# ---- pdp11_bus_arb ----
$ cat src/rtl/pdp11_bus_arb.sv
`default_nettype none
// ============================================================================
// Module   : pdp11_bus_arb
// Brief    : CPU / N-channel DMA arbiter for the RAM port, with CPU address decode.
// Revision : 1.0
// ============================================================================
module pdp11_bus_arb #(
    parameter int             AW      = 22,
    parameter int             DMA_AW  = 18,
    parameter int             NCH     = 2,
    parameter int             BURST   = 4,
    parameter logic [AW-1:0]  RAM_TOP = AW'(22'o760000)
) (
    input  logic                  clk,
    input  logic                  reset,
    input  logic [AW-1:0]         cpu_addr_i,
    input  logic [15:0]           cpu_data_in_i,
    input  logic                  cpu_rd_i,
    input  logic                  cpu_wr_i,
    input  logic                  cpu_byte_op_i,
    input  logic                  cpu_arbitrate_i,
    output logic                  cpu_ack_o,
    output logic                  cpu_error_o,
    output logic [15:0]           cpu_data_out_o,
    input  logic [NCH-1:0]        dma_req_i,
    input  logic [NCH*DMA_AW-1:0] dma_addr_i,
    input  logic [NCH-1:0]        dma_rd_i,
    input  logic [NCH-1:0]        dma_wr_i,
    input  logic [NCH*16-1:0]     dma_wdata_i,
    output logic [NCH-1:0]        dma_ack_o,
    output logic [15:0]           dma_rdata_o,
    output logic [AW-1:0]         ram_addr_o,
    output logic [15:0]           ram_wdata_o,
    input  logic [15:0]           ram_rdata_i,
    output logic                  ram_rd_o,
    output logic                  ram_wr_o,
    output logic                  ram_byte_op_o,
    output logic                  io_rd_o,
    output logic                  io_wr_o,
    input  logic [15:0]           io_rdata_i,
    input  logic                  io_no_decode_i,
    output logic [2:0]            grant_chan_o
);

    typedef enum logic [0:0] {
        S_IDLE  = 1'b0,
        S_BURST = 1'b1
    } state_t;

    state_t           state_q;
    logic [2:0]       ch_q;
    logic [3:0]       cnt_q;
    logic [2:0]       rr_q;
    logic             cpu_ack_q;
    logic [NCH-1:0]   dma_ack_q;
    logic [2:0]       grant_q;

    logic [7:0]       req_pad;
    logic [2:0]       pick_ch_d;
    logic [NCH-1:0]   pick_oh_d;
    logic [2:0]       rr_d;
    logic [3:0]       scan_idx;

    logic [DMA_AW-1:0] sel_addr;
    logic [15:0]       sel_wdata;
    logic              sel_rd;
    logic              sel_wr;

    logic iopage;
    logic ram_acc;
    logic dma_own;

    assign req_pad = 8'(dma_req_i);

    // Scan downward so the first requester at or after rr_q wins.
    always_comb begin
        pick_ch_d = '0;
        scan_idx  = '0;
        for (int k = NCH - 1; k >= 0; k--) begin
            scan_idx = {1'b0, rr_q} + 4'(k);
            if (scan_idx >= 4'(NCH)) begin
                scan_idx = scan_idx - 4'(NCH);
            end
            if (req_pad[scan_idx[2:0]]) begin
                pick_ch_d = scan_idx[2:0];
            end
        end
    end

    generate
        for (genvar i = 0; i < NCH; i++) begin : g_pick_oh
            assign pick_oh_d[i] = (pick_ch_d == 3'(i));
        end
    endgenerate

    assign rr_d = (ch_q == 3'(NCH - 1)) ? 3'd0 : ch_q + 3'd1;

    always_ff @(posedge clk) begin
        if (reset) begin
            state_q   <= S_IDLE;
            ch_q      <= '0;
            cnt_q     <= '0;
            rr_q      <= '0;
            cpu_ack_q <= 1'b1;
            dma_ack_q <= '0;
            grant_q   <= '0;
        end else begin
            case (state_q)
                S_IDLE: begin
                    if (cpu_arbitrate_i && (|dma_req_i)) begin
                        state_q   <= S_BURST;
                        ch_q      <= pick_ch_d;
                        cnt_q     <= 4'd1;
                        cpu_ack_q <= 1'b0;
                        dma_ack_q <= pick_oh_d;
                        grant_q   <= pick_ch_d;
                    end
                end
                S_BURST: begin
                    if (req_pad[ch_q] && (cnt_q < 4'(BURST))) begin
                        cnt_q <= cnt_q + 4'd1;
                    end else begin
                        // Always drop back to IDLE so the CPU gets a cycle between bursts.
                        state_q   <= S_IDLE;
                        rr_q      <= rr_d;
                        cpu_ack_q <= 1'b1;
                        dma_ack_q <= '0;
                        grant_q   <= '0;
                    end
                end
                default: begin
                    state_q <= S_IDLE;
                end
            endcase
        end
    end

    always_comb begin
        sel_addr  = '0;
        sel_wdata = '0;
        sel_rd    = 1'b0;
        sel_wr    = 1'b0;
        for (int i = 0; i < NCH; i++) begin
            if (ch_q == 3'(i)) begin
                sel_addr  = dma_addr_i[i*DMA_AW +: DMA_AW];
                sel_wdata = dma_wdata_i[i*16 +: 16];
                sel_rd    = dma_rd_i[i];
                sel_wr    = dma_wr_i[i];
            end
        end
    end

    assign iopage  = &cpu_addr_i[AW-1:13];
    assign ram_acc = ~iopage;
    assign dma_own = ~cpu_ack_q;

    assign io_rd_o        = cpu_rd_i & iopage;
    assign io_wr_o        = cpu_wr_i & iopage;
    assign cpu_data_out_o = ram_acc ? ram_rdata_i : io_rdata_i;
    assign cpu_error_o    = (iopage & io_no_decode_i)
                          | (ram_acc & (cpu_rd_i | cpu_wr_i) & (cpu_addr_i >= RAM_TOP));

    assign ram_addr_o    = dma_own ? AW'(sel_addr) : cpu_addr_i;
    assign ram_wdata_o   = dma_own ? sel_wdata     : cpu_data_in_i;
    assign ram_rd_o      = dma_own ? sel_rd        : (cpu_rd_i & ram_acc);
    assign ram_wr_o      = dma_own ? sel_wr        : (cpu_wr_i & ram_acc);
    assign ram_byte_op_o = dma_own ? 1'b0          : cpu_byte_op_i;
    assign dma_rdata_o   = ram_rdata_i;

    assign cpu_ack_o    = cpu_ack_q;
    assign dma_ack_o    = dma_ack_q;
    assign grant_chan_o = grant_q;

endmodule
`default_nettype wire

$ cat config.mk
export PLATFORM = sky130hd
export DESIGN_NAME = pdp11_bus_arb
export DESIGN_NICKNAME = d
export VERILOG_FILES = /design/src/rtl/pdp11_bus_arb.sv
export SDC_FILE = /design/constraint.sdc
export NUM_CORES = 1
export LEC_CHECK = 0
export ABC_AREA = 1
export CORE_MARGIN = 10
export CORE_UTILIZATION = 31
export DETAILED_ROUTE_END_ITERATION = 8
export PLACE_DENSITY = 0.86
export SYNTH_ARGS = -nofsm -noshare
export SYNTH_HDL_FRONTEND = slang
export SYNTH_SLANG_ARGS = --single-unit
$ cat constraint.sdc
create_clock -name clk -period 2.3 [get_ports clk]
set_input_delay 0.23 -clock clk [delete_from_list [all_inputs] [get_ports clk]]
set_output_delay 0.23 -clock clk [all_outputs]
set_load 0.03 [all_outputs]
==> results.json <==
{
  "outcome": "completed",
  "finalWorstSetupSlack_ps": 278,
  "r2r_cells": 9,
  "cts_sinks": 17,
  "power_density_nw_per_um2": 356,
  "drt_iter0_markers": 87,
  "start_kind": "register",
  "ys_types": 28,
  "fp_nets": 518,
  "grt_use_met2_pct": 37.7,
  "final_cell_area_um2": 4290,
  "antenna_found_initial": 0,
  "critPathRequiredTime_ps": 2070,
  "nFillCells": 613,
  "ant_nets": 0,
  "yosysMostFrequentCell": "nand3_1",
  "synth_flops": 17
}
[layout make-up]
class,count,area share [%]
multi-input combinational,261,31.2
tap,80,2.33
sequential,17,7.93
clock buffer,4,1.05
inverter,42,3.67
timing repair buffer,242,53.8
[power breakdown]
part / switching, mW / internal (mW) / total (mW)
combinational: 0.500 / 0.484 / 0.984
sequential: 0.0131 / 0.305 / 0.318
clock: 0.102 / 0.123 / 0.225
total: 0.615 / 0.912 / 1.53
[registers in the layout, summed over array words and instances, names as in the netlist]
register,count
rr_q,3
state_q,1
cpu_ack_o,1
dma_ack_o,2
cnt_q,4
grant_chan_o,3
ch_q,3
Fig. 1: pdp11_bus_arb, signal metal coverage by tile
The bar under the picture is 20 um long. 21 x 21 tiles, from dark blue (low) to red (high), scaled to the fullest tile. Values are wire area over tile area, all layers added.
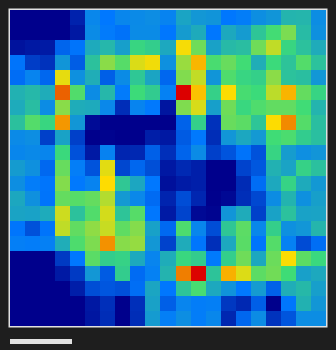
tiles over half the peak: 20%
mean over tiles: 0.19
emptiest ninth of the die: middle
densest ninth of the die: top right
final wirelength: 11,600 um
vias: 3,241
Total GRT Usage: 19.7%
Avg WL per Cell: 17.9 um

Fig. 2: pdp11_bus_arb, M1 wires
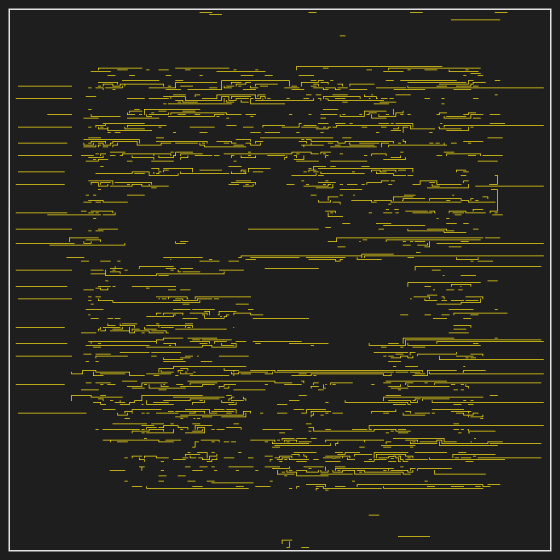
main direction: horizontal
nets with wire on the layer: 638
wire length on this layer: 3,870 um
share of all routed wire: 33%
longest straight run: 34.0 um


# ---- adc128s022_responder ----
$ cat config.mk
export PLATFORM = sky130hd
export DESIGN_NAME = adc128s022_responder
export DESIGN_NICKNAME = d
export VERILOG_FILES = /design/src/rtl/adc128s022_responder.sv
export SDC_FILE = /design/constraint.sdc
export NUM_CORES = 1
export LEC_CHECK = 0
export CORE_ASPECT_RATIO = 1.1
export CORE_UTILIZATION = 35
export DETAILED_ROUTE_END_ITERATION = 7
export PLACE_DENSITY = 0.72
export REMOVE_ABC_BUFFERS = 1
export SYNTH_ARGS = -nofsm -noshare
export SYNTH_HDL_FRONTEND = slang
export SYNTH_SLANG_ARGS = --single-unit
$ cat constraint.sdc
create_clock -name clk -period 1.9 [get_ports clk]
set_clock_uncertainty 0.05 [all_clocks]
set_input_delay 0.38 -clock clk [delete_from_list [all_inputs] [get_ports clk]]
set_output_delay 0.38 -clock clk [all_outputs]
set_load 0.03 [all_outputs]
$ cat src/rtl/adc128s022_responder.sv
// SPI responder that stands in for an ADC128S022 8-channel 12-bit converter.
// It oversamples sclk/cs_n/copi on clk and decodes the 3-bit channel address
// from each 16-bit control word. It returns the sample for the address
// received in the previous frame.
// Optional build macro ADC128S022_RESPONDER_SYNC_EN adds 2-flop input
// synchronizers for hosts that are asynchronous to clk.
module adc128s022_responder #(
  parameter int unsigned Clock_Ratio_Min = 8
) (
  input  logic        clk,
  input  logic        async_rst,
  input  logic        clk_en,
  input  logic        sclk,
  input  logic        cs_n,
  input  logic        copi,
  input  logic [95:0] sample_data,
  output logic        cipo,
  output logic        cipo_oe,
  output logic        frame_done,
  output logic [2:0]  frame_channel,
  output logic        frame_abort
);

  // Input stage outputs, before the edge-detect registers.
  logic sclk_s, cs_n_s, copi_s;

`ifdef ADC128S022_RESPONDER_SYNC_EN
  logic [1:0] sclk_sync_q, cs_n_sync_q, copi_sync_q;

  // Two-flop synchronizers; cs_n resets to the deselected level.
  always_ff @(posedge clk or posedge async_rst) begin
    if (async_rst) begin
      sclk_sync_q <= 2'b00;
      cs_n_sync_q <= 2'b11;
      copi_sync_q <= 2'b00;
    end else if (clk_en) begin
      sclk_sync_q <= {sclk_sync_q[0], sclk};
      cs_n_sync_q <= {cs_n_sync_q[0], cs_n};
      copi_sync_q <= {copi_sync_q[0], copi};
    end
  end

  assign sclk_s = sclk_sync_q[1];
  assign cs_n_s = cs_n_sync_q[1];
  assign copi_s = copi_sync_q[1];
`else
  assign sclk_s = sclk;
  assign cs_n_s = cs_n;
  assign copi_s = copi;
`endif

  logic sclk_q, sclk_prev_q, cs_n_q, cs_n_prev_q, copi_q;

  // Edge-detect registers: current and previous sampled levels.
  always_ff @(posedge clk or posedge async_rst) begin
    if (async_rst) begin
      sclk_q      <= 1'b0;
      sclk_prev_q <= 1'b0;
      cs_n_q      <= 1'b1;
      cs_n_prev_q <= 1'b1;
      copi_q      <= 1'b0;
    end else if (clk_en) begin
      sclk_q      <= sclk_s;
      sclk_prev_q <= sclk_q;
      cs_n_q      <= cs_n_s;
      cs_n_prev_q <= cs_n_q;
      copi_q      <= copi_s;
    end
  end

  logic sclk_rise, sclk_fall, cs_fall, cs_rise;
  assign sclk_rise = sclk_q & ~sclk_prev_q;
  assign sclk_fall = ~sclk_q & sclk_prev_q;
  assign cs_fall   = ~cs_n_q & cs_n_prev_q;
  assign cs_rise   = cs_n_q & ~cs_n_prev_q;

  function automatic logic [11:0] chan_sample(input logic [95:0] data, input logic [2:0] ch);
    logic [11:0] res;
    res = 12'h000;
    unique case (ch)
      3'd0: res = data[11:0];
      3'd1: res = data[23:12];
      3'd2: res = data[35:24];
      3'd3: res = data[47:36];
      3'd4: res = data[59:48];
      3'd5: res = data[71:60];
      3'd6: res = data[83:72];
      3'd7: res = data[95:84];
    endcase
    return res;
  endfunction

  logic [15:0] shift_q, shift_d;
  logic [3:0]  bit_count_q, bit_count_d;
  logic [2:0]  cur_addr_q, cur_addr_d;
  logic [2:0]  next_addr_q, next_addr_d;
  logic        armed_q, armed_d;
  logic        oe_q, oe_d;
  logic        done_q, done_d;
  logic [2:0]  channel_q, channel_d;
  logic        abort_q, abort_d;

  // Frame engine next state; cs_n edges outrank same-cycle sclk edges.
  always_comb begin
    shift_d     = shift_q;
    bit_count_d = bit_count_q;
    cur_addr_d  = cur_addr_q;
    next_addr_d = next_addr_q;
    armed_d     = armed_q;
    oe_d        = oe_q;
    done_d      = 1'b0;
    channel_d   = channel_q;
    abort_d     = 1'b0;
    if (cs_n_q) begin
      // Deselected: drop any partial frame and address.
      oe_d        = 1'b0;
      bit_count_d = 4'd0;
      next_addr_d = 3'd0;
      armed_d     = 1'b0;
      if (cs_rise && (bit_count_q != 4'd0)) begin
        abort_d = 1'b1;
      end
    end else if (cs_fall) begin
      // next_addr is 0 here, so the first frame after select returns channel 0.
      shift_d    = {4'b0000, chan_sample(sample_data, next_addr_q)};
      cur_addr_d = next_addr_q;
      armed_d    = 1'b0;
      oe_d       = 1'b1;
    end else if (sclk_rise) begin
      armed_d     = 1'b1;
      bit_count_d = bit_count_q + 4'd1;
      case (bit_count_q)
        4'd2:    next_addr_d[2] = copi_q;
        4'd3:    next_addr_d[1] = copi_q;
        4'd4:    next_addr_d[0] = copi_q;
        default: ;
      endcase
      if (bit_count_q == 4'd15) begin
        done_d     = 1'b1;
        channel_d  = cur_addr_q;
        cur_addr_d = next_addr_q;
        shift_d    = {4'b0000, chan_sample(sample_data, next_addr_q)};
        armed_d    = 1'b0;
      end
    end else if (sclk_fall && armed_q) begin
      // Unarmed falls (CPOL=1 leading edge, post-reload edge) must not shift.
      shift_d = {shift_q[14:0], 1'b0};
    end
  end

  // Frame engine state register.
  always_ff @(posedge clk or posedge async_rst) begin
    if (async_rst) begin
      shift_q     <= 16'h0000;
      bit_count_q <= 4'd0;
      cur_addr_q  <= 3'd0;
      next_addr_q <= 3'd0;
      armed_q     <= 1'b0;
      oe_q        <= 1'b0;
      done_q      <= 1'b0;
      channel_q   <= 3'd0;
      abort_q     <= 1'b0;
    end else if (clk_en) begin
      shift_q     <= shift_d;
      bit_count_q <= bit_count_d;
      cur_addr_q  <= cur_addr_d;
      next_addr_q <= next_addr_d;
      armed_q     <= armed_d;
      oe_q        <= oe_d;
      done_q      <= done_d;
      channel_q   <= channel_d;
      abort_q     <= abort_d;
    end
  end

  assign cipo          = shift_q[15];
  assign cipo_oe       = oe_q;
  assign frame_done    = done_q;
  assign frame_channel = channel_q;
  assign frame_abort   = abort_q;

`ifndef SYNTHESIS
  logic [31:0] period_cnt_q;

  // Qualified cycles since the last in-frame sclk rise (saturating).
  always_ff @(posedge clk or posedge async_rst) begin
    if (async_rst) begin
      period_cnt_q <= '1;
    end else if (clk_en) begin
      if (cs_n_q || cs_fall) begin
        period_cnt_q <= '1;
      end else if (sclk_rise) begin
        period_cnt_q <= '0;
      end else if (period_cnt_q != '1) begin
        period_cnt_q <= period_cnt_q + 32'd1;
      end
    end
  end

  sclk_ratio_check: assert property (@(posedge clk) disable iff (async_rst)
    (clk_en && sclk_rise && !cs_n_q) |-> (period_cnt_q >= Clock_Ratio_Min - 1));
`endif

endmodule

Fig. 3: adc128s022_responder, met3 routing
The bar under the picture is 20 um long.
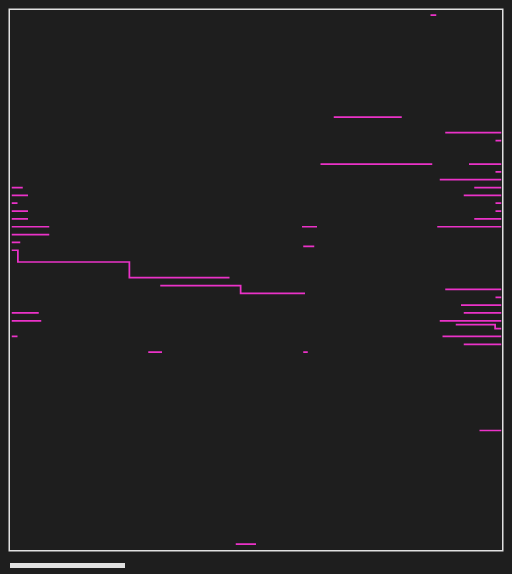
wire length on this layer: 257 um
main direction: horizontal
share of all routed wire: 3.6%
longest straight run: 19.3 um
nets with wire on the layer: 37
vias: 2,463
grt met3 use: 3.25%
final wirelength: 7230 um

Fig. 4: adc128s022_responder, cell classes on the final placement
Fill, decap, tap and diode cells in gray.
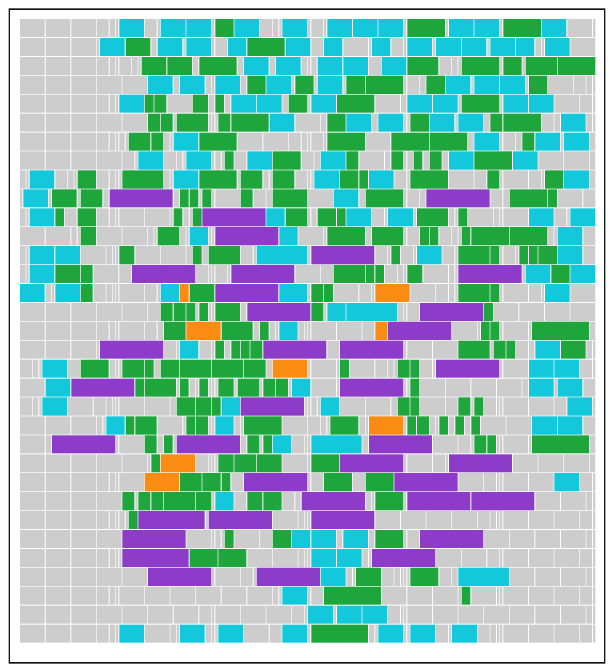
[green] all other logic | cells: 203 | share of their area: 41%
[purple] flops | cells: 38 | share of their area: 24%
[orange] clock drivers and dummy loads | cells: 8 | share of their area: 2.3%
[cyan] other buffers and delay cells | cells: 132 | share of their area: 33%
Final Util: 55.0%
# rows: 33
Post-Layout Inst Area: 4090 um2
flop share of the area: 23.3%
total core area: 7430 um2

## power breakdown
part	switching [mW]	internal (mW)	total (mW)	leakage (nW)
Sequential	0.129	1.01	1.14	0.494
Clock	0.270	0.293	0.563	0.0482
Combinational	0.642	0.754	1.40	1.14
## metal layers
| metal | share of wire (%) | wire length [um] |
|---|---|---|
| met5 | 0 | 0 |
| met3 | 3.6 | 257 |
| met1 | 42 | 3070 |
| met2 | 53 | 3840 |
| met4 | 0.76 | 55 |
==> results.json <==
{
  "edf_count": 0,
  "top_area_cell": "dfrtp_1",
  "rsz0062_at_grt": "yes",
  "grt_pass1_wl_um": 11400,
  "end_kind": "register",
  "final-setup-viol-count": 0,
  "outcome": "completed",
  "top_regs": "shift_q x16, bit_count_q x4",
  "ios": 109,
  "r2r_cells": 7,
  "critPathLaunch": "next_addr_q[2]",
  "warnings": 28,
  "cts_tree": "yes",
  "cts_sinks": 38,
  "n_all_buffers": 132
}

# ---- zion_shared_reg_arbiter_flat ----
## src/rtl/zion_shared_reg_arbiter_if.sv

```systemverilog
// -----------------------------------------------------------------------------
// zion_shared_reg_arbiter_if
//   Bundle of request/grant/register signals between NUM_REQ requesters and
//   the shared register arbiter.
//
//   Handshake: iReq[i] | iClr[i] acts as "valid" for requester i and oAck[i]
//   acts as "ready". A request is consumed in exactly the cycle where it is
//   asserted and oAck[i] is high; the requester must hold iReq/iClr/iDat/iLock
//   stable until that cycle and may change them freely afterwards. oAck is
//   combinational and at most one bit is set.
//
//   Ports (by modport):
//     master : drives iReq, iClr, iLock, iDat; observes oAck, oDat, oUpd,
//              oOwner, oLocked
//     slave  : the arbiter side (the reverse directions)
// -----------------------------------------------------------------------------
interface zion_shared_reg_arbiter_if #(
    parameter int NUM_REQ = 4,
    parameter int WIDTH   = 32
);
    localparam int OW = (NUM_REQ > 1) ? $clog2(NUM_REQ) : 1;

    logic [NUM_REQ-1:0]       iReq;
    logic [NUM_REQ-1:0]       iClr;
    logic [NUM_REQ-1:0]       iLock;
    logic [NUM_REQ*WIDTH-1:0] iDat;
    logic [NUM_REQ-1:0]       oAck;
    logic [WIDTH-1:0]         oDat;
    logic                     oUpd;
    logic [OW-1:0]            oOwner;
    logic                     oLocked;

    modport master (
        output iReq, iClr, iLock, iDat,
        input  oAck, oDat, oUpd, oOwner, oLocked
    );

    modport slave (
        input  iReq, iClr, iLock, iDat,
        output oAck, oDat, oUpd, oOwner, oLocked
    );
endinterface

```

## src/rtl/zion_shared_reg_arbiter.sv

```systemverilog
// -----------------------------------------------------------------------------
// zion_shared_reg_arbiter
//   Round-robin write arbiter in front of one shared register. Each requester
//   may write (iReq) or clear (iClr, wins over write) the register; a granted
//   requester can hold ownership for a short atomic burst (iLock), limited to
//   LOCK_MAX cycles of ownership in total.
//
//   Ports:
//     clk  : clock, all state on posedge
//     rst  : synchronous reset, active high (also forces oAck to 0)
//     bus  : slave modport of zion_shared_reg_arbiter_if
//            iReq/iClr/iLock/iDat in, oAck (combinational one-hot grant),
//            oDat (register), oUpd (update pulse), oOwner (last writer),
//            oLocked (FSM state is LOCKED) out
// -----------------------------------------------------------------------------
module zion_shared_reg_arbiter #(
    parameter int               NUM_REQ  = 4,
    parameter int               WIDTH    = 32,
    parameter logic [WIDTH-1:0] INI_DATA = '0,
    parameter int               LOCK_MAX = 8
) (
    input  logic                      clk,
    input  logic                      rst,
    zion_shared_reg_arbiter_if.slave  bus
);
    localparam int  IW     = (NUM_REQ > 1) ? $clog2(NUM_REQ) : 1;
    localparam int  CW     = 17;
    localparam bit  LOCKEN = (LOCK_MAX > 0);

    generate
        if (NUM_REQ < 2) begin : gBadNumReq
            $error("zion_shared_reg_arbiter: NUM_REQ must be >= 2");
        end
        if (LOCK_MAX >= 65536) begin : gBadLockMax
            $error("zion_shared_reg_arbiter: LOCK_MAX must be < 2**16");
        end
        if (WIDTH < 1) begin : gBadWidth
            $error("zion_shared_reg_arbiter: WIDTH must be >= 1");
        end
    endgenerate

    typedef enum logic {
        IDLE   = 1'b0,
        LOCKED = 1'b1
    } state_t;

    state_t             state;
    logic [IW-1:0]      ptr;
    logic [IW-1:0]      lockOwn;
    logic [CW-1:0]      cnt;
    logic [WIDTH-1:0]   dat;
    logic               upd;
    logic [IW-1:0]      owner;

    logic [NUM_REQ-1:0] cand;
    logic               found;
    logic [IW-1:0]      win;
    int                 scanIdx;
    logic               gnt;
    logic [IW-1:0]      gIdx;
    logic [NUM_REQ-1:0] ack;
    logic [CW-1:0]      cntNext;
    logic               lastCycle;

    assign cand = bus.iReq | bus.iClr;

    // First candidate at or after ptr, wrapping around.
    always_comb begin
        found   = 1'b0;
        win     = '0;
        scanIdx = 0;
        for (int k = 0; k < NUM_REQ; k++) begin
            scanIdx = (int'(ptr) + k) % NUM_REQ;
            if (!found && cand[scanIdx[IW-1:0]]) begin
                found = 1'b1;
                win   = scanIdx[IW-1:0];
            end
        end
    end

    // While locked only the lock owner can be granted; reset blocks all grants.
    always_comb begin
        gIdx = win;
        gnt  = found;
        if (state == LOCKED) begin
            gIdx = lockOwn;
            gnt  = cand[lockOwn];
        end
        if (rst) begin
            gnt = 1'b0;
        end
        ack = '0;
        if (gnt) begin
            ack[gIdx] = 1'b1;
        end
    end

    // cnt holds the ownership cycles already used, the locking grant being
    // the first. The current LOCKED cycle is number cnt+1 and is the last
    // one allowed once that reaches LOCK_MAX.
    assign cntNext   = cnt + 1'b1;
    assign lastCycle = (cntNext >= CW'(LOCK_MAX));

    function automatic logic [IW-1:0] nextIdx(input logic [IW-1:0] idx);
        return (idx == IW'(NUM_REQ - 1)) ? '0 : idx + 1'b1;
    endfunction

    always_ff @(posedge clk) begin
        if (rst) begin
            state   <= IDLE;
            ptr     <= '0;
            lockOwn <= '0;
            cnt     <= '0;
            dat     <= INI_DATA;
            upd     <= 1'b0;
            owner   <= '0;
        end else begin
            upd <= gnt;
            if (gnt) begin
                dat   <= bus.iClr[gIdx] ? INI_DATA : bus.iDat[int'(gIdx)*WIDTH +: WIDTH];
                owner <= gIdx;
            end
            case (state)
                IDLE: begin
                    if (found) begin
                        if (LOCKEN && bus.iLock[win]) begin
                            state   <= LOCKED;
                            lockOwn <= win;
                            cnt     <= CW'(1);
                        end else begin
                            ptr <= nextIdx(win);
                        end
                    end
                end
                LOCKED: begin
                    cnt <= cntNext;
                    if (!bus.iLock[lockOwn] || lastCycle) begin
                        state <= IDLE;
                        ptr   <= nextIdx(lockOwn);
                        cnt   <= '0;
                    end
                end
                default: begin
                    state <= IDLE;
                end
            endcase
        end
    end

    assign bus.oAck    = ack;
    assign bus.oDat    = dat;
    assign bus.oUpd    = upd;
    assign bus.oOwner  = owner;
    assign bus.oLocked = (state == LOCKED);
endmodule

```

## src/flat_wrapper.sv

```systemverilog
// flat-port wrapper written by rule: the top's interface ports become plain ports
module zion_shared_reg_arbiter_flat 
#(
    parameter int               NUM_REQ  = 4,
    parameter int               WIDTH    = 32,
    parameter logic [WIDTH-1:0] INI_DATA = '0,
    parameter int               LOCK_MAX = 8
)
  (clk, rst, bus_iReq, bus_iClr, bus_iLock, bus_iDat, bus_oAck, bus_oDat, bus_oUpd, bus_oOwner, bus_oLocked);
  zion_shared_reg_arbiter_if #(.NUM_REQ(NUM_REQ), .WIDTH(WIDTH)) bus_i ();
  input  logic clk;
  input  logic rst;
  input wire logic [$bits(bus_i.iReq)-1:0] bus_iReq;
  input wire logic [$bits(bus_i.iClr)-1:0] bus_iClr;
  input wire logic [$bits(bus_i.iLock)-1:0] bus_iLock;
  input wire logic [$bits(bus_i.iDat)-1:0] bus_iDat;
  output wire logic [$bits(bus_i.oAck)-1:0] bus_oAck;
  output wire logic [$bits(bus_i.oDat)-1:0] bus_oDat;
  output wire logic [$bits(bus_i.oUpd)-1:0] bus_oUpd;
  output wire logic [$bits(bus_i.oOwner)-1:0] bus_oOwner;
  output wire logic [$bits(bus_i.oLocked)-1:0] bus_oLocked;
  assign bus_i.iReq = bus_iReq;
  assign bus_i.iClr = bus_iClr;
  assign bus_i.iLock = bus_iLock;
  assign bus_i.iDat = bus_iDat;
  assign bus_oAck = bus_i.oAck;
  assign bus_oDat = bus_i.oDat;
  assign bus_oUpd = bus_i.oUpd;
  assign bus_oOwner = bus_i.oOwner;
  assign bus_oLocked = bus_i.oLocked;
  zion_shared_reg_arbiter #(.NUM_REQ(NUM_REQ), .WIDTH(WIDTH), .INI_DATA(INI_DATA), .LOCK_MAX(LOCK_MAX)) u_core (.clk(clk), .rst(rst), .bus(bus_i));
endmodule
```

## config.mk

```make
export PLATFORM = sky130hd
export DESIGN_NAME = zion_shared_reg_arbiter_flat
export DESIGN_NICKNAME = d
export VERILOG_FILES = /design/src/rtl/zion_shared_reg_arbiter_if.sv /design/src/rtl/zion_shared_reg_arbiter.sv /design/src/flat_wrapper.sv
export SDC_FILE = /design/constraint.sdc
export NUM_CORES = 1
export LEC_CHECK = 0
export CELL_PAD_IN_SITES_DETAIL_PLACEMENT = 0
export CELL_PAD_IN_SITES_GLOBAL_PLACEMENT = 1
export CORE_MARGIN = 2
export CORE_UTILIZATION = 30
export CTS_CLUSTER_DIAMETER = 30
export DETAILED_ROUTE_END_ITERATION = 16
export HOLD_SLACK_MARGIN = 0.08
export MAX_ROUTING_LAYER = met4
export PLACE_DENSITY_LB_ADDON = 0.1
export REMOVE_ABC_BUFFERS = 1
export SYNTH_ARGS = -nofsm -noshare
export SYNTH_HDL_FRONTEND = slang
export SYNTH_SLANG_ARGS = --single-unit
```

## constraint.sdc

```tcl
create_clock -name clk -period 3.1 [get_ports clk]
set_input_delay 0.31 -clock clk [delete_from_list [all_inputs] [get_ports clk]]
set_output_delay 0.31 -clock clk [all_outputs]
set_load 0.1 [all_outputs]
```

==> results.json <==
{
  "outcome": "completed",
  "r2r_cells": 8,
  "clock_path_buffers": 2,
  "r2r-end": "u_core.ptr[1]",
  "remaining_drc_errors": 0,
  "met3_usage_pct": 4.36,
  "gp_congestion": 0.855,
  "buf_share_pct": 35.9,
  "max_freq_mhz": 359,
  "tightest_slew_ps": 1020,
  "dpl.cell_count": 654,
  "final-setup-viol-count": 0,
  "cts_tree": "yes",
  "finalWorstSetupSlack_ps": 313,
  "critical_path_arrival_ps": 2480,
  "top_layer": "met4",
  "final_cells": 668,
  "row_count": 38,
  "topCellsByArea": "dfxtp_1, mux2i_1, o221ai_1",
  "p_comb_mw": 3.39,
  "p_leak_nw": 2.33
}
-- cells by family (layout without fill, tap and decap cells) --
kind of cell / Yosys count / in the layout / synth area share [%]
adders and majority gates: 3 / 3 / 1.14
DFF: 57 / 57 / 34.7
muxes: 72 / 72 / 23.1
AOI/OAI and AO/OA: 67 / 67 / 18.2
and+or+nand+nor: 112 / 112 / 17.3
buffers and inverters: 23 / 211 / 4.14
xor gates and xnor gates: 6 / 6 / 1.60
-- worst max-delay path, delay by kind of cell --
family | cells | cell delay [ps]
buffers and inverters | 3 | 980
muxes | 1 | 300
and+or+nand+nor | 2 | 350
AOI/OAI and AO/OA | 2 | 520
Fig. 5: zion_shared_reg_arbiter_flat, M1 wires
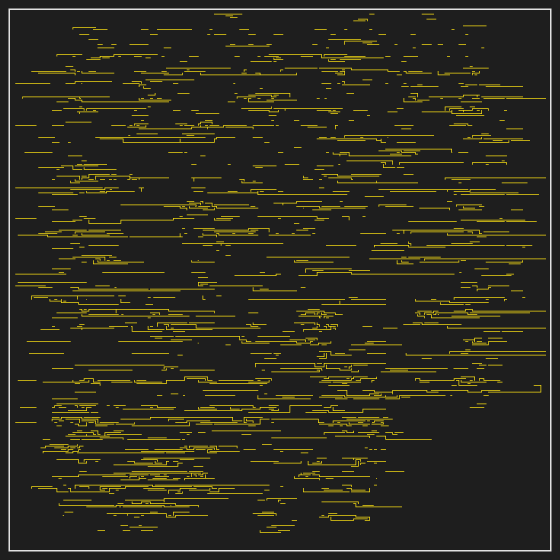
longest straight run: 28.1 um
wire length on this layer: 4,530 um
met1 Track Usage GR: 21.7%
vias: 3,310
final wirelength: 10,700 um


# ---- ctrl_pipe_reg ----
Fig. 6: ctrl_pipe_reg, clock nets
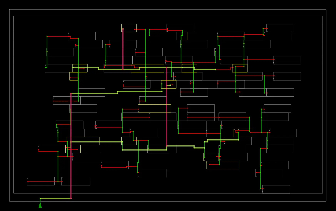
Fig. 7: ctrl_pipe_reg, M1 wires
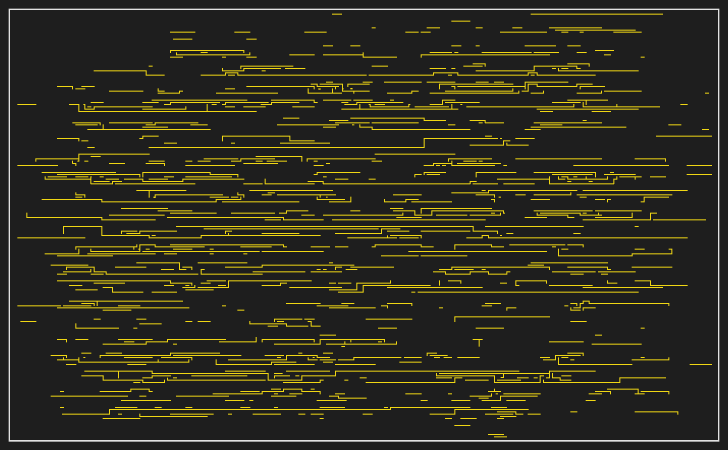
Fig. 8: ctrl_pipe_reg, signal metal coverage by tile
The bar under the picture is 20 um long. 21 x 13 tiles, from dark blue (low) to red (high), scaled to the fullest tile. Values are wire area over tile area, all layers added.
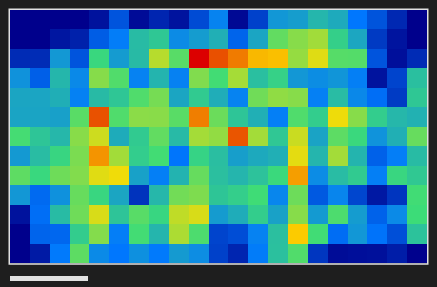
[src/rtl/ctrl_pkg.sv]
// rtl/ctrl_pkg.sv - control word layout and bubble pattern for the MIPS pipeline
//
// Purpose: width of the decoder control word, bit offsets of each control
// field, and the NOP-safe bubble pattern loaded on reset/flush/bubble.
// Ports: none (package).
package ctrl_pkg;

  localparam int CTRL_W = 20;

  // Single-bit field offsets inside the control word
  localparam int JUMP           = 0;
  localparam int BRANCH_E       = 1;
  localparam int BRANCH_NE      = 2;
  localparam int REGDEST        = 3;
  localparam int MEMREAD        = 4;
  localparam int MEMWRITE       = 5;
  localparam int MEMTOREG       = 6;
  localparam int ALUSRC         = 7;
  localparam int REGWRITE       = 8;
  // ALUOP occupies [ALUOP +: ALUOP_W]
  localparam int ALUOP          = 9;
  localparam int ALUOP_W        = 4;
  localparam int IS_SIGN        = 13;
  localparam int ZERO_EXT       = 14;
  localparam int USE_SA         = 15;
  localparam int ALU_SIGN_RESET = 16;

  // Builds the bubble: nothing writes anything, ALU left in signed/reset mode.
  function automatic logic [CTRL_W-1:0] make_bubble();
    logic [CTRL_W-1:0] w;
    w                 = '0;
    w[IS_SIGN]        = 1'b1;
    w[ALU_SIGN_RESET] = 1'b1;
    return w;
  endfunction

  localparam logic [CTRL_W-1:0] CTRL_BUBBLE = make_bubble();

endpackage

[src/rtl/ctrl_pipe_stage.sv]
// rtl/ctrl_pipe_stage.sv - one control pipeline stage with hold/flush/bubble
//
// Purpose: data + valid register for one pipeline boundary and its
// next-state priority mux (flush > hold > upstream-hold bubble > advance).
// Ports:
//   clk, rst_n        clock, async active-low reset
//   flush_i           load bubble, clear valid (overrides hold)
//   hold_i            keep current contents
//   up_hold_i         upstream stage frozen: take a bubble
//   prev_data_i       word offered by the previous stage (or decoder)
//   prev_valid_i      valid of the offered word
//   data_o, valid_o   registered stage contents
module ctrl_pipe_stage
  import ctrl_pkg::*;
#(
  parameter int               WIDTH      = CTRL_W,
  parameter logic [WIDTH-1:0] BUBBLE_VAL = CTRL_BUBBLE
) (
  input  logic             clk,
  input  logic             rst_n,
  input  logic             flush_i,
  input  logic             hold_i,
  input  logic             up_hold_i,
  input  logic [WIDTH-1:0] prev_data_i,
  input  logic             prev_valid_i,
  output logic [WIDTH-1:0] data_o,
  output logic             valid_o
);

  logic [WIDTH-1:0] data_q, data_d;
  logic             valid_q, valid_d;

  always_comb begin
    data_d  = data_q;
    valid_d = valid_q;
    if (flush_i) begin
      data_d  = BUBBLE_VAL;
      valid_d = 1'b0;
    end else if (!hold_i) begin
      // An invalid word is always replaced by the bubble so that in_data
      // garbage never enters the pipe when in_valid is low.
      if (up_hold_i || !prev_valid_i) begin
        data_d  = BUBBLE_VAL;
        valid_d = 1'b0;
      end else begin
        data_d  = prev_data_i;
        valid_d = 1'b1;
      end
    end
  end

  always_ff @(posedge clk or negedge rst_n) begin
    if (!rst_n) begin
      data_q  <= BUBBLE_VAL;
      valid_q <= 1'b0;
    end else begin
      data_q  <= data_d;
      valid_q <= valid_d;
    end
  end

  assign data_o  = data_q;
  assign valid_o = valid_q;

endmodule

[src/rtl/ctrl_pipe_reg.sv]
// rtl/ctrl_pipe_reg.sv - DEPTH-stage control-word pipeline with stall/flush
//
// Purpose: chain of DEPTH ctrl_pipe_stage instances between decoder and
// EX/MEM/WB, with the downstream-to-upstream hold OR-chain.
// Optional: define CTRL_PIPE_PERF_EN to add stall_cnt/bubble_cnt counters.
// Ports:
//   clk, rst_n             clock, async active-low reset
//   in_data, in_valid      control word from decoder and its valid
//   in_ready               stage 0 accepts this cycle (combinational from stall)
//   stall[DEPTH]           per-stage stall request
//   flush[DEPTH]           per-stage bubble insert
//   stage_data, stage_valid  all stage contents, stage i at [i*WIDTH +: WIDTH]
//   out_data, out_valid    last stage contents
//   stall_cnt, bubble_cnt  saturating perf counters (CTRL_PIPE_PERF_EN only)
module ctrl_pipe_reg
  import ctrl_pkg::*;
#(
  parameter int               WIDTH      = CTRL_W,
  parameter int               DEPTH      = 3,
  parameter logic [WIDTH-1:0] BUBBLE_VAL = CTRL_BUBBLE
) (
  input  logic                   clk,
  input  logic                   rst_n,
  input  logic [WIDTH-1:0]       in_data,
  input  logic                   in_valid,
  output logic                   in_ready,
  input  logic [DEPTH-1:0]       stall,
  input  logic [DEPTH-1:0]       flush,
  output logic [DEPTH*WIDTH-1:0] stage_data,
  output logic [DEPTH-1:0]       stage_valid,
  output logic [WIDTH-1:0]       out_data,
  output logic                   out_valid
`ifdef CTRL_PIPE_PERF_EN
  ,
  output logic [31:0]            stall_cnt,
  output logic [31:0]            bubble_cnt
`endif
);

  logic [DEPTH-1:0] hold;
  logic [DEPTH-1:0] up_hold;
  logic [DEPTH-1:0] prev_valid;
  logic [WIDTH-1:0] prev_data [DEPTH];
  logic [WIDTH-1:0] sdata     [DEPTH];

  // A stalled stage freezes everything upstream of it.
  always_comb begin
    hold            = '0;
    hold[DEPTH-1]   = stall[DEPTH-1];
    for (int i = DEPTH - 2; i >= 0; i--) begin
      hold[i] = stall[i] | hold[i+1];
    end
  end

  assign in_ready = ~hold[0];

  for (genvar i = 0; i < DEPTH; i++) begin : g_stage
    if (i == 0) begin : g_first
      assign prev_data[i]  = in_data;
      assign prev_valid[i] = in_valid;
      assign up_hold[i]    = 1'b0;
    end else begin : g_rest
      assign prev_data[i]  = sdata[i-1];
      assign prev_valid[i] = stage_valid[i-1];
      assign up_hold[i]    = hold[i-1];
    end

    ctrl_pipe_stage #(
      .WIDTH      (WIDTH),
      .BUBBLE_VAL (BUBBLE_VAL)
    ) u_stage (
      .clk          (clk),
      .rst_n        (rst_n),
      .flush_i      (flush[i]),
      .hold_i       (hold[i]),
      .up_hold_i    (up_hold[i]),
      .prev_data_i  (prev_data[i]),
      .prev_valid_i (prev_valid[i]),
      .data_o       (sdata[i]),
      .valid_o      (stage_valid[i])
    );

    assign stage_data[i*WIDTH +: WIDTH] = sdata[i];
  end

  assign out_data  = sdata[DEPTH-1];
  assign out_valid = stage_valid[DEPTH-1];

`ifdef CTRL_PIPE_PERF_EN
  logic [31:0] stall_cnt_q, bubble_cnt_q;
  logic        last_cap_invalid;

  // Last stage loads something this edge (not held, or flushed) and what it
  // loads is not a valid instruction.
  assign last_cap_invalid = flush[DEPTH-1] |
                            (~hold[DEPTH-1] & (up_hold[DEPTH-1] | ~prev_valid[DEPTH-1]));

  always_ff @(posedge clk or negedge rst_n) begin
    if (!rst_n) begin
      stall_cnt_q  <= '0;
      bubble_cnt_q <= '0;
    end else begin
      if (hold[0] && (stall_cnt_q != 32'hFFFF_FFFF)) begin
        stall_cnt_q <= stall_cnt_q + 32'd1;
      end
      if (last_cap_invalid && (bubble_cnt_q != 32'hFFFF_FFFF)) begin
        bubble_cnt_q <= bubble_cnt_q + 32'd1;
      end
    end
  end

  assign stall_cnt  = stall_cnt_q;
  assign bubble_cnt = bubble_cnt_q;
`endif

endmodule

[config.mk]
export PLATFORM = sky130hd
export DESIGN_NAME = ctrl_pipe_reg
export DESIGN_NICKNAME = d
export VERILOG_FILES = /design/src/rtl/ctrl_pkg.sv /design/src/rtl/ctrl_pipe_stage.sv /design/src/rtl/ctrl_pipe_reg.sv
export SDC_FILE = /design/constraint.sdc
export NUM_CORES = 1
export LEC_CHECK = 0
export CAP_MARGIN = 20
export CORE_ASPECT_RATIO = 0.6
export CORE_MARGIN = 1
export CORE_UTILIZATION = 43
export DETAILED_ROUTE_END_ITERATION = 12
export PLACE_DENSITY_LB_ADDON = 0.1
export SETUP_SLACK_MARGIN = 0.05
export SLEW_MARGIN = 20
export SYNTH_ARGS = -nofsm -noshare
export SYNTH_HDL_FRONTEND = slang
export SYNTH_SLANG_ARGS = --single-unit
export TNS_END_PERCENT = 10
[constraint.sdc]
create_clock -name clk -period 1.9 [get_ports clk]
set_clock_uncertainty 0.05 [all_clocks]
set_input_delay 0.38 -clock clk [delete_from_list [all_inputs] [get_ports clk]]
set_output_delay 0.38 -clock clk [all_outputs]
set_load 0.01 [all_outputs]
==> results.json <==
{
  "remaining_drc_errors": 0,
  "coreArea_um2": 6220,
  "outcome": "completed",
  "crit_slowest_cell": "clkdlybuf4s50_1",
  "grt_max_degree": 42,
  "via_count": 2104,
  "n_all_buffers": 126,
  "seq_cells": 63,
  "antenna_found_initial": 0,
  "hold_viol": 0,
  "hpwl_um": 5070,
  "synthCells": 221,
  "common_cells": "dfrtp_1, buf_4, mux2i_1",
  "ys_warn_count": 0,
  "critical_path_arrival_ps": 1420,
  "initial_utilization_pct": 45.3,
  "p_comb_share_pct": 7.7,
  "max_stage_delay_ps": 440,
  "drt_pass1_iterations": 4,
  "crit_type": "in2out",
  "slew_headroom_pct": 61.9,
  "warnings": 28,
  "clk_share_pct": 6.17,
  "path_cells": "clkdlybuf4s50_1 -> or3_4 -> clkinv_2 -> buf_2",
  "grt-busiest-layer": "met1",
  "clock_path_buffers": 2,
  "crit_family": "buffers and inverters",
  "grt_use_met2_pct": 30.0
}
Notes on Fig. 6 above:
Sink Count: 63
CLK BUF: 10
clk pwr: 1.51 mW
Num CTS Buffers: 9

Notes on Fig. 7 above:
longest straight run: 44.6 um
main direction: horizontal
share of all routed wire: 51%
wire length on this layer: 3,560 um

Notes on Fig. 8 above:
fullest tile: 0.42
mean over tiles: 0.16
nearly empty tiles: 4.4%
emptiest ninth of the die: top left
Avg WL per Cell: 17.3 um
final wirelength: 7020 um

-- logic make-up after synthesis --
logic type	count (synthesis)	synth area share [%]
flip-flops	63	56.2
multiplexers	20	7.10
AND-OR/OR-AND	46	14.9
AND/OR/NAND/NOR	46	11.5
buffers and inverters	46	10.3
-- how the worst max path moves through the flow --
stage,from,to,cells after the start
3_5_place_dp,stall[0],in_ready,4
2_1_floorplan,stall[0],in_ready,3
5_1_grt,stall[0],in_ready,4
4_1_cts,g_stage[1].u_stage.data_o[13],stage_data[33],1
3_3_place_gp,stall[0],in_ready,4
6_report,stall[0],in_ready,4

# ---- mem_ext_bridge_flat ----
Fig. 9: mem_ext_bridge_flat, met3 routing
The bar under the picture is 50 um long.
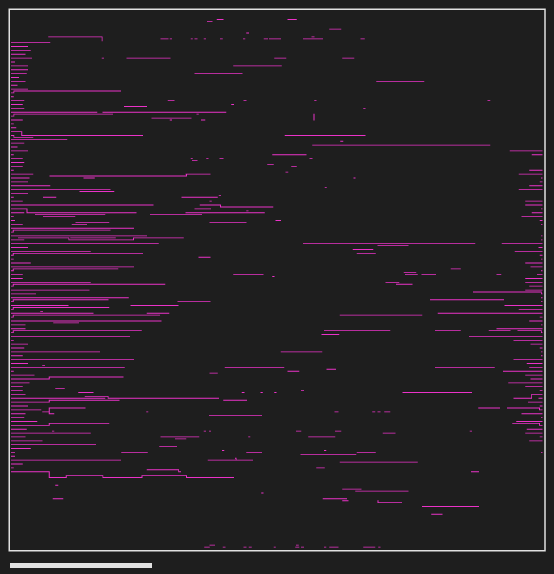
`config.mk`:
```
export PLATFORM = sky130hd
export DESIGN_NAME = mem_ext_bridge_flat
export DESIGN_NICKNAME = d
export VERILOG_FILES = /design/src/rtl/mem_ext_bridge_if.sv /design/src/rtl/mem_ext_bridge.sv /design/src/flat_wrapper.sv
export SDC_FILE = /design/constraint.sdc
export NUM_CORES = 1
export LEC_CHECK = 0
export CORE_AREA = 4 4 184 186
export CTS_BUF_LIST = sky130_fd_sc_hd__clkbuf_8
export DETAILED_ROUTE_END_ITERATION = 12
export DIE_AREA = 0 0 188 190
export GPL_TIMING_DRIVEN = 0
export PLACE_DENSITY = 0.83
export RECOVER_POWER = 100
export SYNTH_ARGS = -nofsm -noshare
export SYNTH_HDL_FRONTEND = slang
export SYNTH_SLANG_ARGS = --single-unit
```
`constraint.sdc`:
```
create_clock -name clock -period 3.8 [get_ports clock]
set_input_delay 0.76 -clock clock [delete_from_list [all_inputs] [get_ports clock]]
set_output_delay 0.76 -clock clock [all_outputs]
set_load 0.005 [all_outputs]
```
`src/rtl/mem_ext_bridge_if.sv`:
```
// Bundle between the L1 miss/writeback path, the bridge and the 32-bit memory.
// slave: bridge side. master: requester plus external memory side.
interface mem_ext_bridge_if;
  logic [31:0]  memAddr;
  logic [4:0]   memOpm;
  logic [127:0] memDataOut;
  logic [127:0] memDataIn;
  logic [1:0]   memOK;
  logic [31:0]  extAddr;
  logic         extReq;
  logic         extWe;
  logic [3:0]   extBe;
  logic [31:0]  extWData;
  logic [31:0]  extRData;
  logic         extAck;
  logic         extErr;

  modport slave (
    input  memAddr,
    input  memOpm,
    input  memDataOut,
    output memDataIn,
    output memOK,
    output extAddr,
    output extReq,
    output extWe,
    output extBe,
    output extWData,
    input  extRData,
    input  extAck,
    input  extErr
  );

  modport master (
    output memAddr,
    output memOpm,
    output memDataOut,
    input  memDataIn,
    input  memOK,
    input  extAddr,
    input  extReq,
    input  extWe,
    input  extBe,
    input  extWData,
    output extRData,
    output extAck,
    output extErr
  );
endinterface

```
`src/rtl/mem_ext_bridge.sv`:
```
// Splits 128-bit L1 requests into 1/2/4 external 32-bit beats.
// Ports: clock, reset (async active-low), bus (mem_ext_bridge_if.slave).
module mem_ext_bridge #(
  parameter int TIMEOUT = 255
) (
  input logic             clock,
  input logic             reset,
  mem_ext_bridge_if.slave bus
);

  localparam int CW_RAW = $clog2(TIMEOUT + 1);
  localparam int CW = (CW_RAW < 8) ? 8 : CW_RAW;
  localparam logic [CW-1:0] TO_CNT = CW'(TIMEOUT);
  localparam logic [CW-1:0] CNT_ONE = CW'(1);

  localparam logic [1:0] OK_READY = 2'b00;
  localparam logic [1:0] OK_OK    = 2'b01;
  localparam logic [1:0] OK_HOLD  = 2'b10;
  localparam logic [1:0] OK_FAULT = 2'b11;

  typedef enum logic [1:0] {
    IDLE,
    BEAT,
    DONE,
    FAULT
  } state_e;

  state_e state_q, state_d;

  logic [31:2]   addr_q, addr_d;
  logic [2:0]    size_q, size_d;
  logic          load_q, load_d;
  logic [127:0]  wdata_q, wdata_d;
  logic [1:0]    beat_q, beat_d;
  logic [1:0]    last_q, last_d;
  logic [CW-1:0] cnt_q, cnt_d;

  logic [1:0]   mem_ok_q, mem_ok_d;
  logic [127:0] rdata_q, rdata_d;
  logic         ext_req_q, ext_req_d;
  logic         ext_we_q, ext_we_d;
  logic [3:0]   ext_be_q, ext_be_d;
  logic [31:0]  ext_addr_q, ext_addr_d;
  logic [31:0]  ext_wdata_q, ext_wdata_d;

  logic       req_go;
  logic       req_bad;
  logic       last_beat;
  logic       timed_out;
  logic [1:0] beat_nx;

  function automatic logic [31:0] beat_addr(
    input logic [31:2] a,
    input logic [2:0]  sz,
    input logic [1:0]  i
  );
    logic [31:0] r;
    case (sz)
      3'b011:  r = {a[31:3], i[0], 2'b00};
      3'b111:  r = {a[31:4], i, 2'b00};
      default: r = {a[31:2], 2'b00};
    endcase
    return r;
  endfunction

  function automatic logic [3:0] byte_en(
    input logic [1:0] a,
    input logic [2:0] sz
  );
    logic [3:0] be;
    be = 4'hF;
    unique case (1'b1)
      (sz == 3'b000): be = 4'b0001 << a;
      (sz == 3'b001): be = a[1] ? 4'b1100 : 4'b0011;
      default:        be = 4'hF;
    endcase
    return be;
  endfunction

  function automatic logic [1:0] last_idx(
    input logic [2:0] sz
  );
    logic [1:0] n;
    case (sz)
      3'b011:  n = 2'd1;
      3'b111:  n = 2'd3;
      default: n = 2'd0;
    endcase
    return n;
  endfunction

  assign req_go = (bus.memOpm[4:3] != 2'b00);

  // Reserved opcode 11 and odd 16-bit addresses never reach the bus.
  assign req_bad = (bus.memOpm[4:3] == 2'b11) ||
                   ((bus.memOpm[2:0] == 3'b001) &&
                    bus.memAddr[0]);

  assign last_beat = (beat_q == last_q);
  assign timed_out = (cnt_q == TO_CNT);
  assign beat_nx   = beat_q + 2'd1;

  always_ff @(posedge clock or negedge reset) begin
    if (!reset) begin
      state_q <= IDLE;
    end else begin
      state_q <= state_d;
    end
  end

  always_comb begin
    state_d = state_q;
    unique case (state_q)
      IDLE: begin
        if (req_go) begin
          state_d = req_bad ? FAULT : BEAT;
        end
      end
      BEAT: begin
        if (bus.extErr) begin
          state_d = FAULT;
        end else if (bus.extAck) begin
          if (last_beat) begin
            state_d = DONE;
          end
        end else if (timed_out) begin
          state_d = FAULT;
        end
      end
      DONE, FAULT: begin
        if (!req_go) begin
          state_d = IDLE;
        end
      end
      default: state_d = IDLE;
    endcase
  end

  always_comb begin
    addr_d      = addr_q;
    size_d      = size_q;
    load_d      = load_q;
    wdata_d     = wdata_q;
    beat_d      = beat_q;
    last_d      = last_q;
    cnt_d       = cnt_q;
    mem_ok_d    = mem_ok_q;
    rdata_d     = rdata_q;
    ext_req_d   = ext_req_q;
    ext_we_d    = ext_we_q;
    ext_be_d    = ext_be_q;
    ext_addr_d  = ext_addr_q;
    ext_wdata_d = ext_wdata_q;
    unique case (state_q)
      IDLE: begin
        mem_ok_d = OK_READY;
        if (req_go) begin
          addr_d  = bus.memAddr[31:2];
          size_d  = bus.memOpm[2:0];
          load_d  = bus.memOpm[3];
          wdata_d = bus.memDataOut;
          beat_d  = 2'd0;
          last_d  = last_idx(bus.memOpm[2:0]);
          cnt_d   = '0;
          rdata_d = '0;
          if (req_bad) begin
            mem_ok_d = OK_FAULT;
          end else begin
            mem_ok_d    = OK_HOLD;
            ext_req_d   = 1'b1;
            ext_we_d    = bus.memOpm[4];
            ext_be_d    = byte_en(bus.memAddr[1:0],
                                  bus.memOpm[2:0]);
            ext_addr_d  = beat_addr(bus.memAddr[31:2],
                                    bus.memOpm[2:0], 2'd0);
            ext_wdata_d = bus.memDataOut[31:0];
          end
        end
      end
      BEAT: begin
        if (bus.extErr) begin
          ext_req_d = 1'b0;
          mem_ok_d  = OK_FAULT;
          rdata_d   = '0;
        end else if (bus.extAck) begin
          cnt_d = '0;
          if (load_q) begin
            rdata_d[{beat_q, 5'b0} +: 32] = bus.extRData;
          end
          if (last_beat) begin
            ext_req_d = 1'b0;
            mem_ok_d  = OK_OK;
          end else begin
            beat_d      = beat_nx;
            ext_addr_d  = beat_addr(addr_q, size_q, beat_nx);
            ext_wdata_d = wdata_q[{beat_nx, 5'b0} +: 32];
          end
        end else if (timed_out) begin
          ext_req_d = 1'b0;
          mem_ok_d  = OK_FAULT;
          rdata_d   = '0;
        end else begin
          cnt_d = cnt_q + CNT_ONE;
        end
      end
      DONE, FAULT: begin
        if (!req_go) begin
          mem_ok_d = OK_READY;
        end
      end
      default: mem_ok_d = OK_READY;
    endcase
  end

  always_ff @(posedge clock or negedge reset) begin
    if (!reset) begin
      addr_q      <= '0;
      size_q      <= '0;
      load_q      <= 1'b0;
      wdata_q     <= '0;
      beat_q      <= '0;
      last_q      <= '0;
      cnt_q       <= '0;
      mem_ok_q    <= OK_READY;
      rdata_q     <= '0;
      ext_req_q   <= 1'b0;
      ext_we_q    <= 1'b0;
      ext_be_q    <= '0;
      ext_addr_q  <= '0;
      ext_wdata_q <= '0;
    end else begin
      addr_q      <= addr_d;
      size_q      <= size_d;
      load_q      <= load_d;
      wdata_q     <= wdata_d;
      beat_q      <= beat_d;
      last_q      <= last_d;
      cnt_q       <= cnt_d;
      mem_ok_q    <= mem_ok_d;
      rdata_q     <= rdata_d;
      ext_req_q   <= ext_req_d;
      ext_we_q    <= ext_we_d;
      ext_be_q    <= ext_be_d;
      ext_addr_q  <= ext_addr_d;
      ext_wdata_q <= ext_wdata_d;
    end
  end

  assign bus.memOK     = mem_ok_q;
  assign bus.memDataIn = rdata_q;
  assign bus.extReq    = ext_req_q;
  assign bus.extWe     = ext_we_q;
  assign bus.extBe     = ext_be_q;
  assign bus.extAddr   = ext_addr_q;
  assign bus.extWData  = ext_wdata_q;

endmodule
```
`src/flat_wrapper.sv`:
```
// flat-port wrapper written by rule: the top's interface ports become plain ports
module mem_ext_bridge_flat 
#(
  parameter int TIMEOUT = 255
)
  (clock, reset, bus_memAddr, bus_memOpm, bus_memDataOut, bus_memDataIn, bus_memOK, bus_extAddr, bus_extReq, bus_extWe, bus_extBe, bus_extWData, bus_extRData, bus_extAck, bus_extErr);
  mem_ext_bridge_if bus_i ();
  input logic clock;
  input logic reset;
  input wire logic [$bits(bus_i.memAddr)-1:0] bus_memAddr;
  input wire logic [$bits(bus_i.memOpm)-1:0] bus_memOpm;
  input wire logic [$bits(bus_i.memDataOut)-1:0] bus_memDataOut;
  output wire logic [$bits(bus_i.memDataIn)-1:0] bus_memDataIn;
  output wire logic [$bits(bus_i.memOK)-1:0] bus_memOK;
  output wire logic [$bits(bus_i.extAddr)-1:0] bus_extAddr;
  output wire logic [$bits(bus_i.extReq)-1:0] bus_extReq;
  output wire logic [$bits(bus_i.extWe)-1:0] bus_extWe;
  output wire logic [$bits(bus_i.extBe)-1:0] bus_extBe;
  output wire logic [$bits(bus_i.extWData)-1:0] bus_extWData;
  input wire logic [$bits(bus_i.extRData)-1:0] bus_extRData;
  input wire logic [$bits(bus_i.extAck)-1:0] bus_extAck;
  input wire logic [$bits(bus_i.extErr)-1:0] bus_extErr;
  assign bus_i.memAddr = bus_memAddr;
  assign bus_i.memOpm = bus_memOpm;
  assign bus_i.memDataOut = bus_memDataOut;
  assign bus_memDataIn = bus_i.memDataIn;
  assign bus_memOK = bus_i.memOK;
  assign bus_extAddr = bus_i.extAddr;
  assign bus_extReq = bus_i.extReq;
  assign bus_extWe = bus_i.extWe;
  assign bus_extBe = bus_i.extBe;
  assign bus_extWData = bus_i.extWData;
  assign bus_i.extRData = bus_extRData;
  assign bus_i.extAck = bus_extAck;
  assign bus_i.extErr = bus_extErr;
  mem_ext_bridge #(.TIMEOUT(TIMEOUT)) u_core (.clock(clock), .reset(reset), .bus(bus_i));
endmodule
```
==> results.json <==
{
  "outcome": "complete, but fails checks",
  "violations": "capacitance limit, slew limit",
  "cts_sinks": 374,
  "ys_seq_share_pct": 55.7,
  "dp_slack_ps": 65.4,
  "crit_type": "reg2reg",
  "viasPerCell": 5.28,
  "drv_slew": 93,
  "n_all_buffers": 488,
  "top_area_cell": "dfrtp_1",
  "top_area_share_pct": 55.7,
  "met3_usage_pct": 7.58,
  "crit_family": "simple AND/OR/NAND/NOR gates",
  "grt_use_met2_pct": 44.8,
  "buf_share_pct": 19.6,
  "grt_pass1_vias": 13398,
  "drv_cap": 2,
  "final_cells": 2372,
  "nets": 2084,
  "comb_cells": 852,
  "seq_cells": 374,
  "seq_area_share_pct": 41.4,
  "grt_max_degree": 125,
  "die_w_um": 188,
  "drive_above_1_share_pct": 19.7,
  "finalPower_mw": 14.6,
  "drt-total-wl_um": 47400
}
## Picture notes: Fig. 9
share of all routed wire: 7.6%
nets with wire on the layer: 266

[power breakdown]
group	switching, mW	internal, mW	total [mW]
Combinational	2.20	2.83	5.03
Sequential	0.699	5.32	6.02
Clock	1.61	1.89	3.51
Total	4.51	10.0	14.6

# ---- rom_arbiter_flat ----
Fig. 10: rom_arbiter_flat, signal metal coverage by tile
The bar under the picture is 20 um long. 20 x 16 tiles, from dark blue (low) to red (high), scaled to the fullest tile. Values are wire area over tile area, all layers added.
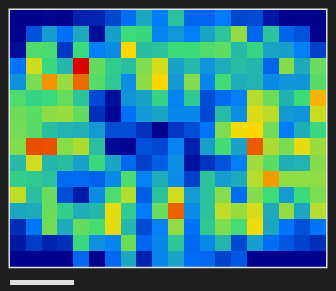
==> src/rtl/rom_arbiter_pkg.sv <==
// rom_arbiter_pkg: shared sizes and FSM/owner encodings for the instruction ROM arbiter
package rom_arbiter_pkg;
    localparam int DATA_WIDTH = 32;
    localparam int ROM_DEPTH  = 64;
    typedef enum logic [1:0] {
        ARB_IDLE = 2'd0,
        ARB_ADDR = 2'd1,
        ARB_RESP = 2'd2
    } arb_state_e;
    typedef enum logic {
        ARB_OWNER_F = 1'b0,
        ARB_OWNER_D = 1'b1
    } arb_owner_e;
endpackage

==> src/rtl/rom_arbiter_if.sv <==
// rom_arbiter_if: fetch/debug requester handshakes plus the ROM address/data pair
interface rom_arbiter_if
    import rom_arbiter_pkg::*;
#(
    parameter int DW = DATA_WIDTH,
    parameter int AW = $clog2(ROM_DEPTH)
);
    logic          f_req;
    logic [AW-1:0] f_addr;
    logic          f_gnt;
    logic          f_rvalid;
    logic [DW-1:0] f_rdata;
    logic          d_req;
    logic [AW-1:0] d_addr;
    logic          d_gnt;
    logic          d_rvalid;
    logic [DW-1:0] d_rdata;
    logic [AW-1:0] rom_addr;
    logic [DW-1:0] rom_data;
    logic          busy;
    modport slave (
        input  f_req, f_addr, d_req, d_addr, rom_data,
        output f_gnt, f_rvalid, f_rdata, d_gnt, d_rvalid, d_rdata, rom_addr, busy
    );
    modport master (
        output f_req, f_addr, d_req, d_addr, rom_data,
        input  f_gnt, f_rvalid, f_rdata, d_gnt, d_rvalid, d_rdata, rom_addr, busy
    );
endinterface

==> src/rtl/rom_arbiter_rr_arb2.sv <==
// rr_arb2: combinational 2-way arbiter; ARB_RR_EN selects round-robin ties, else fetch priority
module rr_arb2
    import rom_arbiter_pkg::*;
(
    input  logic       req_f,
    input  logic       req_d,
    input  arb_owner_e last,
    output arb_owner_e win
);
    arb_owner_e tie;
`ifdef ARB_RR_EN
    // on a tie the requester that was not served last wins
    always_comb tie = (last == ARB_OWNER_D) ? ARB_OWNER_F : ARB_OWNER_D;
`else
    logic unused_last;
    assign unused_last = last;
    // fixed priority: fetch always wins a tie
    always_comb tie = ARB_OWNER_F;
`endif
    // single requester wins outright; the idle case is a don't-care
    always_comb win = (req_f && req_d) ? tie : ((req_f || !req_d) ? ARB_OWNER_F : ARB_OWNER_D);
endmodule

==> src/rtl/rom_arbiter.sv <==
// rom_arbiter: shares one combinational ROM between fetch and debug; tie policy set by ARB_RR_EN
module rom_arbiter
    import rom_arbiter_pkg::*;
#(
    parameter int DW    = DATA_WIDTH,
    parameter int DEPTH = ROM_DEPTH,
    parameter int AW    = $clog2(DEPTH)
) (
    input logic          clk,
    input logic          rstn,
    rom_arbiter_if.slave bus
);
    arb_state_e    state_q;
    arb_owner_e    owner_q;
    arb_owner_e    last_q;
    arb_owner_e    win;
    logic [AW-1:0] addr_q;
    logic [DW-1:0] f_rdata_q;
    logic [DW-1:0] d_rdata_q;
    logic          f_gnt_q;
    logic          d_gnt_q;
    logic          f_rvalid_q;
    logic          d_rvalid_q;
    logic          arb;

    rr_arb2 u_arb (
        .req_f (bus.f_req),
        .req_d (bus.d_req),
        .last  (last_q),
        .win   (win)
    );

    // requests are only sampled outside ADDR, so at most one access is in flight
    assign arb = (state_q != ARB_ADDR) && (bus.f_req || bus.d_req);

    // FSM, address/data capture and registered handshake pulses
    always_ff @(posedge clk or negedge rstn) begin
        if (!rstn) begin
            state_q    <= ARB_IDLE;
            owner_q    <= ARB_OWNER_F;
            last_q     <= ARB_OWNER_D;
            addr_q     <= '0;
            f_rdata_q  <= '0;
            d_rdata_q  <= '0;
            f_gnt_q    <= 1'b0;
            d_gnt_q    <= 1'b0;
            f_rvalid_q <= 1'b0;
            d_rvalid_q <= 1'b0;
        end else begin
            state_q    <= arb ? ARB_ADDR : ((state_q == ARB_ADDR) ? ARB_RESP : ARB_IDLE);
            f_gnt_q    <= arb && (win == ARB_OWNER_F);
            d_gnt_q    <= arb && (win == ARB_OWNER_D);
            f_rvalid_q <= (state_q == ARB_ADDR) && (owner_q == ARB_OWNER_F);
            d_rvalid_q <= (state_q == ARB_ADDR) && (owner_q == ARB_OWNER_D);
            if (arb) begin
                owner_q <= win;
                addr_q  <= (win == ARB_OWNER_D) ? bus.d_addr : bus.f_addr;
            end
            if (state_q == ARB_ADDR) begin
                last_q <= owner_q;
                if (owner_q == ARB_OWNER_F) f_rdata_q <= bus.rom_data;
                else d_rdata_q <= bus.rom_data;
            end
        end
    end

    assign bus.rom_addr = addr_q;
    assign bus.f_gnt    = f_gnt_q;
    assign bus.d_gnt    = d_gnt_q;
    assign bus.f_rvalid = f_rvalid_q;
    assign bus.d_rvalid = d_rvalid_q;
    assign bus.f_rdata  = f_rdata_q;
    assign bus.d_rdata  = d_rdata_q;
    assign bus.busy     = (state_q != ARB_IDLE);
endmodule

==> src/flat_wrapper.sv <==
// flat-port wrapper written by rule: the top's interface ports become plain ports
module rom_arbiter_flat import rom_arbiter_pkg::*;
#(
    parameter int DW    = DATA_WIDTH,
    parameter int DEPTH = ROM_DEPTH,
    parameter int AW    = $clog2(DEPTH)
)
  (clk, rstn, bus_f_req, bus_f_addr, bus_d_req, bus_d_addr, bus_rom_data, bus_f_gnt, bus_f_rvalid, bus_f_rdata, bus_d_gnt, bus_d_rvalid, bus_d_rdata, bus_rom_addr, bus_busy);
  rom_arbiter_if #(.DW(DW), .AW(AW)) bus_i ();
  input logic clk;
  input logic rstn;
  input wire logic [$bits(bus_i.f_req)-1:0] bus_f_req;
  input wire logic [$bits(bus_i.f_addr)-1:0] bus_f_addr;
  input wire logic [$bits(bus_i.d_req)-1:0] bus_d_req;
  input wire logic [$bits(bus_i.d_addr)-1:0] bus_d_addr;
  input wire logic [$bits(bus_i.rom_data)-1:0] bus_rom_data;
  output wire logic [$bits(bus_i.f_gnt)-1:0] bus_f_gnt;
  output wire logic [$bits(bus_i.f_rvalid)-1:0] bus_f_rvalid;
  output wire logic [$bits(bus_i.f_rdata)-1:0] bus_f_rdata;
  output wire logic [$bits(bus_i.d_gnt)-1:0] bus_d_gnt;
  output wire logic [$bits(bus_i.d_rvalid)-1:0] bus_d_rvalid;
  output wire logic [$bits(bus_i.d_rdata)-1:0] bus_d_rdata;
  output wire logic [$bits(bus_i.rom_addr)-1:0] bus_rom_addr;
  output wire logic [$bits(bus_i.busy)-1:0] bus_busy;
  assign bus_i.f_req = bus_f_req;
  assign bus_i.f_addr = bus_f_addr;
  assign bus_i.d_req = bus_d_req;
  assign bus_i.d_addr = bus_d_addr;
  assign bus_i.rom_data = bus_rom_data;
  assign bus_f_gnt = bus_i.f_gnt;
  assign bus_f_rvalid = bus_i.f_rvalid;
  assign bus_f_rdata = bus_i.f_rdata;
  assign bus_d_gnt = bus_i.d_gnt;
  assign bus_d_rvalid = bus_i.d_rvalid;
  assign bus_d_rdata = bus_i.d_rdata;
  assign bus_rom_addr = bus_i.rom_addr;
  assign bus_busy = bus_i.busy;
  rom_arbiter #(.DW(DW), .DEPTH(DEPTH), .AW(AW)) u_core (.clk(clk), .rstn(rstn), .bus(bus_i));
endmodule
==> config.mk <==
export PLATFORM = sky130hd
export DESIGN_NAME = rom_arbiter_flat
export DESIGN_NICKNAME = d
export VERILOG_FILES = /design/src/rtl/rom_arbiter_pkg.sv /design/src/rtl/rom_arbiter_if.sv /design/src/rtl/rom_arbiter_rr_arb2.sv /design/src/rtl/rom_arbiter.sv /design/src/flat_wrapper.sv
export SDC_FILE = /design/constraint.sdc
export NUM_CORES = 1
export LEC_CHECK = 0
export CORE_ASPECT_RATIO = 0.8
export CORE_MARGIN = 3
export CORE_UTILIZATION = 47
export CTS_BUF_LIST = sky130_fd_sc_hd__clkbuf_16
export CTS_CLUSTER_SIZE = 20
export DETAILED_ROUTE_END_ITERATION = 6
export PLACE_DENSITY = 0.94
export SLEW_MARGIN = 15
export SYNTH_ARGS = -nofsm -noshare
export SYNTH_HDL_FRONTEND = slang
export SYNTH_SLANG_ARGS = --single-unit
==> constraint.sdc <==
create_clock -name clk -period 2.5 [get_ports clk]
set_clock_uncertainty 0.05 [all_clocks]
set_input_delay 0.5 -clock clk [delete_from_list [all_inputs] [get_ports clk]]
set_output_delay 0.5 -clock clk [all_outputs]
set_load 0.02 [all_outputs]
==> results.json <==
{
  "synth-area-yosys_um2": 3200,
  "ios": 123,
  "warnings": 26,
  "nWellTaps": 84,
  "yosysCellCount": 173,
  "path_depth": 2,
  "r2r_cells": 4,
  "critPathLaunch": "u_core.state_q[0]",
  "max_freq_mhz": 478,
  "outcome": "completed",
  "edf_count": 0,
  "drt_pass1_iterations": 4,
  "drt_iter0_markers": 63,
  "gp_congestion": 0.739,
  "synth_flops": 77,
  "ys_sh_simple_pct": 2.66,
  "viasPerCell": 4.80,
  "grt_use_met2_pct": 30.9
}
Notes on Fig. 10 above:
mean over tiles: 0.14
emptiest ninth of the die: middle
fullest tile: 0.38

==> how the worst min path moves through the flow <==
stage / startpoint / endpoint / slack, ps / cells after the start
after floorplan: rstn / u_core.bus.d_gnt / 150 / 0
after global placement: rstn / u_core.bus.d_rdata[26] / 440 / 1
after detailed placement: u_core.bus.f_rdata[2] / u_core.bus.f_rdata[2] / 440 / 1
after CTS: rstn / u_core.bus.f_rvalid / 100 / 1
after global routing: rstn / u_core.bus.d_rdata[28] / 110 / 1
final: rstn / u_core.bus.d_rdata[28] / 90 / 1

# ---- tx_sched ----
Fig. 11: tx_sched, M1 wires
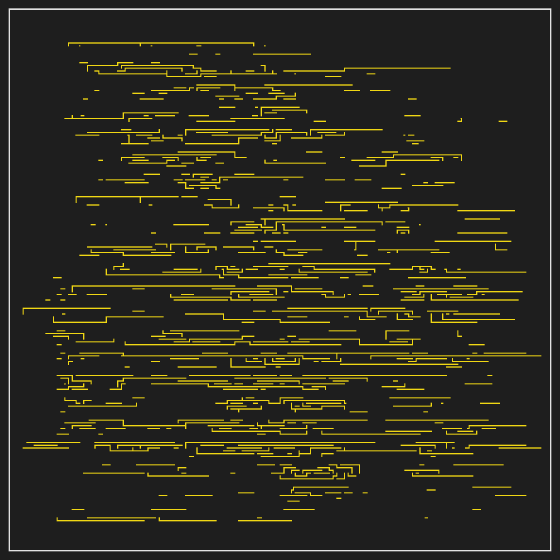
Fig. 12: tx_sched, clock nets
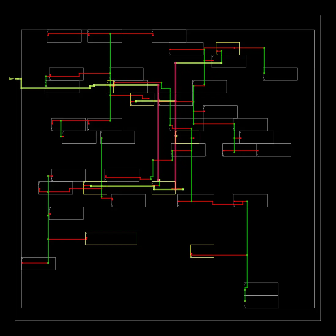
Fig. 13: tx_sched, signal metal coverage by tile
The bar under the picture is 20 um long. 13 x 13 tiles, from dark blue (low) to red (high), scaled to the fullest tile. Values are wire area over tile area, all layers added.
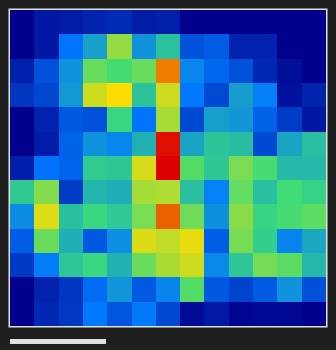
[src/rtl/tx_sched.sv]
// Round-robin TX scheduler: preamble/SFD, client octet mux and inter-packet gap onto one MAC port.
// eth_octet/eth_strobe lag the state by one cycle; the client is stalled only by withholding gnt.
module tx_sched #(
    parameter int N       = 3,
    parameter int IFG     = 12,
    parameter int MAX_LEN = 1530
) (
    input  logic           clk,
    input  logic           rst,
    input  logic [N-1:0]   req,
    input  logic [8*N-1:0] cl_data,
    input  logic [N-1:0]   cl_last,
    output logic [N-1:0]   gnt,
    output logic [7:0]     eth_octet,
    output logic           eth_strobe,
    output logic           packet_start,
    output logic           busy,
    output logic           overrun
);

    localparam int W  = (N > 1) ? $clog2(N) : 1;
    localparam int LW = 11;
    localparam int GW = $clog2(IFG + 1);

    typedef enum logic [1:0] {
        IDLE,
        PRE,
        DATA,
        GAP
    } state_t;

    state_t        state;
    state_t        state_nxt;
    logic [W-1:0]  win;
    logic [W-1:0]  arb;
    logic [W-1:0]  idx;
    logic          found;
    logic [2:0]    pre_cnt;
    logic [LW-1:0] len_cnt;
    logic [GW-1:0] gap_cnt;
    logic [7:0]    win_dat;
    logic          win_last;
    logic          load_win;
    logic          src_vld;
    logic [7:0]    src_oct;
    logic          ovr_nxt;

    // The winner register doubles as the round-robin pointer.
    always_comb begin
        arb   = win;
        found = 1'b0;
        idx   = '0;
        for (int i = 1; i <= N; i++) begin
            idx = W'((int'(win) + i) % N);
            if (!found && req[idx]) begin
                found = 1'b1;
                arb   = idx;
            end
        end
    end

    always_comb begin
        win_dat  = '0;
        win_last = 1'b0;
        gnt      = '0;
        for (int i = 0; i < N; i++) begin
            if (win == W'(i)) begin
                win_dat  = cl_data[8*i +: 8];
                win_last = cl_last[i];
            end
            gnt[i] = (state == DATA) && (win == W'(i));
        end
    end

    always_comb begin
        state_nxt = state;
        load_win  = 1'b0;
        src_vld   = 1'b0;
        src_oct   = '0;
        ovr_nxt   = 1'b0;
        case (state)
            IDLE: begin
                if (|req) begin
                    load_win  = 1'b1;
                    state_nxt = PRE;
                end
            end
            PRE: begin
                src_vld = 1'b1;
                src_oct = (pre_cnt == 3'd7) ? 8'hD5 : 8'h55;
                if (pre_cnt == 3'd7) begin
                    state_nxt = DATA;
                end
            end
            DATA: begin
                src_vld = 1'b1;
                src_oct = win_dat;
                // A clean last on the final allowed cycle is not an overrun.
                if (win_last) begin
                    state_nxt = GAP;
                end else if (len_cnt == LW'(MAX_LEN - 1)) begin
                    state_nxt = GAP;
                    ovr_nxt   = 1'b1;
                end
            end
            GAP: begin
                if (gap_cnt == GW'(IFG - 1)) begin
                    state_nxt = IDLE;
                end
            end
            default: state_nxt = IDLE;
        endcase
    end

    always_ff @(posedge clk) begin
        if (rst) begin
            state        <= IDLE;
            win          <= W'(N - 1);
            pre_cnt      <= '0;
            len_cnt      <= '0;
            gap_cnt      <= '0;
            eth_octet    <= '0;
            eth_strobe   <= 1'b0;
            packet_start <= 1'b0;
            overrun      <= 1'b0;
        end else begin
            state <= state_nxt;
            if (load_win) begin
                win <= arb;
            end
            pre_cnt      <= (state == PRE)  ? pre_cnt + 3'd1     : '0;
            len_cnt      <= (state == DATA) ? len_cnt + LW'(1)   : '0;
            gap_cnt      <= (state == GAP)  ? gap_cnt + GW'(1)   : '0;
            eth_octet    <= src_oct;
            eth_strobe   <= src_vld;
            packet_start <= (state == PRE) && (pre_cnt == 3'd0);
            overrun      <= ovr_nxt;
        end
    end

    assign busy = (state != IDLE);

endmodule

[config.mk]
export PLATFORM = sky130hd
export DESIGN_NAME = tx_sched
export DESIGN_NICKNAME = d
export VERILOG_FILES = /design/src/rtl/tx_sched.sv
export SDC_FILE = /design/constraint.sdc
export NUM_CORES = 1
export LEC_CHECK = 0
export CAP_MARGIN = 25
export CORE_MARGIN = 1
export CORE_UTILIZATION = 45
export CTS_CLUSTER_SIZE = 20
export DETAILED_ROUTE_END_ITERATION = 10
export PLACE_DENSITY = 0.81
export REMOVE_ABC_BUFFERS = 1
export SETUP_SLACK_MARGIN = 0.02
export SLEW_MARGIN = 5
export SYNTH_ARGS = -nofsm -noshare
export SYNTH_HDL_FRONTEND = slang
export SYNTH_SLANG_ARGS = --single-unit
[constraint.sdc]
create_clock -name clk -period 2.2 [get_ports clk]
set_input_delay 0.66 -clock clk [delete_from_list [all_inputs] [get_ports clk]]
set_output_delay 0.66 -clock clk [all_outputs]
set_load 0.05 [all_outputs]
==> results.json <==
{
  "outcome": "completed",
  "synth-area-yosys_um2": 1830,
  "holdWs_ps": 431,
  "final-setup-viol-count": 0,
  "r2r-start": "win[0]",
  "r2r-end": "win[0]",
  "largest_cell_class": "multi-input combinational cells",
  "netSwitchingFraction_pct": 38.7,
  "hold_viol": 0,
  "drv_cap": 0,
  "grt_pass1_wl_um": 7030,
  "critPathRequiredTime_ps": 1540,
  "r2r_cells": 6,
  "gp_congestion": 0.931,
  "remaining_drc_errors": 0,
  "largest_reg_flops": 11
}
## Picture notes: Fig. 11
longest straight run: 23.0 um
main direction: horizontal
share of all routed wire: 49%
wire length on this layer: 1,980 um
nets with wire on the layer: 251

## Picture notes: Fig. 12
Layout Skew: 14.7 ps
CLK BUF: 7

## Picture notes: Fig. 13
tiles over half the peak: 23%
fullest tile: 0.49
emptiest ninth of the die: top right
vias: 1,631
Total GRT Usage: 21.3%
Avg WL per Cell: 13.3 um

[worst reg2reg max path, stage by stage (launching register included)]
cell and delay [ps]:
dfxtp_1 390, inv_1 160, ha_1 440, nand2b_1 200, a32o_1 290, a211o_1 270, o211a_1 110
[power groups by stage]
stage	clock, mW	combinational, mW	sequential [mW]
6_report	0.598	1.34	0.729
5_1_grt	0.644	1.46	0.741
4_1_cts	0.609	1.31	0.725
3_5_place_dp	0	1.30	0.736
3_3_place_gp	0	1.30	0.729
2_1_floorplan	0	0.755	0.850

# ---- thunderbird_lamp_decoder ----
$ cat src/rtl/thunderbird_lamp_decoder.sv
// Thunderbird tail-light bus observer.
// Samples the lamp patterns each clock and rebuilds the turn request. It checks
// every transition against the legal left, right and hazard sequences, and it
// counts completed sequences and illegal transitions. Both counts saturate.
// Ports:
//   clock      rising-edge system clock
//   reset      synchronous, active-high reset
//   L, R       lamp patterns, bit0 inner .. bit2 outer
//   mode       decoded request: 00 idle, 01 left, 10 right, 11 hazard
//   seq_done   one-cycle pulse when a sequence completes
//   err        one-cycle pulse on an illegal transition
//   seq_count  completed sequences (saturating)
//   err_count  illegal transitions (saturating)
module thunderbird_lamp_decoder #(
    parameter int unsigned CW        = 8,
    parameter int unsigned IDLE_HOLD = 2
) (
    input  logic          clock,
    input  logic          reset,
    input  logic [2:0]    L,
    input  logic [2:0]    R,
    output logic [1:0]    mode,
    output logic          seq_done,
    output logic          err,
    output logic [CW-1:0] seq_count,
    output logic [CW-1:0] err_count
);

    localparam int unsigned ICW = 4;

    localparam logic [1:0] MODE_IDLE  = 2'b00;
    localparam logic [1:0] MODE_LEFT  = 2'b01;
    localparam logic [1:0] MODE_RIGHT = 2'b10;
    localparam logic [1:0] MODE_HAZ   = 2'b11;

    // Samples are {L, R}
    localparam logic [5:0] P_OFF = 6'b000_000;
    localparam logic [5:0] P_L1  = 6'b001_000;
    localparam logic [5:0] P_L2  = 6'b011_000;
    localparam logic [5:0] P_L3  = 6'b111_000;
    localparam logic [5:0] P_R1  = 6'b000_001;
    localparam logic [5:0] P_R2  = 6'b000_011;
    localparam logic [5:0] P_R3  = 6'b000_111;
    localparam logic [5:0] P_HAZ = 6'b111_111;

    localparam logic [ICW-1:0] HOLD = ICW'(IDLE_HOLD);

    typedef enum logic [3:0] {
        S_IDLE,
        S_L1,
        S_L2,
        S_L3,
        S_R1,
        S_R2,
        S_R3,
        S_HAZ,
        S_RESYNC
    } state_t;

    state_t         state_q, state_d;
    logic [ICW-1:0] idle_cnt_q, idle_cnt_d;
    logic [1:0]     mode_q, mode_d;
    logic           seq_done_q, err_q;
    logic [CW-1:0]  seq_count_q, seq_count_d;
    logic [CW-1:0]  err_count_q, err_count_d;
    logic           done_c, bad_c;
    logic [5:0]     sample;

    assign sample = {L, R};

    // Next-state and sequence checking
    always_comb begin
        state_d    = state_q;
        idle_cnt_d = idle_cnt_q;
        mode_d     = mode_q;
        done_c     = 1'b0;
        bad_c      = 1'b0;

        unique case (state_q)
            S_IDLE: begin
                if (sample == P_OFF) begin
                    if (idle_cnt_q < HOLD) idle_cnt_d = idle_cnt_q + ICW'(1);
                end else if (sample == P_L1) begin
                    state_d = S_L1;
                    mode_d  = MODE_LEFT;
                end else if (sample == P_R1) begin
                    state_d = S_R1;
                    mode_d  = MODE_RIGHT;
                end else if (sample == P_HAZ) begin
                    state_d = S_HAZ;
                    mode_d  = MODE_HAZ;
                end else begin
                    bad_c = 1'b1;
                end
            end
            S_L1: if (sample == P_L2) state_d = S_L2; else bad_c = 1'b1;
            S_L2: if (sample == P_L3) state_d = S_L3; else bad_c = 1'b1;
            S_R1: if (sample == P_R2) state_d = S_R2; else bad_c = 1'b1;
            S_R2: if (sample == P_R3) state_d = S_R3; else bad_c = 1'b1;
            S_L3, S_R3, S_HAZ: begin
                if (sample == P_OFF) begin
                    state_d    = S_IDLE;
                    idle_cnt_d = ICW'(1);
                    done_c     = 1'b1;
                end else begin
                    bad_c = 1'b1;
                end
            end
            S_RESYNC: begin
                // Wait quietly for the lamps to go dark before re-arming
                if (sample == P_OFF) begin
                    state_d    = S_IDLE;
                    idle_cnt_d = ICW'(1);
                end
            end
            default: state_d = S_RESYNC;
        endcase

        if (bad_c) begin
            state_d = S_RESYNC;
            mode_d  = MODE_IDLE;
        end

        // Mode survives short idle gaps so back-to-back flashing stays steady
        if (state_d != S_IDLE) begin
            idle_cnt_d = '0;
        end else if (idle_cnt_d >= HOLD) begin
            mode_d = MODE_IDLE;
        end
    end

    // Saturating event counters
    always_comb begin
        seq_count_d = seq_count_q;
        err_count_d = err_count_q;
        if (done_c && (seq_count_q != '1)) seq_count_d = seq_count_q + CW'(1);
        if (bad_c && (err_count_q != '1)) err_count_d = err_count_q + CW'(1);
    end

    // State and output registers
    always_ff @(posedge clock) begin
        if (reset) begin
            state_q     <= S_IDLE;
            idle_cnt_q  <= '0;
            mode_q      <= MODE_IDLE;
            seq_done_q  <= 1'b0;
            err_q       <= 1'b0;
            seq_count_q <= '0;
            err_count_q <= '0;
        end else begin
            state_q     <= state_d;
            idle_cnt_q  <= idle_cnt_d;
            mode_q      <= mode_d;
            seq_done_q  <= done_c;
            err_q       <= bad_c;
            seq_count_q <= seq_count_d;
            err_count_q <= err_count_d;
        end
    end

    assign mode      = mode_q;
    assign seq_done  = seq_done_q;
    assign err       = err_q;
    assign seq_count = seq_count_q;
    assign err_count = err_count_q;

endmodule

$ cat config.mk
export PLATFORM = sky130hd
export DESIGN_NAME = thunderbird_lamp_decoder
export DESIGN_NICKNAME = d
export VERILOG_FILES = /design/src/rtl/thunderbird_lamp_decoder.sv
export SDC_FILE = /design/constraint.sdc
export NUM_CORES = 1
export LEC_CHECK = 0
export ABC_AREA = 1
export CORE_UTILIZATION = 50
export CTS_BUF_LIST = sky130_fd_sc_hd__clkbuf_8
export CTS_CLUSTER_SIZE = 30
export DETAILED_ROUTE_END_ITERATION = 10
export PLACE_DENSITY = 0.8
export SYNTH_ARGS = -nofsm -noshare
export SYNTH_HDL_FRONTEND = slang
export SYNTH_SLANG_ARGS = --single-unit
$ cat constraint.sdc
create_clock -name clock -period 4.6 [get_ports clock]
set_input_delay 1.38 -clock clock [delete_from_list [all_inputs] [get_ports clock]]
set_output_delay 1.38 -clock clock [all_outputs]
set_load 0.1 [all_outputs]
Fig. 14: thunderbird_lamp_decoder, met3 routing
The bar under the picture is 20 um long.
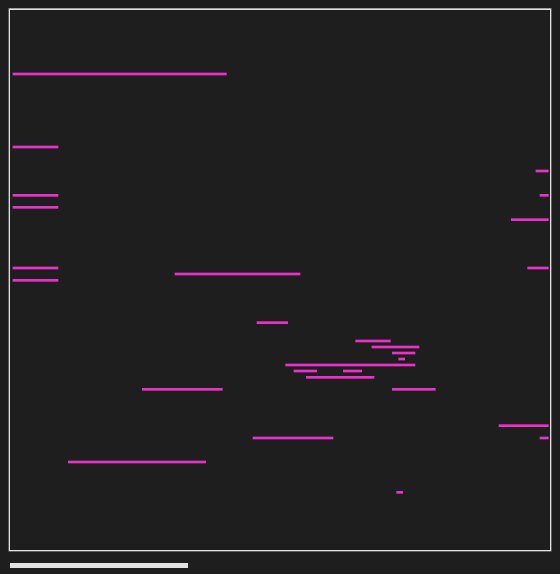
share of all routed wire: 4.5%
main direction: horizontal
wire length on this layer: 153 um
longest straight run: 23.7 um
vias: 1,704
grt met3 use: 3.20%
final wirelength: 3410 um

==> results.json <==
{
  "outcome": "completed",
  "drt_pass1_iterations": 4,
  "grt_overflow": 0,
  "met1_usage_pct": 26.6,
  "critical_path_arrival_ps": 1860,
  "r2r-end": "err_count[7]",
  "tightest_slew_ps": 969,
  "grt_use_total_pct": 20.2,
  "ff_latch_area_um2": 561,
  "layout_top_cell": "nand2_1",
  "path_clk_slew_ps": 90,
  "max_stage_delay_ps": 1160,
  "drv_slew": 0,
  "ys_warn_count": 0,
  "cts.htree.levels": 1,
  "crit_family": "buffers and inverters",
  "setup-tns-final_ps": 0,
  "wl_per_cell_um": 10.4,
  "ys_sh_simple_pct": 41.6,
  "grt_pass1_vias": 1384,
  "grt_use_met2_pct": 34.9,
  "hold_viol": 0
}
Fig. 15: thunderbird_lamp_decoder, clock nets
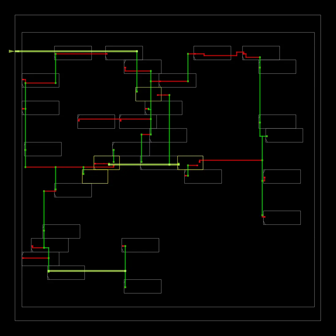
Layout Skew: 4.17 ps
Sink Count: 28
flop count: 28
Num CTS Buffers: 3

==> through the flow <==
step                power [mW]  setup WS [ps]
CTS                      0.499           1350
global route             0.517           1270
floorplan                0.325           2130
global placement         0.346           1400
finish                   0.491           1360
detailed placement       0.347           1380
==> where the power goes <==
group          internal (mW)  switching, mW
sequential             0.247        0.00408
clock                 0.0766         0.0732
combinational         0.0249         0.0649
total                  0.349          0.142

# ---- digital_clock ----
Fig. 16: digital_clock, cell classes on the final placement
Fill, decap, tap and diode cells in gray.
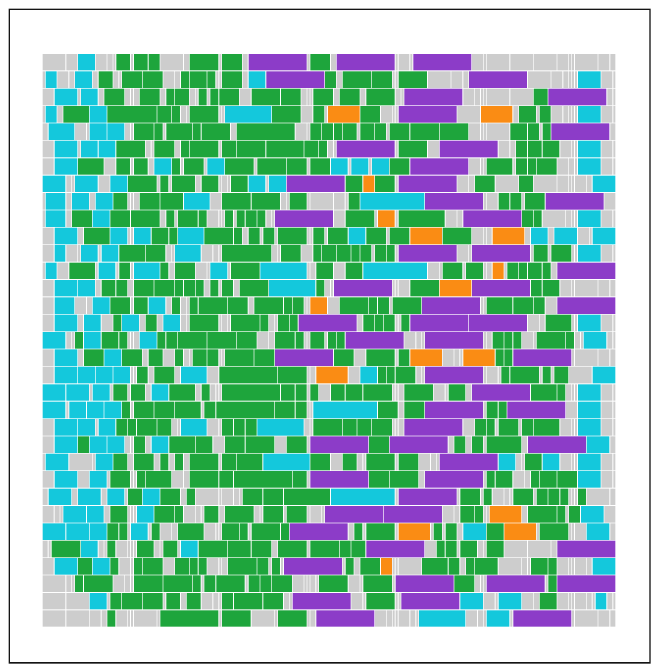
Fig. 17: digital_clock, met3 routing
The bar under the picture is 20 um long.
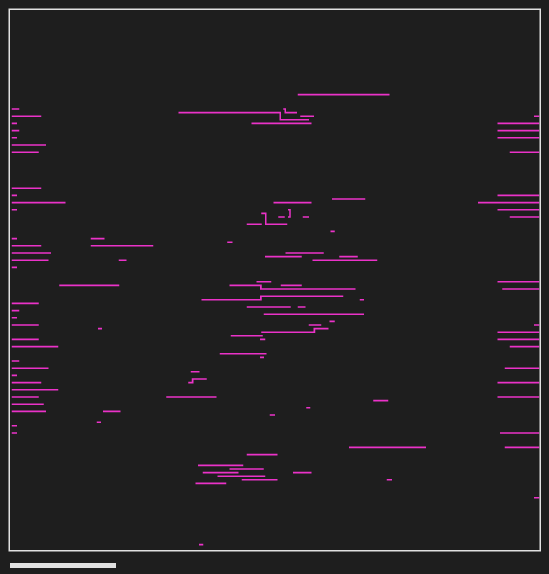
## config.mk

```make
export PLATFORM = sky130hd
export DESIGN_NAME = digital_clock
export DESIGN_NICKNAME = d
export VERILOG_FILES = /design/src/rtl/digital_clock.sv
export SDC_FILE = /design/constraint.sdc
export NUM_CORES = 1
export LEC_CHECK = 0
export CAP_MARGIN = 30
export CORE_AREA = 5 5 95 97
export DETAILED_ROUTE_END_ITERATION = 12
export DIE_AREA = 0 0 100 102
export PLACE_DENSITY_LB_ADDON = 0.1
export SLEW_MARGIN = 20
export SYNTH_ARGS = -nofsm -noshare
export SYNTH_HDL_FRONTEND = slang
export SYNTH_SLANG_ARGS = --single-unit
```

## constraint.sdc

```tcl
create_clock -name clk -period 2.9 [get_ports clk]
set_clock_uncertainty 0.15 [all_clocks]
set_input_delay 0.435 -clock clk [delete_from_list [all_inputs] [get_ports clk]]
set_output_delay 0.435 -clock clk [all_outputs]
set_load 0.02 [all_outputs]
```

## src/rtl/digital_clock.sv

```systemverilog
// 24-hour BCD time-of-day counter: a programmable prescaler makes a one-cycle
// per-second strobe that advances six HH:MM:SS BCD digits.
module digital_clock (
  input  logic        clk,
  input  logic        reset,
  input  logic [31:0] clock_frequency,
  output logic [3:0]  sec_ones,
  output logic [3:0]  sec_tens,
  output logic [3:0]  min_ones,
  output logic [3:0]  min_tens,
  output logic [3:0]  hour_ones,
  output logic [3:0]  hour_tens
);

  logic [31:0] div_cnt_q, div_cnt_d;
  logic [31:0] terminal_s;
  logic        one_sec_pulse;
  logic        pulse_d;
  logic [3:0]  sec_ones_q, sec_ones_d;
  logic [3:0]  sec_tens_q, sec_tens_d;
  logic [3:0]  min_ones_q, min_ones_d;
  logic [3:0]  min_tens_q, min_tens_d;
  logic [3:0]  hour_ones_q, hour_ones_d;
  logic [3:0]  hour_tens_q, hour_tens_d;

  // Prescaler next state; >= lets a lowered divisor end the current second at once
  always_comb begin
    terminal_s = 32'd0;
    div_cnt_d  = 32'd0;
    pulse_d    = 1'b0;
    if (clock_frequency > 32'd1) begin
      terminal_s = clock_frequency - 32'd1;
    end else begin
      terminal_s = 32'd0;
    end
    if (div_cnt_q >= terminal_s) begin
      div_cnt_d = 32'd0;
      pulse_d   = 1'b1;
    end else begin
      div_cnt_d = div_cnt_q + 32'd1;
      pulse_d   = 1'b0;
    end
  end

  // BCD carry chain, fully resolved in one cycle
  always_comb begin
    sec_ones_d  = sec_ones_q;
    sec_tens_d  = sec_tens_q;
    min_ones_d  = min_ones_q;
    min_tens_d  = min_tens_q;
    hour_ones_d = hour_ones_q;
    hour_tens_d = hour_tens_q;
    if (one_sec_pulse) begin
      if (sec_ones_q == 4'd9) begin
        sec_ones_d = 4'd0;
        if (sec_tens_q == 4'd5) begin
          sec_tens_d = 4'd0;
          if (min_ones_q == 4'd9) begin
            min_ones_d = 4'd0;
            if (min_tens_q == 4'd5) begin
              min_tens_d = 4'd0;
              if ((hour_tens_q == 4'd2) && (hour_ones_q == 4'd3)) begin
                hour_tens_d = 4'd0;
                hour_ones_d = 4'd0;
              end else if (hour_ones_q == 4'd9) begin
                hour_ones_d = 4'd0;
                hour_tens_d = hour_tens_q + 4'd1;
              end else begin
                hour_ones_d = hour_ones_q + 4'd1;
              end
            end else begin
              min_tens_d = min_tens_q + 4'd1;
            end
          end else begin
            min_ones_d = min_ones_q + 4'd1;
          end
        end else begin
          sec_tens_d = sec_tens_q + 4'd1;
        end
      end else begin
        sec_ones_d = sec_ones_q + 4'd1;
      end
    end else begin
      sec_ones_d = sec_ones_q;
    end
  end

  // State registers with asynchronous clear
  always_ff @(posedge clk or negedge reset) begin
    if (!reset) begin
      div_cnt_q     <= 32'd0;
      one_sec_pulse <= 1'b0;
      sec_ones_q    <= 4'd0;
      sec_tens_q    <= 4'd0;
      min_ones_q    <= 4'd0;
      min_tens_q    <= 4'd0;
      hour_ones_q   <= 4'd0;
      hour_tens_q   <= 4'd0;
    end else begin
      div_cnt_q     <= div_cnt_d;
      one_sec_pulse <= pulse_d;
      sec_ones_q    <= sec_ones_d;
      sec_tens_q    <= sec_tens_d;
      min_ones_q    <= min_ones_d;
      min_tens_q    <= min_tens_d;
      hour_ones_q   <= hour_ones_d;
      hour_tens_q   <= hour_tens_d;
    end
  end

  assign sec_ones  = sec_ones_q;
  assign sec_tens  = sec_tens_q;
  assign min_ones  = min_ones_q;
  assign min_tens  = min_tens_q;
  assign hour_ones = hour_ones_q;
  assign hour_tens = hour_tens_q;

endmodule

```

==> results.json <==
{
  "outcome": "complete, but fails checks",
  "violations": "setup timing",
  "final-setup-viol-count": 33,
  "nets": 701,
  "port_buffers": 57,
  "path_buffers": 3,
  "layout_top_cell": "buf_4",
  "finalWorstSetupSlack_ps": -995,
  "ys_warn_count": 0,
  "die_area_um2": 10200,
  "gp_congestion": 0.843,
  "post_cts_buffers": 10,
  "nFillCells": 551,
  "drv_cap": 0,
  "seqPwrFrac_pct": 47.2,
  "top_layer": "met4",
  "max_stage_delay_ps": 630,
  "synth-area-yosys_um2": 4370,
  "viasPerCell": 5.89,
  "crit_fanout": 6,
  "rsz0062_at_grt": "yes",
  "fin_crit_ps": 3900
}
Notes on Fig. 16 above:
[purple] flops | cells: 57 | share of their area: 23%
[cyan] other buffers and delay cells | cells: 139 | share of their area: 22%
[green] all other logic | cells: 421 | share of their area: 53%
[orange] clock drivers and dummy loads | cells: 16 | share of their area: 2.9%

Notes on Fig. 17 above:
main direction: horizontal
wire length on this layer: 597 um
share of all routed wire: 5.0%
longest straight run: 19.1 um
nets with wire on the layer: 88
final wirelength: 11,900 um
vias: 4,348
grt met3 use: 3.89%

[final cells by class]
class | count | area, um2 | share of cell area, %
Multi-Input combinational cell | 403 | 3200 | 50.4
Sequential cell | 57 | 1430 | 22.5
Timing Repair Buffer | 139 | 1340 | 21.1
Clock buffer | 11 | 151 | 2.39
Tap cell | 105 | 131 | 2.07
Inverter | 18 | 67.6 | 1.06
Clock inverter | 5 | 30.0 | 0.473
[state kept, by name (all words and copies together) (netlist names)]
register,flops
sec_tens,4
min_tens,4
hour_ones,4
div_cnt_q,32
min_ones,4
one_sec_pulse,1
hour_tens,4
sec_ones,4

# ---- rtc_time_controller ----
Fig. 18: rtc_time_controller, met3 routing
The bar under the picture is 20 um long.
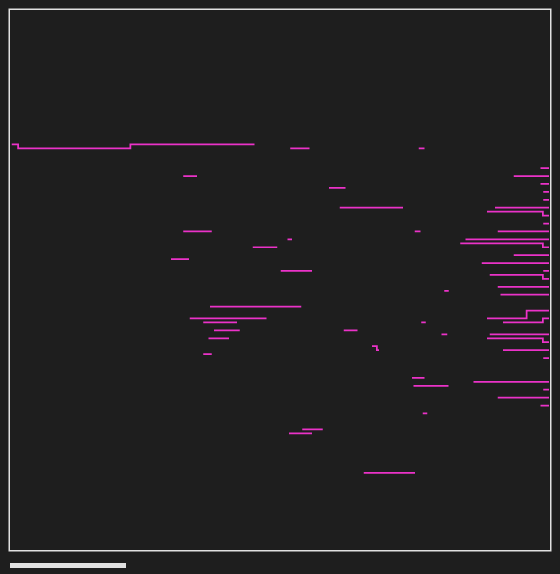
--- config.mk ---
export PLATFORM = sky130hd
export DESIGN_NAME = rtc_time_controller
export DESIGN_NICKNAME = d
export VERILOG_FILES = /design/src/rtl/rtc_pkg.sv /design/src/rtl/tick_generator.sv /design/src/rtl/rtc_time_controller.sv
export SDC_FILE = /design/constraint.sdc
export NUM_CORES = 1
export LEC_CHECK = 0
export CORE_MARGIN = 5
export CORE_UTILIZATION = 40
export CTS_CLUSTER_SIZE = 14
export DETAILED_ROUTE_END_ITERATION = 10
export PLACE_DENSITY = 0.72
export SLEW_MARGIN = 30
export SYNTH_ARGS = -nofsm -noshare
export SYNTH_HDL_FRONTEND = slang
export SYNTH_SLANG_ARGS = --single-unit
--- constraint.sdc ---
create_clock -name clk -period 1.9 [get_ports clk]
set_input_delay 0.57 -clock clk [delete_from_list [all_inputs] [get_ports clk]]
set_output_delay 0.57 -clock clk [all_outputs]
set_load 0.03 [all_outputs]
--- src/rtl/rtc_pkg.sv ---
// Shared types and helpers for the MM:SS real-time clock controller.
package rtc_pkg;

  typedef logic [3:0] bcd_digit_t;

  typedef enum logic [1:0] {IDLE, RUN, PAUSE} rtc_state_t;

  localparam bcd_digit_t MAX_UNITS = 4'd9;
  localparam bcd_digit_t MAX_TENS  = 4'd5;

  // t = {m1, m0, s1, s0}; true when every digit is in its BCD range
  function automatic logic bcd_time_valid(input logic [15:0] t);
    return (t[3:0] <= MAX_UNITS) && (t[7:4] <= MAX_TENS) &&
           (t[11:8] <= MAX_UNITS) && (t[15:12] <= MAX_TENS);
  endfunction

endpackage

--- src/rtl/tick_generator.sv ---
// Once-per-second prescaler. Counts only while enabled and is held at zero
// otherwise, so the first pulse comes TICKS_PER_SEC cycles after enabling.
module tick_generator #(
  parameter int unsigned TICKS_PER_SEC = 50_000_000
) (
  input  logic clk,
  input  logic reset,
  input  logic enable,
  output logic sec_pulse
);

  localparam int unsigned CntW = (TICKS_PER_SEC > 1) ? $clog2(TICKS_PER_SEC) : 1;
  localparam logic [CntW-1:0] TermCount = CntW'(TICKS_PER_SEC - 1);

  logic [CntW-1:0] r_count;

  assign sec_pulse = enable && (r_count == TermCount);

  // Prescaler: clear when disabled or on terminal count, else count up
  always_ff @(posedge clk or posedge reset) begin
    if (reset) begin
      r_count <= '0;
    end else if (!enable || sec_pulse) begin
      r_count <= '0;
    end else begin
      r_count <= r_count + 1'b1;
    end
  end

endmodule

--- src/rtl/rtc_time_controller.sv ---
// Run/set controller for the MM:SS real-time clock: switch capture with BCD
// validation, IDLE/RUN/PAUSE sequencing and the per-second BCD cascade.
// Optional alarm feature is enabled with the RTC_ALARM_EN macro.
module rtc_time_controller
  import rtc_pkg::*;
#(
  parameter int unsigned TICKS_PER_SEC = 50_000_000
) (
  input  logic        clk,
  input  logic        reset,
  input  logic [15:0] switches,
  input  logic        load,
  input  logic        start_stop,
  output logic [3:0]  digit_second_0,
  output logic [3:0]  digit_second_1,
  output logic [3:0]  digit_minute_0,
  output logic [3:0]  digit_minute_1,
  output logic        running,
  output logic        load_error,
  output logic        rollover
`ifdef RTC_ALARM_EN
  ,
  input  logic        alarm_set,
  input  logic        alarm_clear,
  output logic        alarm
`endif
);

  rtc_state_t r_state;
  bcd_digit_t r_s0, r_s1, r_m0, r_m1;
  logic       r_running;
  logic       r_load_error;
  logic       r_rollover;

  logic        w_enable;
  logic        w_sec_pulse;
  logic        w_sw_valid;
  logic        w_load_acc;
  logic        w_alarm_set;
  logic        w_wrap;
  logic [15:0] w_cur_time;
  logic [15:0] w_inc_time;

  assign w_enable   = (r_state == RUN);
  assign w_sw_valid = bcd_time_valid(switches);
  assign w_load_acc = load && (r_state != RUN);
  assign w_cur_time = {r_m1, r_m0, r_s1, r_s0};

`ifdef RTC_ALARM_EN
  assign w_alarm_set = alarm_set;
`else
  assign w_alarm_set = 1'b0;
`endif

  tick_generator #(
    .TICKS_PER_SEC(TICKS_PER_SEC)
  ) u_tick_generator (
    .clk      (clk),
    .reset    (reset),
    .enable   (w_enable),
    .sec_pulse(w_sec_pulse)
  );

  // BCD cascade: next time one second on; w_wrap flags 59:59 -> 00:00.
  // Out-of-range digits are treated as terminal so the result stays BCD.
  always_comb begin
    w_inc_time = w_cur_time;
    w_wrap     = 1'b0;
    if (r_s0 < MAX_UNITS) begin
      w_inc_time[3:0] = r_s0 + 4'd1;
    end else begin
      w_inc_time[3:0] = 4'd0;
      if (r_s1 < MAX_TENS) begin
        w_inc_time[7:4] = r_s1 + 4'd1;
      end else begin
        w_inc_time[7:4] = 4'd0;
        if (r_m0 < MAX_UNITS) begin
          w_inc_time[11:8] = r_m0 + 4'd1;
        end else begin
          w_inc_time[11:8] = 4'd0;
          if (r_m1 < MAX_TENS) begin
            w_inc_time[15:12] = r_m1 + 4'd1;
          end else begin
            w_inc_time[15:12] = 4'd0;
            w_wrap            = 1'b1;
          end
        end
      end
    end
  end

  // FSM with registered outputs: time digits, error flag, rollover, running
  always_ff @(posedge clk or posedge reset) begin
    if (reset) begin
      r_state      <= IDLE;
      r_running    <= 1'b0;
      r_s0         <= '0;
      r_s1         <= '0;
      r_m0         <= '0;
      r_m1         <= '0;
      r_load_error <= 1'b0;
      r_rollover   <= 1'b0;
    end else begin
      r_rollover <= 1'b0;

      // sec_pulse only occurs in RUN and loads only outside RUN: exclusive
      if (w_sec_pulse) begin
        {r_m1, r_m0, r_s1, r_s0} <= w_inc_time;
        r_rollover               <= w_wrap;
      end else if (w_load_acc && w_sw_valid) begin
        {r_m1, r_m0, r_s1, r_s0} <= switches;
      end

      // Sticky until the next capture attempt (time or alarm) that is valid
      if (w_load_acc || w_alarm_set) begin
        r_load_error <= !w_sw_valid;
      end

      case (r_state)
        IDLE, PAUSE: begin
          // A simultaneous load takes priority and swallows start_stop
          if (!load && start_stop) begin
            r_state   <= RUN;
            r_running <= 1'b1;
          end
        end
        RUN: begin
          if (start_stop) begin
            r_state   <= PAUSE;
            r_running <= 1'b0;
          end
        end
        default: begin
          r_state   <= IDLE;
          r_running <= 1'b0;
        end
      endcase
    end
  end

`ifdef RTC_ALARM_EN
  logic [15:0] r_alarm_time;
  logic        r_alarm_armed;
  logic        r_alarm;

  // Alarm register capture and sticky alarm flag raised on a RUN-time match
  always_ff @(posedge clk or posedge reset) begin
    if (reset) begin
      r_alarm_time  <= '0;
      r_alarm_armed <= 1'b0;
      r_alarm       <= 1'b0;
    end else begin
      if (alarm_set && w_sw_valid) begin
        r_alarm_time  <= switches;
        r_alarm_armed <= 1'b1;
      end
      if (w_sec_pulse && r_alarm_armed && (w_inc_time == r_alarm_time)) begin
        r_alarm <= 1'b1;
      end else if (alarm_clear) begin
        r_alarm <= 1'b0;
      end
    end
  end

  assign alarm = r_alarm;
`endif

  assign digit_second_0 = r_s0;
  assign digit_second_1 = r_s1;
  assign digit_minute_0 = r_m0;
  assign digit_minute_1 = r_m1;
  assign running        = r_running;
  assign load_error     = r_load_error;
  assign rollover       = r_rollover;

endmodule

==> results.json <==
{
  "syn_avg_cell_area_um2": 9.62,
  "async_flop_share_pct": 100,
  "grt_max_degree": 37,
  "largest_reg_flops": 26,
  "violations": "setup timing",
  "start_kind": "register",
  "p_clk_mw": 0.567,
  "area_delta_synth_final_pct": 41.4,
  "finalWorstSetupSlack_ps": -77.3,
  "cts_made_buffers": 5,
  "grt_pass1_vias": 2480,
  "r2r-start": "u_tick_generator.r_count[18]",
  "nFillCells": 563,
  "post-route-util_pct": 57.7,
  "seq_cells": 47,
  "final-setup-viol-count": 5,
  "min_from": "running",
  "outcome": "complete, but fails checks",
  "inverters_excl_clock": 20,
  "critPathLaunch": "u_tick_generator.r_count[18]",
  "wl_per_cell_um": 15.2,
  "met1_usage_pct": 19.9,
  "seq_area_share_pct": 30.3,
  "hold_viol": 0,
  "mux_area_share_pct": 5.93,
  "clock_path_buffers": 2,
  "sh_comb_area_pct": 40.5,
  "fin_crit_ps": 1980,
  "die_area_um2": 8610,
  "path_depth": 6
}
About Fig. 18:
main direction: horizontal
longest straight run: 21.2 um
wire length on this layer: 335 um
grt met3 use: 3.41%
final wirelength: 7020 um
vias: 2,505

[cell usage in the layout (no fill, tap or decap), types with 6 or more instances in the layout]
master            n
clkdlybuf4s50_1  10
o21ai_0           8
ha_1              8
dlymetal6s2s_1    6
xnor2_1           6
nand2_1          14
nor2_1           33
nand4_1          11
mux2i_1          12
nand3_1          15
buf_4            53
and3_1            6
a21oi_1           8
inv_1            19
dfrtp_1          47
dlygate4sd2_1    22
xor2_1           16
[what timing repair did]
action	in CTS	in global routing
buffers inserted	5	7
resized	35	18
pin swaps	5	12
endpoints found under the hold margin	0	0
setup endpoints to repair	32	25

# ---- sipo_deserializer ----
==> src/rtl/sipo_pkg.sv <==
// sipo_pkg
// Shared definitions for the sine-wave sample link deserializer.
//   state_t   : receiver FSM states (IDLE hunting for SYNC, SHIFT mid-word)
//   cntWidth  : width of the bit counter for a given MSB index N
//   PAR_BITS  : number of trailing parity bits per frame
// Optional feature macro: SIPO_PARITY_EN (adds one even-parity bit per frame).
package sipo_pkg;

  typedef enum logic {
    IDLE  = 1'b0,
    SHIFT = 1'b1
  } state_t;

  // The counter must reach N+1 when a parity bit follows the data bits.
  function automatic int cntWidth(input int n);
    return $clog2(n + 2);
  endfunction

`ifdef SIPO_PARITY_EN
  localparam int PAR_BITS = 1;
`else
  localparam int PAR_BITS = 0;
`endif

endpackage

==> src/rtl/sipo_out_buf.sv <==
// sipo_out_buf
// One-entry valid/ready holding register between the receiver and the
// downstream sample consumer.
// Ports:
//   clk, rst : clock and asynchronous active-high reset
//   word     : completed word to load (W bits)
//   wr       : a word completed this cycle
//   ready    : consumer accepts data when valid & ready
//   data     : registered output word, RST_VAL after reset
//   valid    : data holds an unconsumed word
//   drop     : wr arrived while the buffer is full and not being emptied
module sipo_out_buf #(
  parameter int           W       = 8,
  parameter logic [W-1:0] RST_VAL = '0
) (
  input  logic         clk,
  input  logic         rst,
  input  logic [W-1:0] word,
  input  logic         wr,
  input  logic         ready,
  output logic [W-1:0] data,
  output logic         valid,
  output logic         drop
);

  logic canLoad;

  // A slot being emptied this cycle can take the new word in the same edge.
  assign canLoad = !valid || ready;
  assign drop    = wr && !canLoad;

  // Load on a completed word when there is room; otherwise a consumed word
  // empties the slot. data is untouched while valid & !ready.
  always_ff @(posedge clk or posedge rst) begin
    if (rst) begin
      data  <= RST_VAL;
      valid <= 1'b0;
    end else if (wr && canLoad) begin
      data  <= word;
      valid <= 1'b1;
    end else if (ready) begin
      valid <= 1'b0;
    end
  end

endmodule

==> src/rtl/sipo_deserializer.sv <==
// sipo_deserializer
// Serial-in/parallel-out receiver, receive end of the PISO serializer.
// Words arrive MSB first, one bit per clk with CE=1; SYNC (qualified by CE)
// marks the first bit of each word.
// Ports:
//   clk, rst : clock and asynchronous active-high reset
//   SI       : serial data, sampled when CE=1
//   CE       : bit enable
//   SYNC     : first-bit marker
//   PDATA    : assembled word (N+1 bits), registered
//   PVALID   : PDATA holds an unconsumed word
//   PREADY   : consumer accepts PDATA when PVALID & PREADY
//   BUSY     : a word is partially received
//   OVERRUN  : sticky, a completed word was dropped
//   CLR_OVR  : synchronous clear of OVERRUN (a same-cycle drop wins)
//   PERR     : parity mismatch for the word in PDATA (SIPO_PARITY_EN only)
// Optional feature macro: SIPO_PARITY_EN.
module sipo_deserializer
  import sipo_pkg::*;
#(
  parameter int           N        = 7,
  parameter logic [N:0]   RST_DATA = {(N+1){1'b0}}
) (
  input  logic       clk,
  input  logic       rst,
  input  logic       SI,
  input  logic       CE,
  input  logic       SYNC,
  output logic [N:0] PDATA,
  output logic       PVALID,
  input  logic       PREADY,
  output logic       BUSY,
  output logic       OVERRUN,
`ifdef SIPO_PARITY_EN
  output logic       PERR,
`endif
  input  logic       CLR_OVR
);

  localparam int CW = cntWidth(N);
  // Without parity the last data bit goes straight to the buffer, so the
  // shift register only needs N bits; with parity it holds the full word.
  localparam int SW = N + PAR_BITS;
  localparam int BW = N + 1 + PAR_BITS;
  localparam logic [CW-1:0] LAST = CW'(N + PAR_BITS);

`ifdef SIPO_PARITY_EN
  localparam logic [BW-1:0] BUF_RST = {1'b0, RST_DATA};
`else
  localparam logic [BW-1:0] BUF_RST = RST_DATA;
`endif

  state_t        state, nextState;
  logic [CW-1:0] cnt, cntNext;
  logic [SW-1:0] sreg, sregNext;
  logic          wr;
  logic          drop;
  logic [BW-1:0] bufWord;
  logic [BW-1:0] bufData;

  // FSM, counter and shift register state.
  always_ff @(posedge clk or posedge rst) begin
    if (rst) begin
      state <= IDLE;
      cnt   <= '0;
      sreg  <= '0;
    end else begin
      state <= nextState;
      cnt   <= cntNext;
      sreg  <= sregNext;
    end
  end

  // SYNC restarts a word from either state, discarding any partial word.
  // Plain bits are only taken inside a word; in IDLE they are ignored.
  always_comb begin
    nextState = state;
    cntNext   = cnt;
    sregNext  = sreg;
    wr        = 1'b0;
    if (CE) begin
      if (SYNC) begin
        sregNext  = {sreg[SW-2:0], SI};
        cntNext   = CW'(1);
        nextState = SHIFT;
      end else if (state == SHIFT) begin
        if (cnt == LAST) begin
          wr        = 1'b1;
          cntNext   = '0;
          nextState = IDLE;
`ifndef SIPO_PARITY_EN
          sregNext  = {sreg[SW-2:0], SI};
`endif
        end else begin
          sregNext = {sreg[SW-2:0], SI};
          cntNext  = cnt + CW'(1);
        end
      end
    end
  end

  // With parity the final SI is the parity bit, not data; a mismatch is
  // flagged when the data bits and the parity bit together have odd weight.
`ifdef SIPO_PARITY_EN
  assign bufWord = {^{sreg, SI}, sreg};
`else
  assign bufWord = {sreg, SI};
`endif

  sipo_out_buf #(
    .W      (BW),
    .RST_VAL(BUF_RST)
  ) u_out_buf (
    .clk  (clk),
    .rst  (rst),
    .word (bufWord),
    .wr   (wr),
    .ready(PREADY),
    .data (bufData),
    .valid(PVALID),
    .drop (drop)
  );

`ifdef SIPO_PARITY_EN
  assign PDATA = bufData[N:0];
  assign PERR  = bufData[N+1];
`else
  assign PDATA = bufData;
`endif

  assign BUSY = (state == SHIFT);

  // Sticky overrun: a drop in the same cycle as CLR_OVR keeps the flag set.
  always_ff @(posedge clk or posedge rst) begin
    if (rst) begin
      OVERRUN <= 1'b0;
    end else if (drop) begin
      OVERRUN <= 1'b1;
    end else if (CLR_OVR) begin
      OVERRUN <= 1'b0;
    end
  end

endmodule

==> config.mk <==
export PLATFORM = sky130hd
export DESIGN_NAME = sipo_deserializer
export DESIGN_NICKNAME = d
export VERILOG_FILES = /design/src/rtl/sipo_pkg.sv /design/src/rtl/sipo_out_buf.sv /design/src/rtl/sipo_deserializer.sv
export SDC_FILE = /design/constraint.sdc
export NUM_CORES = 1
export LEC_CHECK = 0
export ABC_CLOCK_PERIOD_IN_PS = 3800
export CAP_MARGIN = 25
export CORE_MARGIN = 5
export CORE_UTILIZATION = 52
export CTS_CLUSTER_SIZE = 25
export DETAILED_ROUTE_END_ITERATION = 10
export PLACE_DENSITY = 0.8
export SYNTH_ARGS = -nofsm -noshare
export SYNTH_HDL_FRONTEND = slang
export SYNTH_SLANG_ARGS = --single-unit
==> constraint.sdc <==
create_clock -name clk -period 3.8 [get_ports clk]
set_clock_uncertainty 0.05 [all_clocks]
set_input_delay 0.38 -clock clk [delete_from_list [all_inputs] [get_ports clk]]
set_output_delay 0.38 -clock clk [all_outputs]
set_load 0.01 [all_outputs]
Fig. 19: sipo_deserializer, signal metal coverage by tile
The bar under the picture is 20 um long. 11 x 11 tiles, from dark blue (low) to red (high), scaled to the fullest tile. Values are wire area over tile area, all layers added.
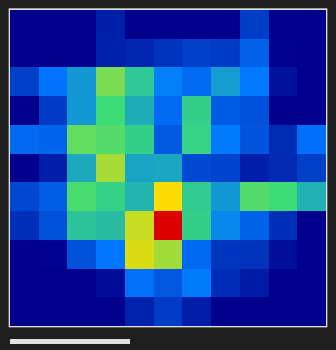
tiles over half the peak: 11%
densest ninth of the die: middle
nearly empty tiles: 30%

Fig. 20: sipo_deserializer, clock nets
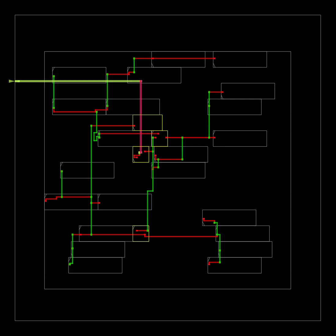
Num CTS Buffers: 3
flop count: 22
worst-skew pair later-pin latency: 300 ps
Sink Count: 22

==> results.json <==
{
  "outcome": "completed",
  "fp_nets": 73,
  "cts.htree.levels": 1,
  "drv_slew": 0,
  "netSwitchingFraction_pct": 25.4,
  "nClkBuffers": 4,
  "switching_power_mw": 0.147,
  "comb_cells": 38,
  "ys_warn_count": 0,
  "syn_area_um2": 940,
  "mux_area_share_pct": 22.2,
  "p_leak_nw": 0.532,
  "gp_congestion": 0.701,
  "sh_comb_area_pct": 31.1,
  "final_cells": 109,
  "ys_sh_simple_pct": 7.46,
  "final_cell_mix": "dfrtp_1, clkdlybuf4s50_1, mux2_4, mux2_2, nand2_1",
  "topCellsByArea": "dfrtp_1, mux2_4, mux2_2",
  "initial_utilization_pct": 54.4,
  "clock_path_buffers": 2,
  "ys_sh_aoi_pct": 7.46,
  "final-setup-viol-count": 0,
  "top_layer": "met4"
}
-- per-stage QoR --
| step | util (%) | power, mW | hold slack (ps) | worst slack, ps |
|---|---|---|---|---|
| after floorplan | - | 0.400 | 319 | 2240 |
| after global placement | 65.1 | 0.456 | 435 | 1560 |
| after detailed placement | 65.1 | 0.463 | 444 | 1520 |
| after CTS | 67.2 | 0.587 | 471 | 1850 |
| after global routing | 67.2 | 0.616 | 493 | 1790 |
| final | 67.2 | 0.581 | 466 | 1840 |
-- worst max-delay path, delay by kind of cell --
kind | cells | cell delay, ps
buf+inv | 1 | 600
simple gates | 2 | 780
mux | 1 | 350

# ---- game_timer ----
## src/rtl/game_timer_pkg.sv

```systemverilog
// Shared types and elaboration helpers for the game timer.
//   state_t     : controller states (CONV exists only with GAME_TIMER_BCD_EN)
//   MODE_UP/DOWN: encoding of the mode input
//   calc_div    : prescale ratio, 0 when the ratio is not an exact integer
//   calc_digits : decimal digits needed to show 0..limit
package game_timer_pkg;

    typedef enum logic [1:0] {
        IDLE = 2'd0,
        RUN  = 2'd1,
        DONE = 2'd2,
        CONV = 2'd3
    } state_t;

    localparam logic MODE_UP   = 1'b0;
    localparam logic MODE_DOWN = 1'b1;

    function automatic int unsigned calc_div(input int unsigned clk_hz,
                                             input int unsigned tick_hz);
        if (tick_hz == 0 || (clk_hz % tick_hz) != 0) return 0;
        return clk_hz / tick_hz;
    endfunction

    function automatic int unsigned calc_digits(input int unsigned limit);
        int unsigned d;
        int unsigned v;
        d = 1;
        v = limit;
        while (v >= 10) begin
            v = v / 10;
            d++;
        end
        return d;
    endfunction

endpackage

```

## src/rtl/tick_prescaler.sv

```systemverilog
// Divides the system clock down to the game tick.
//   clk, reset : clock, asynchronous active-high reset
//   en         : advance the prescaler this cycle
//   clr        : force the prescaler back to 0 (wins over en)
//   wrap       : high in the enabled cycle where the prescaler is at DIV-1
// The value simply holds while en is low, so a pause keeps the partial tick.
module tick_prescaler #(
    parameter int unsigned DIV = 2
) (
    input  logic clk,
    input  logic reset,
    input  logic en,
    input  logic clr,
    output logic wrap
);

    localparam int unsigned PW = (DIV > 2) ? $clog2(DIV) : 1;
    localparam logic [PW-1:0] LAST = PW'(DIV - 1);

    logic [PW-1:0] pre_q;

    assign wrap = en && (pre_q == LAST);

    always_ff @(posedge clk or posedge reset) begin
        if (reset) begin
            pre_q <= '0;
        end else if (clr) begin
            pre_q <= '0;
        end else if (en) begin
            pre_q <= wrap ? '0 : pre_q + PW'(1);
        end
    end

endmodule

```

## src/rtl/game_timer.sv

```systemverilog
// Game timer: prescaled up/down counter with start, pause, preload and sticky expiry.
//   clk, reset  : clock, asynchronous active-high reset
//   start       : pulse, begin/resume counting from IDLE
//   stop        : level, freeze the count while high (stays in RUN)
//   load        : pulse, load load_value/mode and return to IDLE
//   load_value  : preload value (saturated to LIMIT in up mode)
//   mode        : 0 up, 1 down; captured on load only
//   count       : current count
//   tick        : one-cycle pulse in the cycle after count stepped
//   running     : in RUN
//   expired     : in DONE (terminal value reached)
//   bcd         : BCD copy of count, only when GAME_TIMER_BCD_EN is defined
// Optional macro GAME_TIMER_BCD_EN adds the bcd output; after a load the binary value is
// converted by a sequential double-dabble, during which the timer reads as IDLE and start
// is ignored.
module game_timer
    import game_timer_pkg::*;
#(
    parameter int unsigned CLK_HZ  = 12000000,
    parameter int unsigned TICK_HZ = 1,
    parameter int unsigned CNT_W   = 10,
    parameter int unsigned LIMIT   = 999
) (
    input  logic             clk,
    input  logic             reset,
    input  logic             start,
    input  logic             stop,
    input  logic             load,
    input  logic [CNT_W-1:0] load_value,
    input  logic             mode,
    output logic [CNT_W-1:0] count,
    output logic             tick,
    output logic             running,
`ifdef GAME_TIMER_BCD_EN
    output logic [4*calc_digits(LIMIT)-1:0] bcd,
`endif
    output logic             expired
);

    localparam int unsigned DIV = calc_div(CLK_HZ, TICK_HZ);
    localparam logic [CNT_W-1:0] LIMIT_C = CNT_W'(LIMIT);

    if (DIV < 2) begin : g_bad_div
        $error("game_timer: CLK_HZ/TICK_HZ must be an integer >= 2");
    end
    if (64'(LIMIT) >= (64'd1 << CNT_W)) begin : g_bad_limit
        $error("game_timer: LIMIT does not fit in CNT_W bits");
    end

    state_t           state_q, state_d;
    logic [CNT_W-1:0] count_q, count_d;
    logic             mode_q, mode_d;
    logic             tick_q, tick_d;
    logic             pre_en, pre_clr, wrap;
    logic [CNT_W-1:0] load_sat, step_val, term_val;
    logic             conv_done;

    tick_prescaler #(
        .DIV (DIV)
    ) u_prescaler (
        .clk   (clk),
        .reset (reset),
        .en    (pre_en),
        .clr   (pre_clr),
        .wrap  (wrap)
    );

    assign load_sat = (mode == MODE_UP && load_value > LIMIT_C) ? LIMIT_C : load_value;
    assign term_val = (mode_q == MODE_UP) ? LIMIT_C : '0;
    assign step_val = (mode_q == MODE_UP) ? count_q + CNT_W'(1) : count_q - CNT_W'(1);

    always_comb begin
        state_d = state_q;
        count_d = count_q;
        mode_d  = mode_q;
        tick_d  = 1'b0;
        pre_en  = 1'b0;
        pre_clr = 1'b0;
        if (load) begin
            count_d = load_sat;
            mode_d  = mode;
            pre_clr = 1'b1;
`ifdef GAME_TIMER_BCD_EN
            state_d = CONV;
`else
            state_d = IDLE;
`endif
        end else begin
            unique case (state_q)
                IDLE: begin
                    // Starting at the terminal value expires at once without a step.
                    if (start) state_d = (count_q == term_val) ? DONE : RUN;
                end
                RUN: begin
                    if (!stop) begin
                        pre_en = 1'b1;
                        if (wrap) begin
                            count_d = step_val;
                            tick_d  = 1'b1;
                            if (step_val == term_val) state_d = DONE;
                        end
                    end
                end
                DONE: ;
`ifdef GAME_TIMER_BCD_EN
                CONV: begin
                    if (conv_done) state_d = IDLE;
                end
`endif
                default: state_d = IDLE;
            endcase
        end
    end

    always_ff @(posedge clk or posedge reset) begin
        if (reset) begin
            state_q <= IDLE;
            count_q <= '0;
            mode_q  <= MODE_UP;
            tick_q  <= 1'b0;
        end else begin
            state_q <= state_d;
            count_q <= count_d;
            mode_q  <= mode_d;
            tick_q  <= tick_d;
        end
    end

    assign count   = count_q;
    assign tick    = tick_q;
    assign running = (state_q == RUN);
    assign expired = (state_q == DONE);

`ifdef GAME_TIMER_BCD_EN
    localparam int unsigned D  = calc_digits(LIMIT);
    localparam int unsigned CW = $clog2(CNT_W) + 1;

    logic [4*D-1:0]   bcd_q, bcd_d, bcd_step, bcd_dab;
    logic [CNT_W-1:0] bin_q, bin_d, bin_shift;
    logic [CW-1:0]    conv_q, conv_d;

    assign conv_done = (conv_q == CW'(CNT_W - 1));

    // Digit-serial +/-1: the carry/borrow ripples until a digit absorbs it.
    always_comb begin
        logic carry;
        carry    = 1'b1;
        bcd_step = bcd_q;
        for (int i = 0; i < D; i++) begin
            if (carry) begin
                if (mode_q == MODE_UP) begin
                    if (bcd_q[4*i +: 4] == 4'd9) begin
                        bcd_step[4*i +: 4] = 4'd0;
                    end else begin
                        bcd_step[4*i +: 4] = bcd_q[4*i +: 4] + 4'd1;
                        carry = 1'b0;
                    end
                end else begin
                    if (bcd_q[4*i +: 4] == 4'd0) begin
                        bcd_step[4*i +: 4] = 4'd9;
                    end else begin
                        bcd_step[4*i +: 4] = bcd_q[4*i +: 4] - 4'd1;
                        carry = 1'b0;
                    end
                end
            end
        end
    end

    // One double-dabble iteration: add 3 to digits >= 5, then shift the binary in.
    always_comb begin
        logic [4*D-1:0] adj;
        adj = bcd_q;
        for (int i = 0; i < D; i++) begin
            if (adj[4*i +: 4] >= 4'd5) adj[4*i +: 4] = adj[4*i +: 4] + 4'd3;
        end
        {bcd_dab, bin_shift} = {adj, bin_q} << 1;
    end

    always_comb begin
        bcd_d  = bcd_q;
        bin_d  = bin_q;
        conv_d = conv_q;
        if (load) begin
            bcd_d  = '0;
            bin_d  = load_sat;
            conv_d = '0;
        end else if (state_q == CONV) begin
            bcd_d  = bcd_dab;
            bin_d  = bin_shift;
            conv_d = conv_q + CW'(1);
        end else if (tick_d) begin
            bcd_d  = bcd_step;
        end
    end

    always_ff @(posedge clk or posedge reset) begin
        if (reset) begin
            bcd_q  <= '0;
            bin_q  <= '0;
            conv_q <= '0;
        end else begin
            bcd_q  <= bcd_d;
            bin_q  <= bin_d;
            conv_q <= conv_d;
        end
    end

    assign bcd = bcd_q;
`else
    assign conv_done = 1'b0;
`endif

endmodule

```

## config.mk

```make
export PLATFORM = sky130hd
export DESIGN_NAME = game_timer
export DESIGN_NICKNAME = d
export VERILOG_FILES = /design/src/rtl/game_timer_pkg.sv /design/src/rtl/tick_prescaler.sv /design/src/rtl/game_timer.sv
export SDC_FILE = /design/constraint.sdc
export NUM_CORES = 1
export LEC_CHECK = 0
export CAP_MARGIN = 15
export CORE_MARGIN = 2
export CORE_UTILIZATION = 41
export CTS_CLUSTER_DIAMETER = 150
export DETAILED_ROUTE_END_ITERATION = 12
export GPL_TIMING_DRIVEN = 0
export HOLD_SLACK_MARGIN = 0.06
export PLACE_DENSITY = 0.62
export SYNTH_ARGS = -nofsm -noshare
export SYNTH_HDL_FRONTEND = slang
export SYNTH_HIERARCHICAL = 1
export SYNTH_SLANG_ARGS = --single-unit
```

## constraint.sdc

```tcl
create_clock -name clk -period 4.05 [get_ports clk]
set_input_delay 0.6075 -clock clk [delete_from_list [all_inputs] [get_ports clk]]
set_output_delay 0.6075 -clock clk [all_outputs]
set_load 0.03 [all_outputs]
```

==> results.json <==
{
  "final_cell_area_um2": 3090,
  "tightest_slew_ps": 934,
  "synthCells": 296,
  "netSwitchingFraction_pct": 28.9,
  "power_density_nw_per_um2": 344,
  "mux_area_share_pct": 0.437,
  "outcome": "completed",
  "critPathLaunch": "load",
  "reg2reg_slack_ps": 730,
  "fa_ha_area_share_pct": 5.15,
  "min_from": "u_prescaler/pre_q[23]",
  "switching_power_mw": 0.308,
  "slew_headroom_pct": 37.6,
  "ys_types": 58,
  "hold_class": "reg2reg",
  "path_buffers": 4,
  "whs_path_depth": 1,
  "crit_type": "in2reg",
  "crit_slowest_cell": "clkdlybuf4s50_1"
}
==> metal layers <==
layer | vias up | part of all wire, % | GRT usage, %
li1 | 1165 | - | -
met5 | - | 0 | 0
met4 | 0 | 0.87 | 5.81
met1 | 1137 | 51 | 28.4
met3 | 8 | 5.2 | 2.68
met2 | 66 | 43 | 28.4
==> registers in the layout (all words and copies together), names as in the netlist <==
signal,count
u_prescaler/pre_q,24
mode_q,1
count,10
tick,1
state_q,2
Fig. 21: game_timer, signal metal coverage by tile
The bar under the picture is 20 um long. 17 x 17 tiles, from dark blue (low) to red (high), scaled to the fullest tile. Values are wire area over tile area, all layers added.
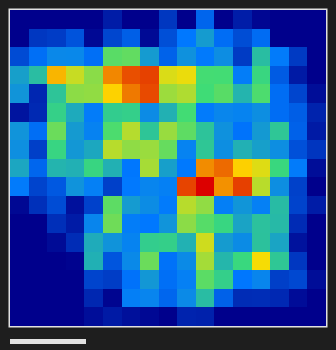
fullest tile: 0.52
tiles over half the peak: 18%
nearly empty tiles: 19%
emptiest ninth of the die: bottom left

Fig. 22: game_timer, cell classes on the final placement
Fill, decap, tap and diode cells in gray.
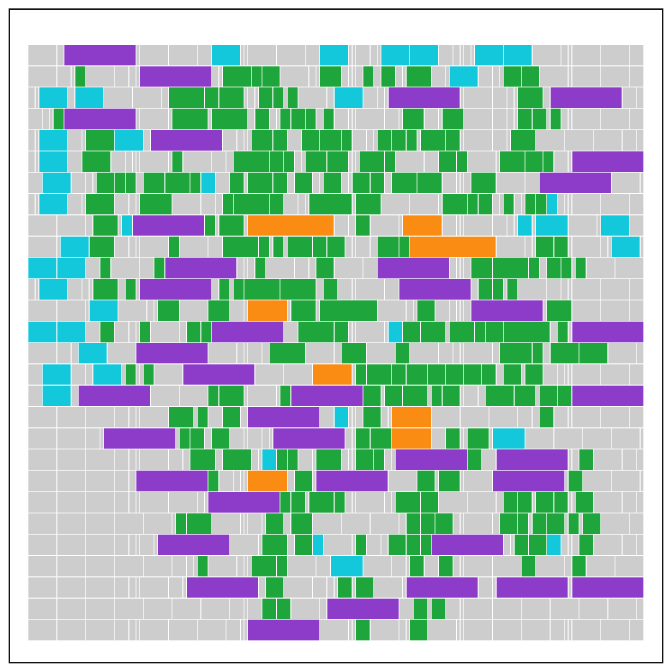
[orange] clock drivers and dummy loads | cells: 8 | share of their area: 4.8%
[cyan] other buffers and delay cells | cells: 40 | share of their area: 12%
[purple] flops | cells: 38 | share of their area: 32%
[green] all other logic | cells: 246 | share of their area: 52%



==> notes/layouts.md <==
Pictures saved along the way, in no particular order.

Clock nets.
shot_01.png
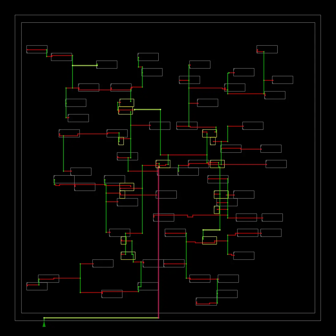
shot_02.png
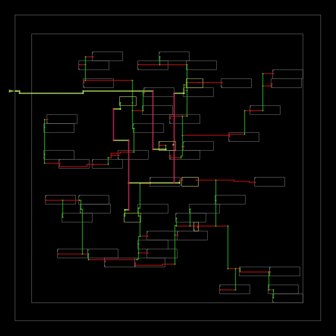
shot_03.png
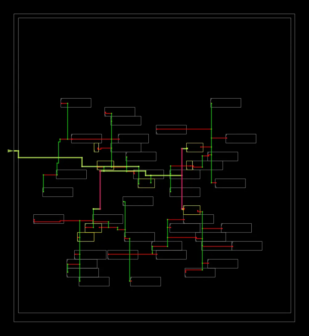
shot_04.png
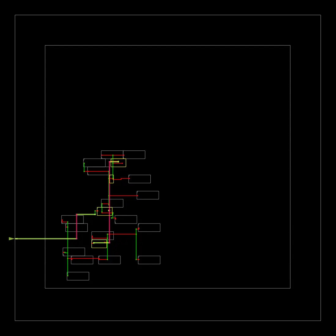
shot_05.png
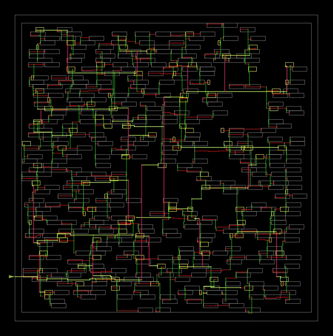
shot_06.png
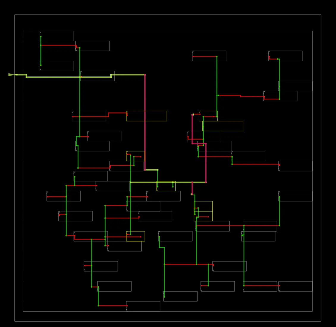
- zion_shared_reg_arbiter_flat = shot_01.png
- mem_ext_bridge_flat = shot_05.png
- pdp11_bus_arb = shot_04.png
- game_timer = shot_06.png
- adc128s022_responder = shot_03.png
- rtc_time_controller = shot_02.png
- most clock buffers: shot_05.png
- most sequential cells: shot_05.png


## Gallery

Signal metal coverage by tile.
picture 1
The bar under the picture is 20 um long. 12 x 12 tiles, from dark blue (low) to red (high), scaled to the fullest tile. Values are wire area over tile area, all layers added.
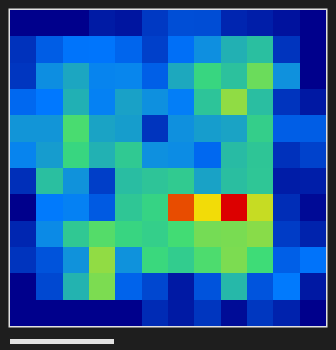
picture 2
The bar under the picture is 20 um long. 19 x 19 tiles, from dark blue (low) to red (high), scaled to the fullest tile. Values are wire area over tile area, all layers added.
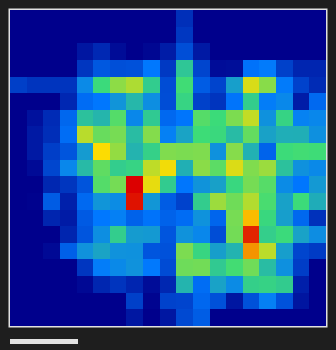
picture 3
The bar under the picture is 20 um long. 17 x 19 tiles, from dark blue (low) to red (high), scaled to the fullest tile. Values are wire area over tile area, all layers added.
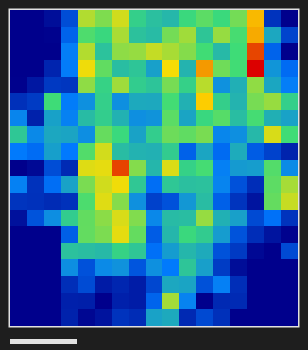
picture 4
The bar under the picture is 20 um long. 22 x 22 tiles, from dark blue (low) to red (high), scaled to the fullest tile. Values are wire area over tile area, all layers added.
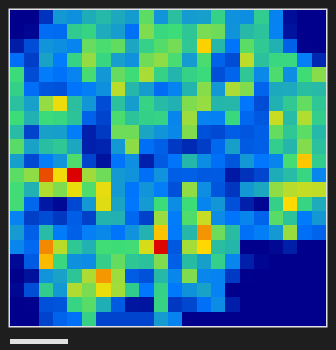
picture 5
The bar under the picture is 50 um long. 38 x 38 tiles, from dark blue (low) to red (high), scaled to the fullest tile. Values are wire area over tile area, all layers added.
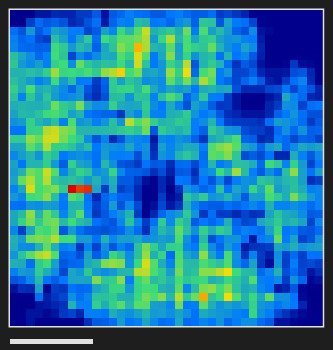
picture 6
The bar under the picture is 20 um long. 20 x 20 tiles, from dark blue (low) to red (high), scaled to the fullest tile. Values are wire area over tile area, all layers added.
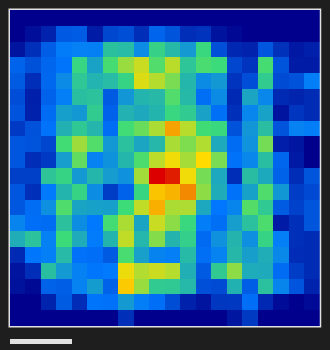
Of these, largest die: picture 5
Of these, smallest die: picture 1
picture 4 -> zion_shared_reg_arbiter_flat
picture 6 -> digital_clock
picture 3 -> adc128s022_responder
picture 5 -> mem_ext_bridge_flat
picture 2 -> rtc_time_controller
picture 1 -> thunderbird_lamp_decoder

Key to picture 5:
nearly empty tiles: 7.3%
emptiest ninth of the die: top right
tiles over half the peak: 11%

No activity file was given, so power comes from the tool's default toggle rates.
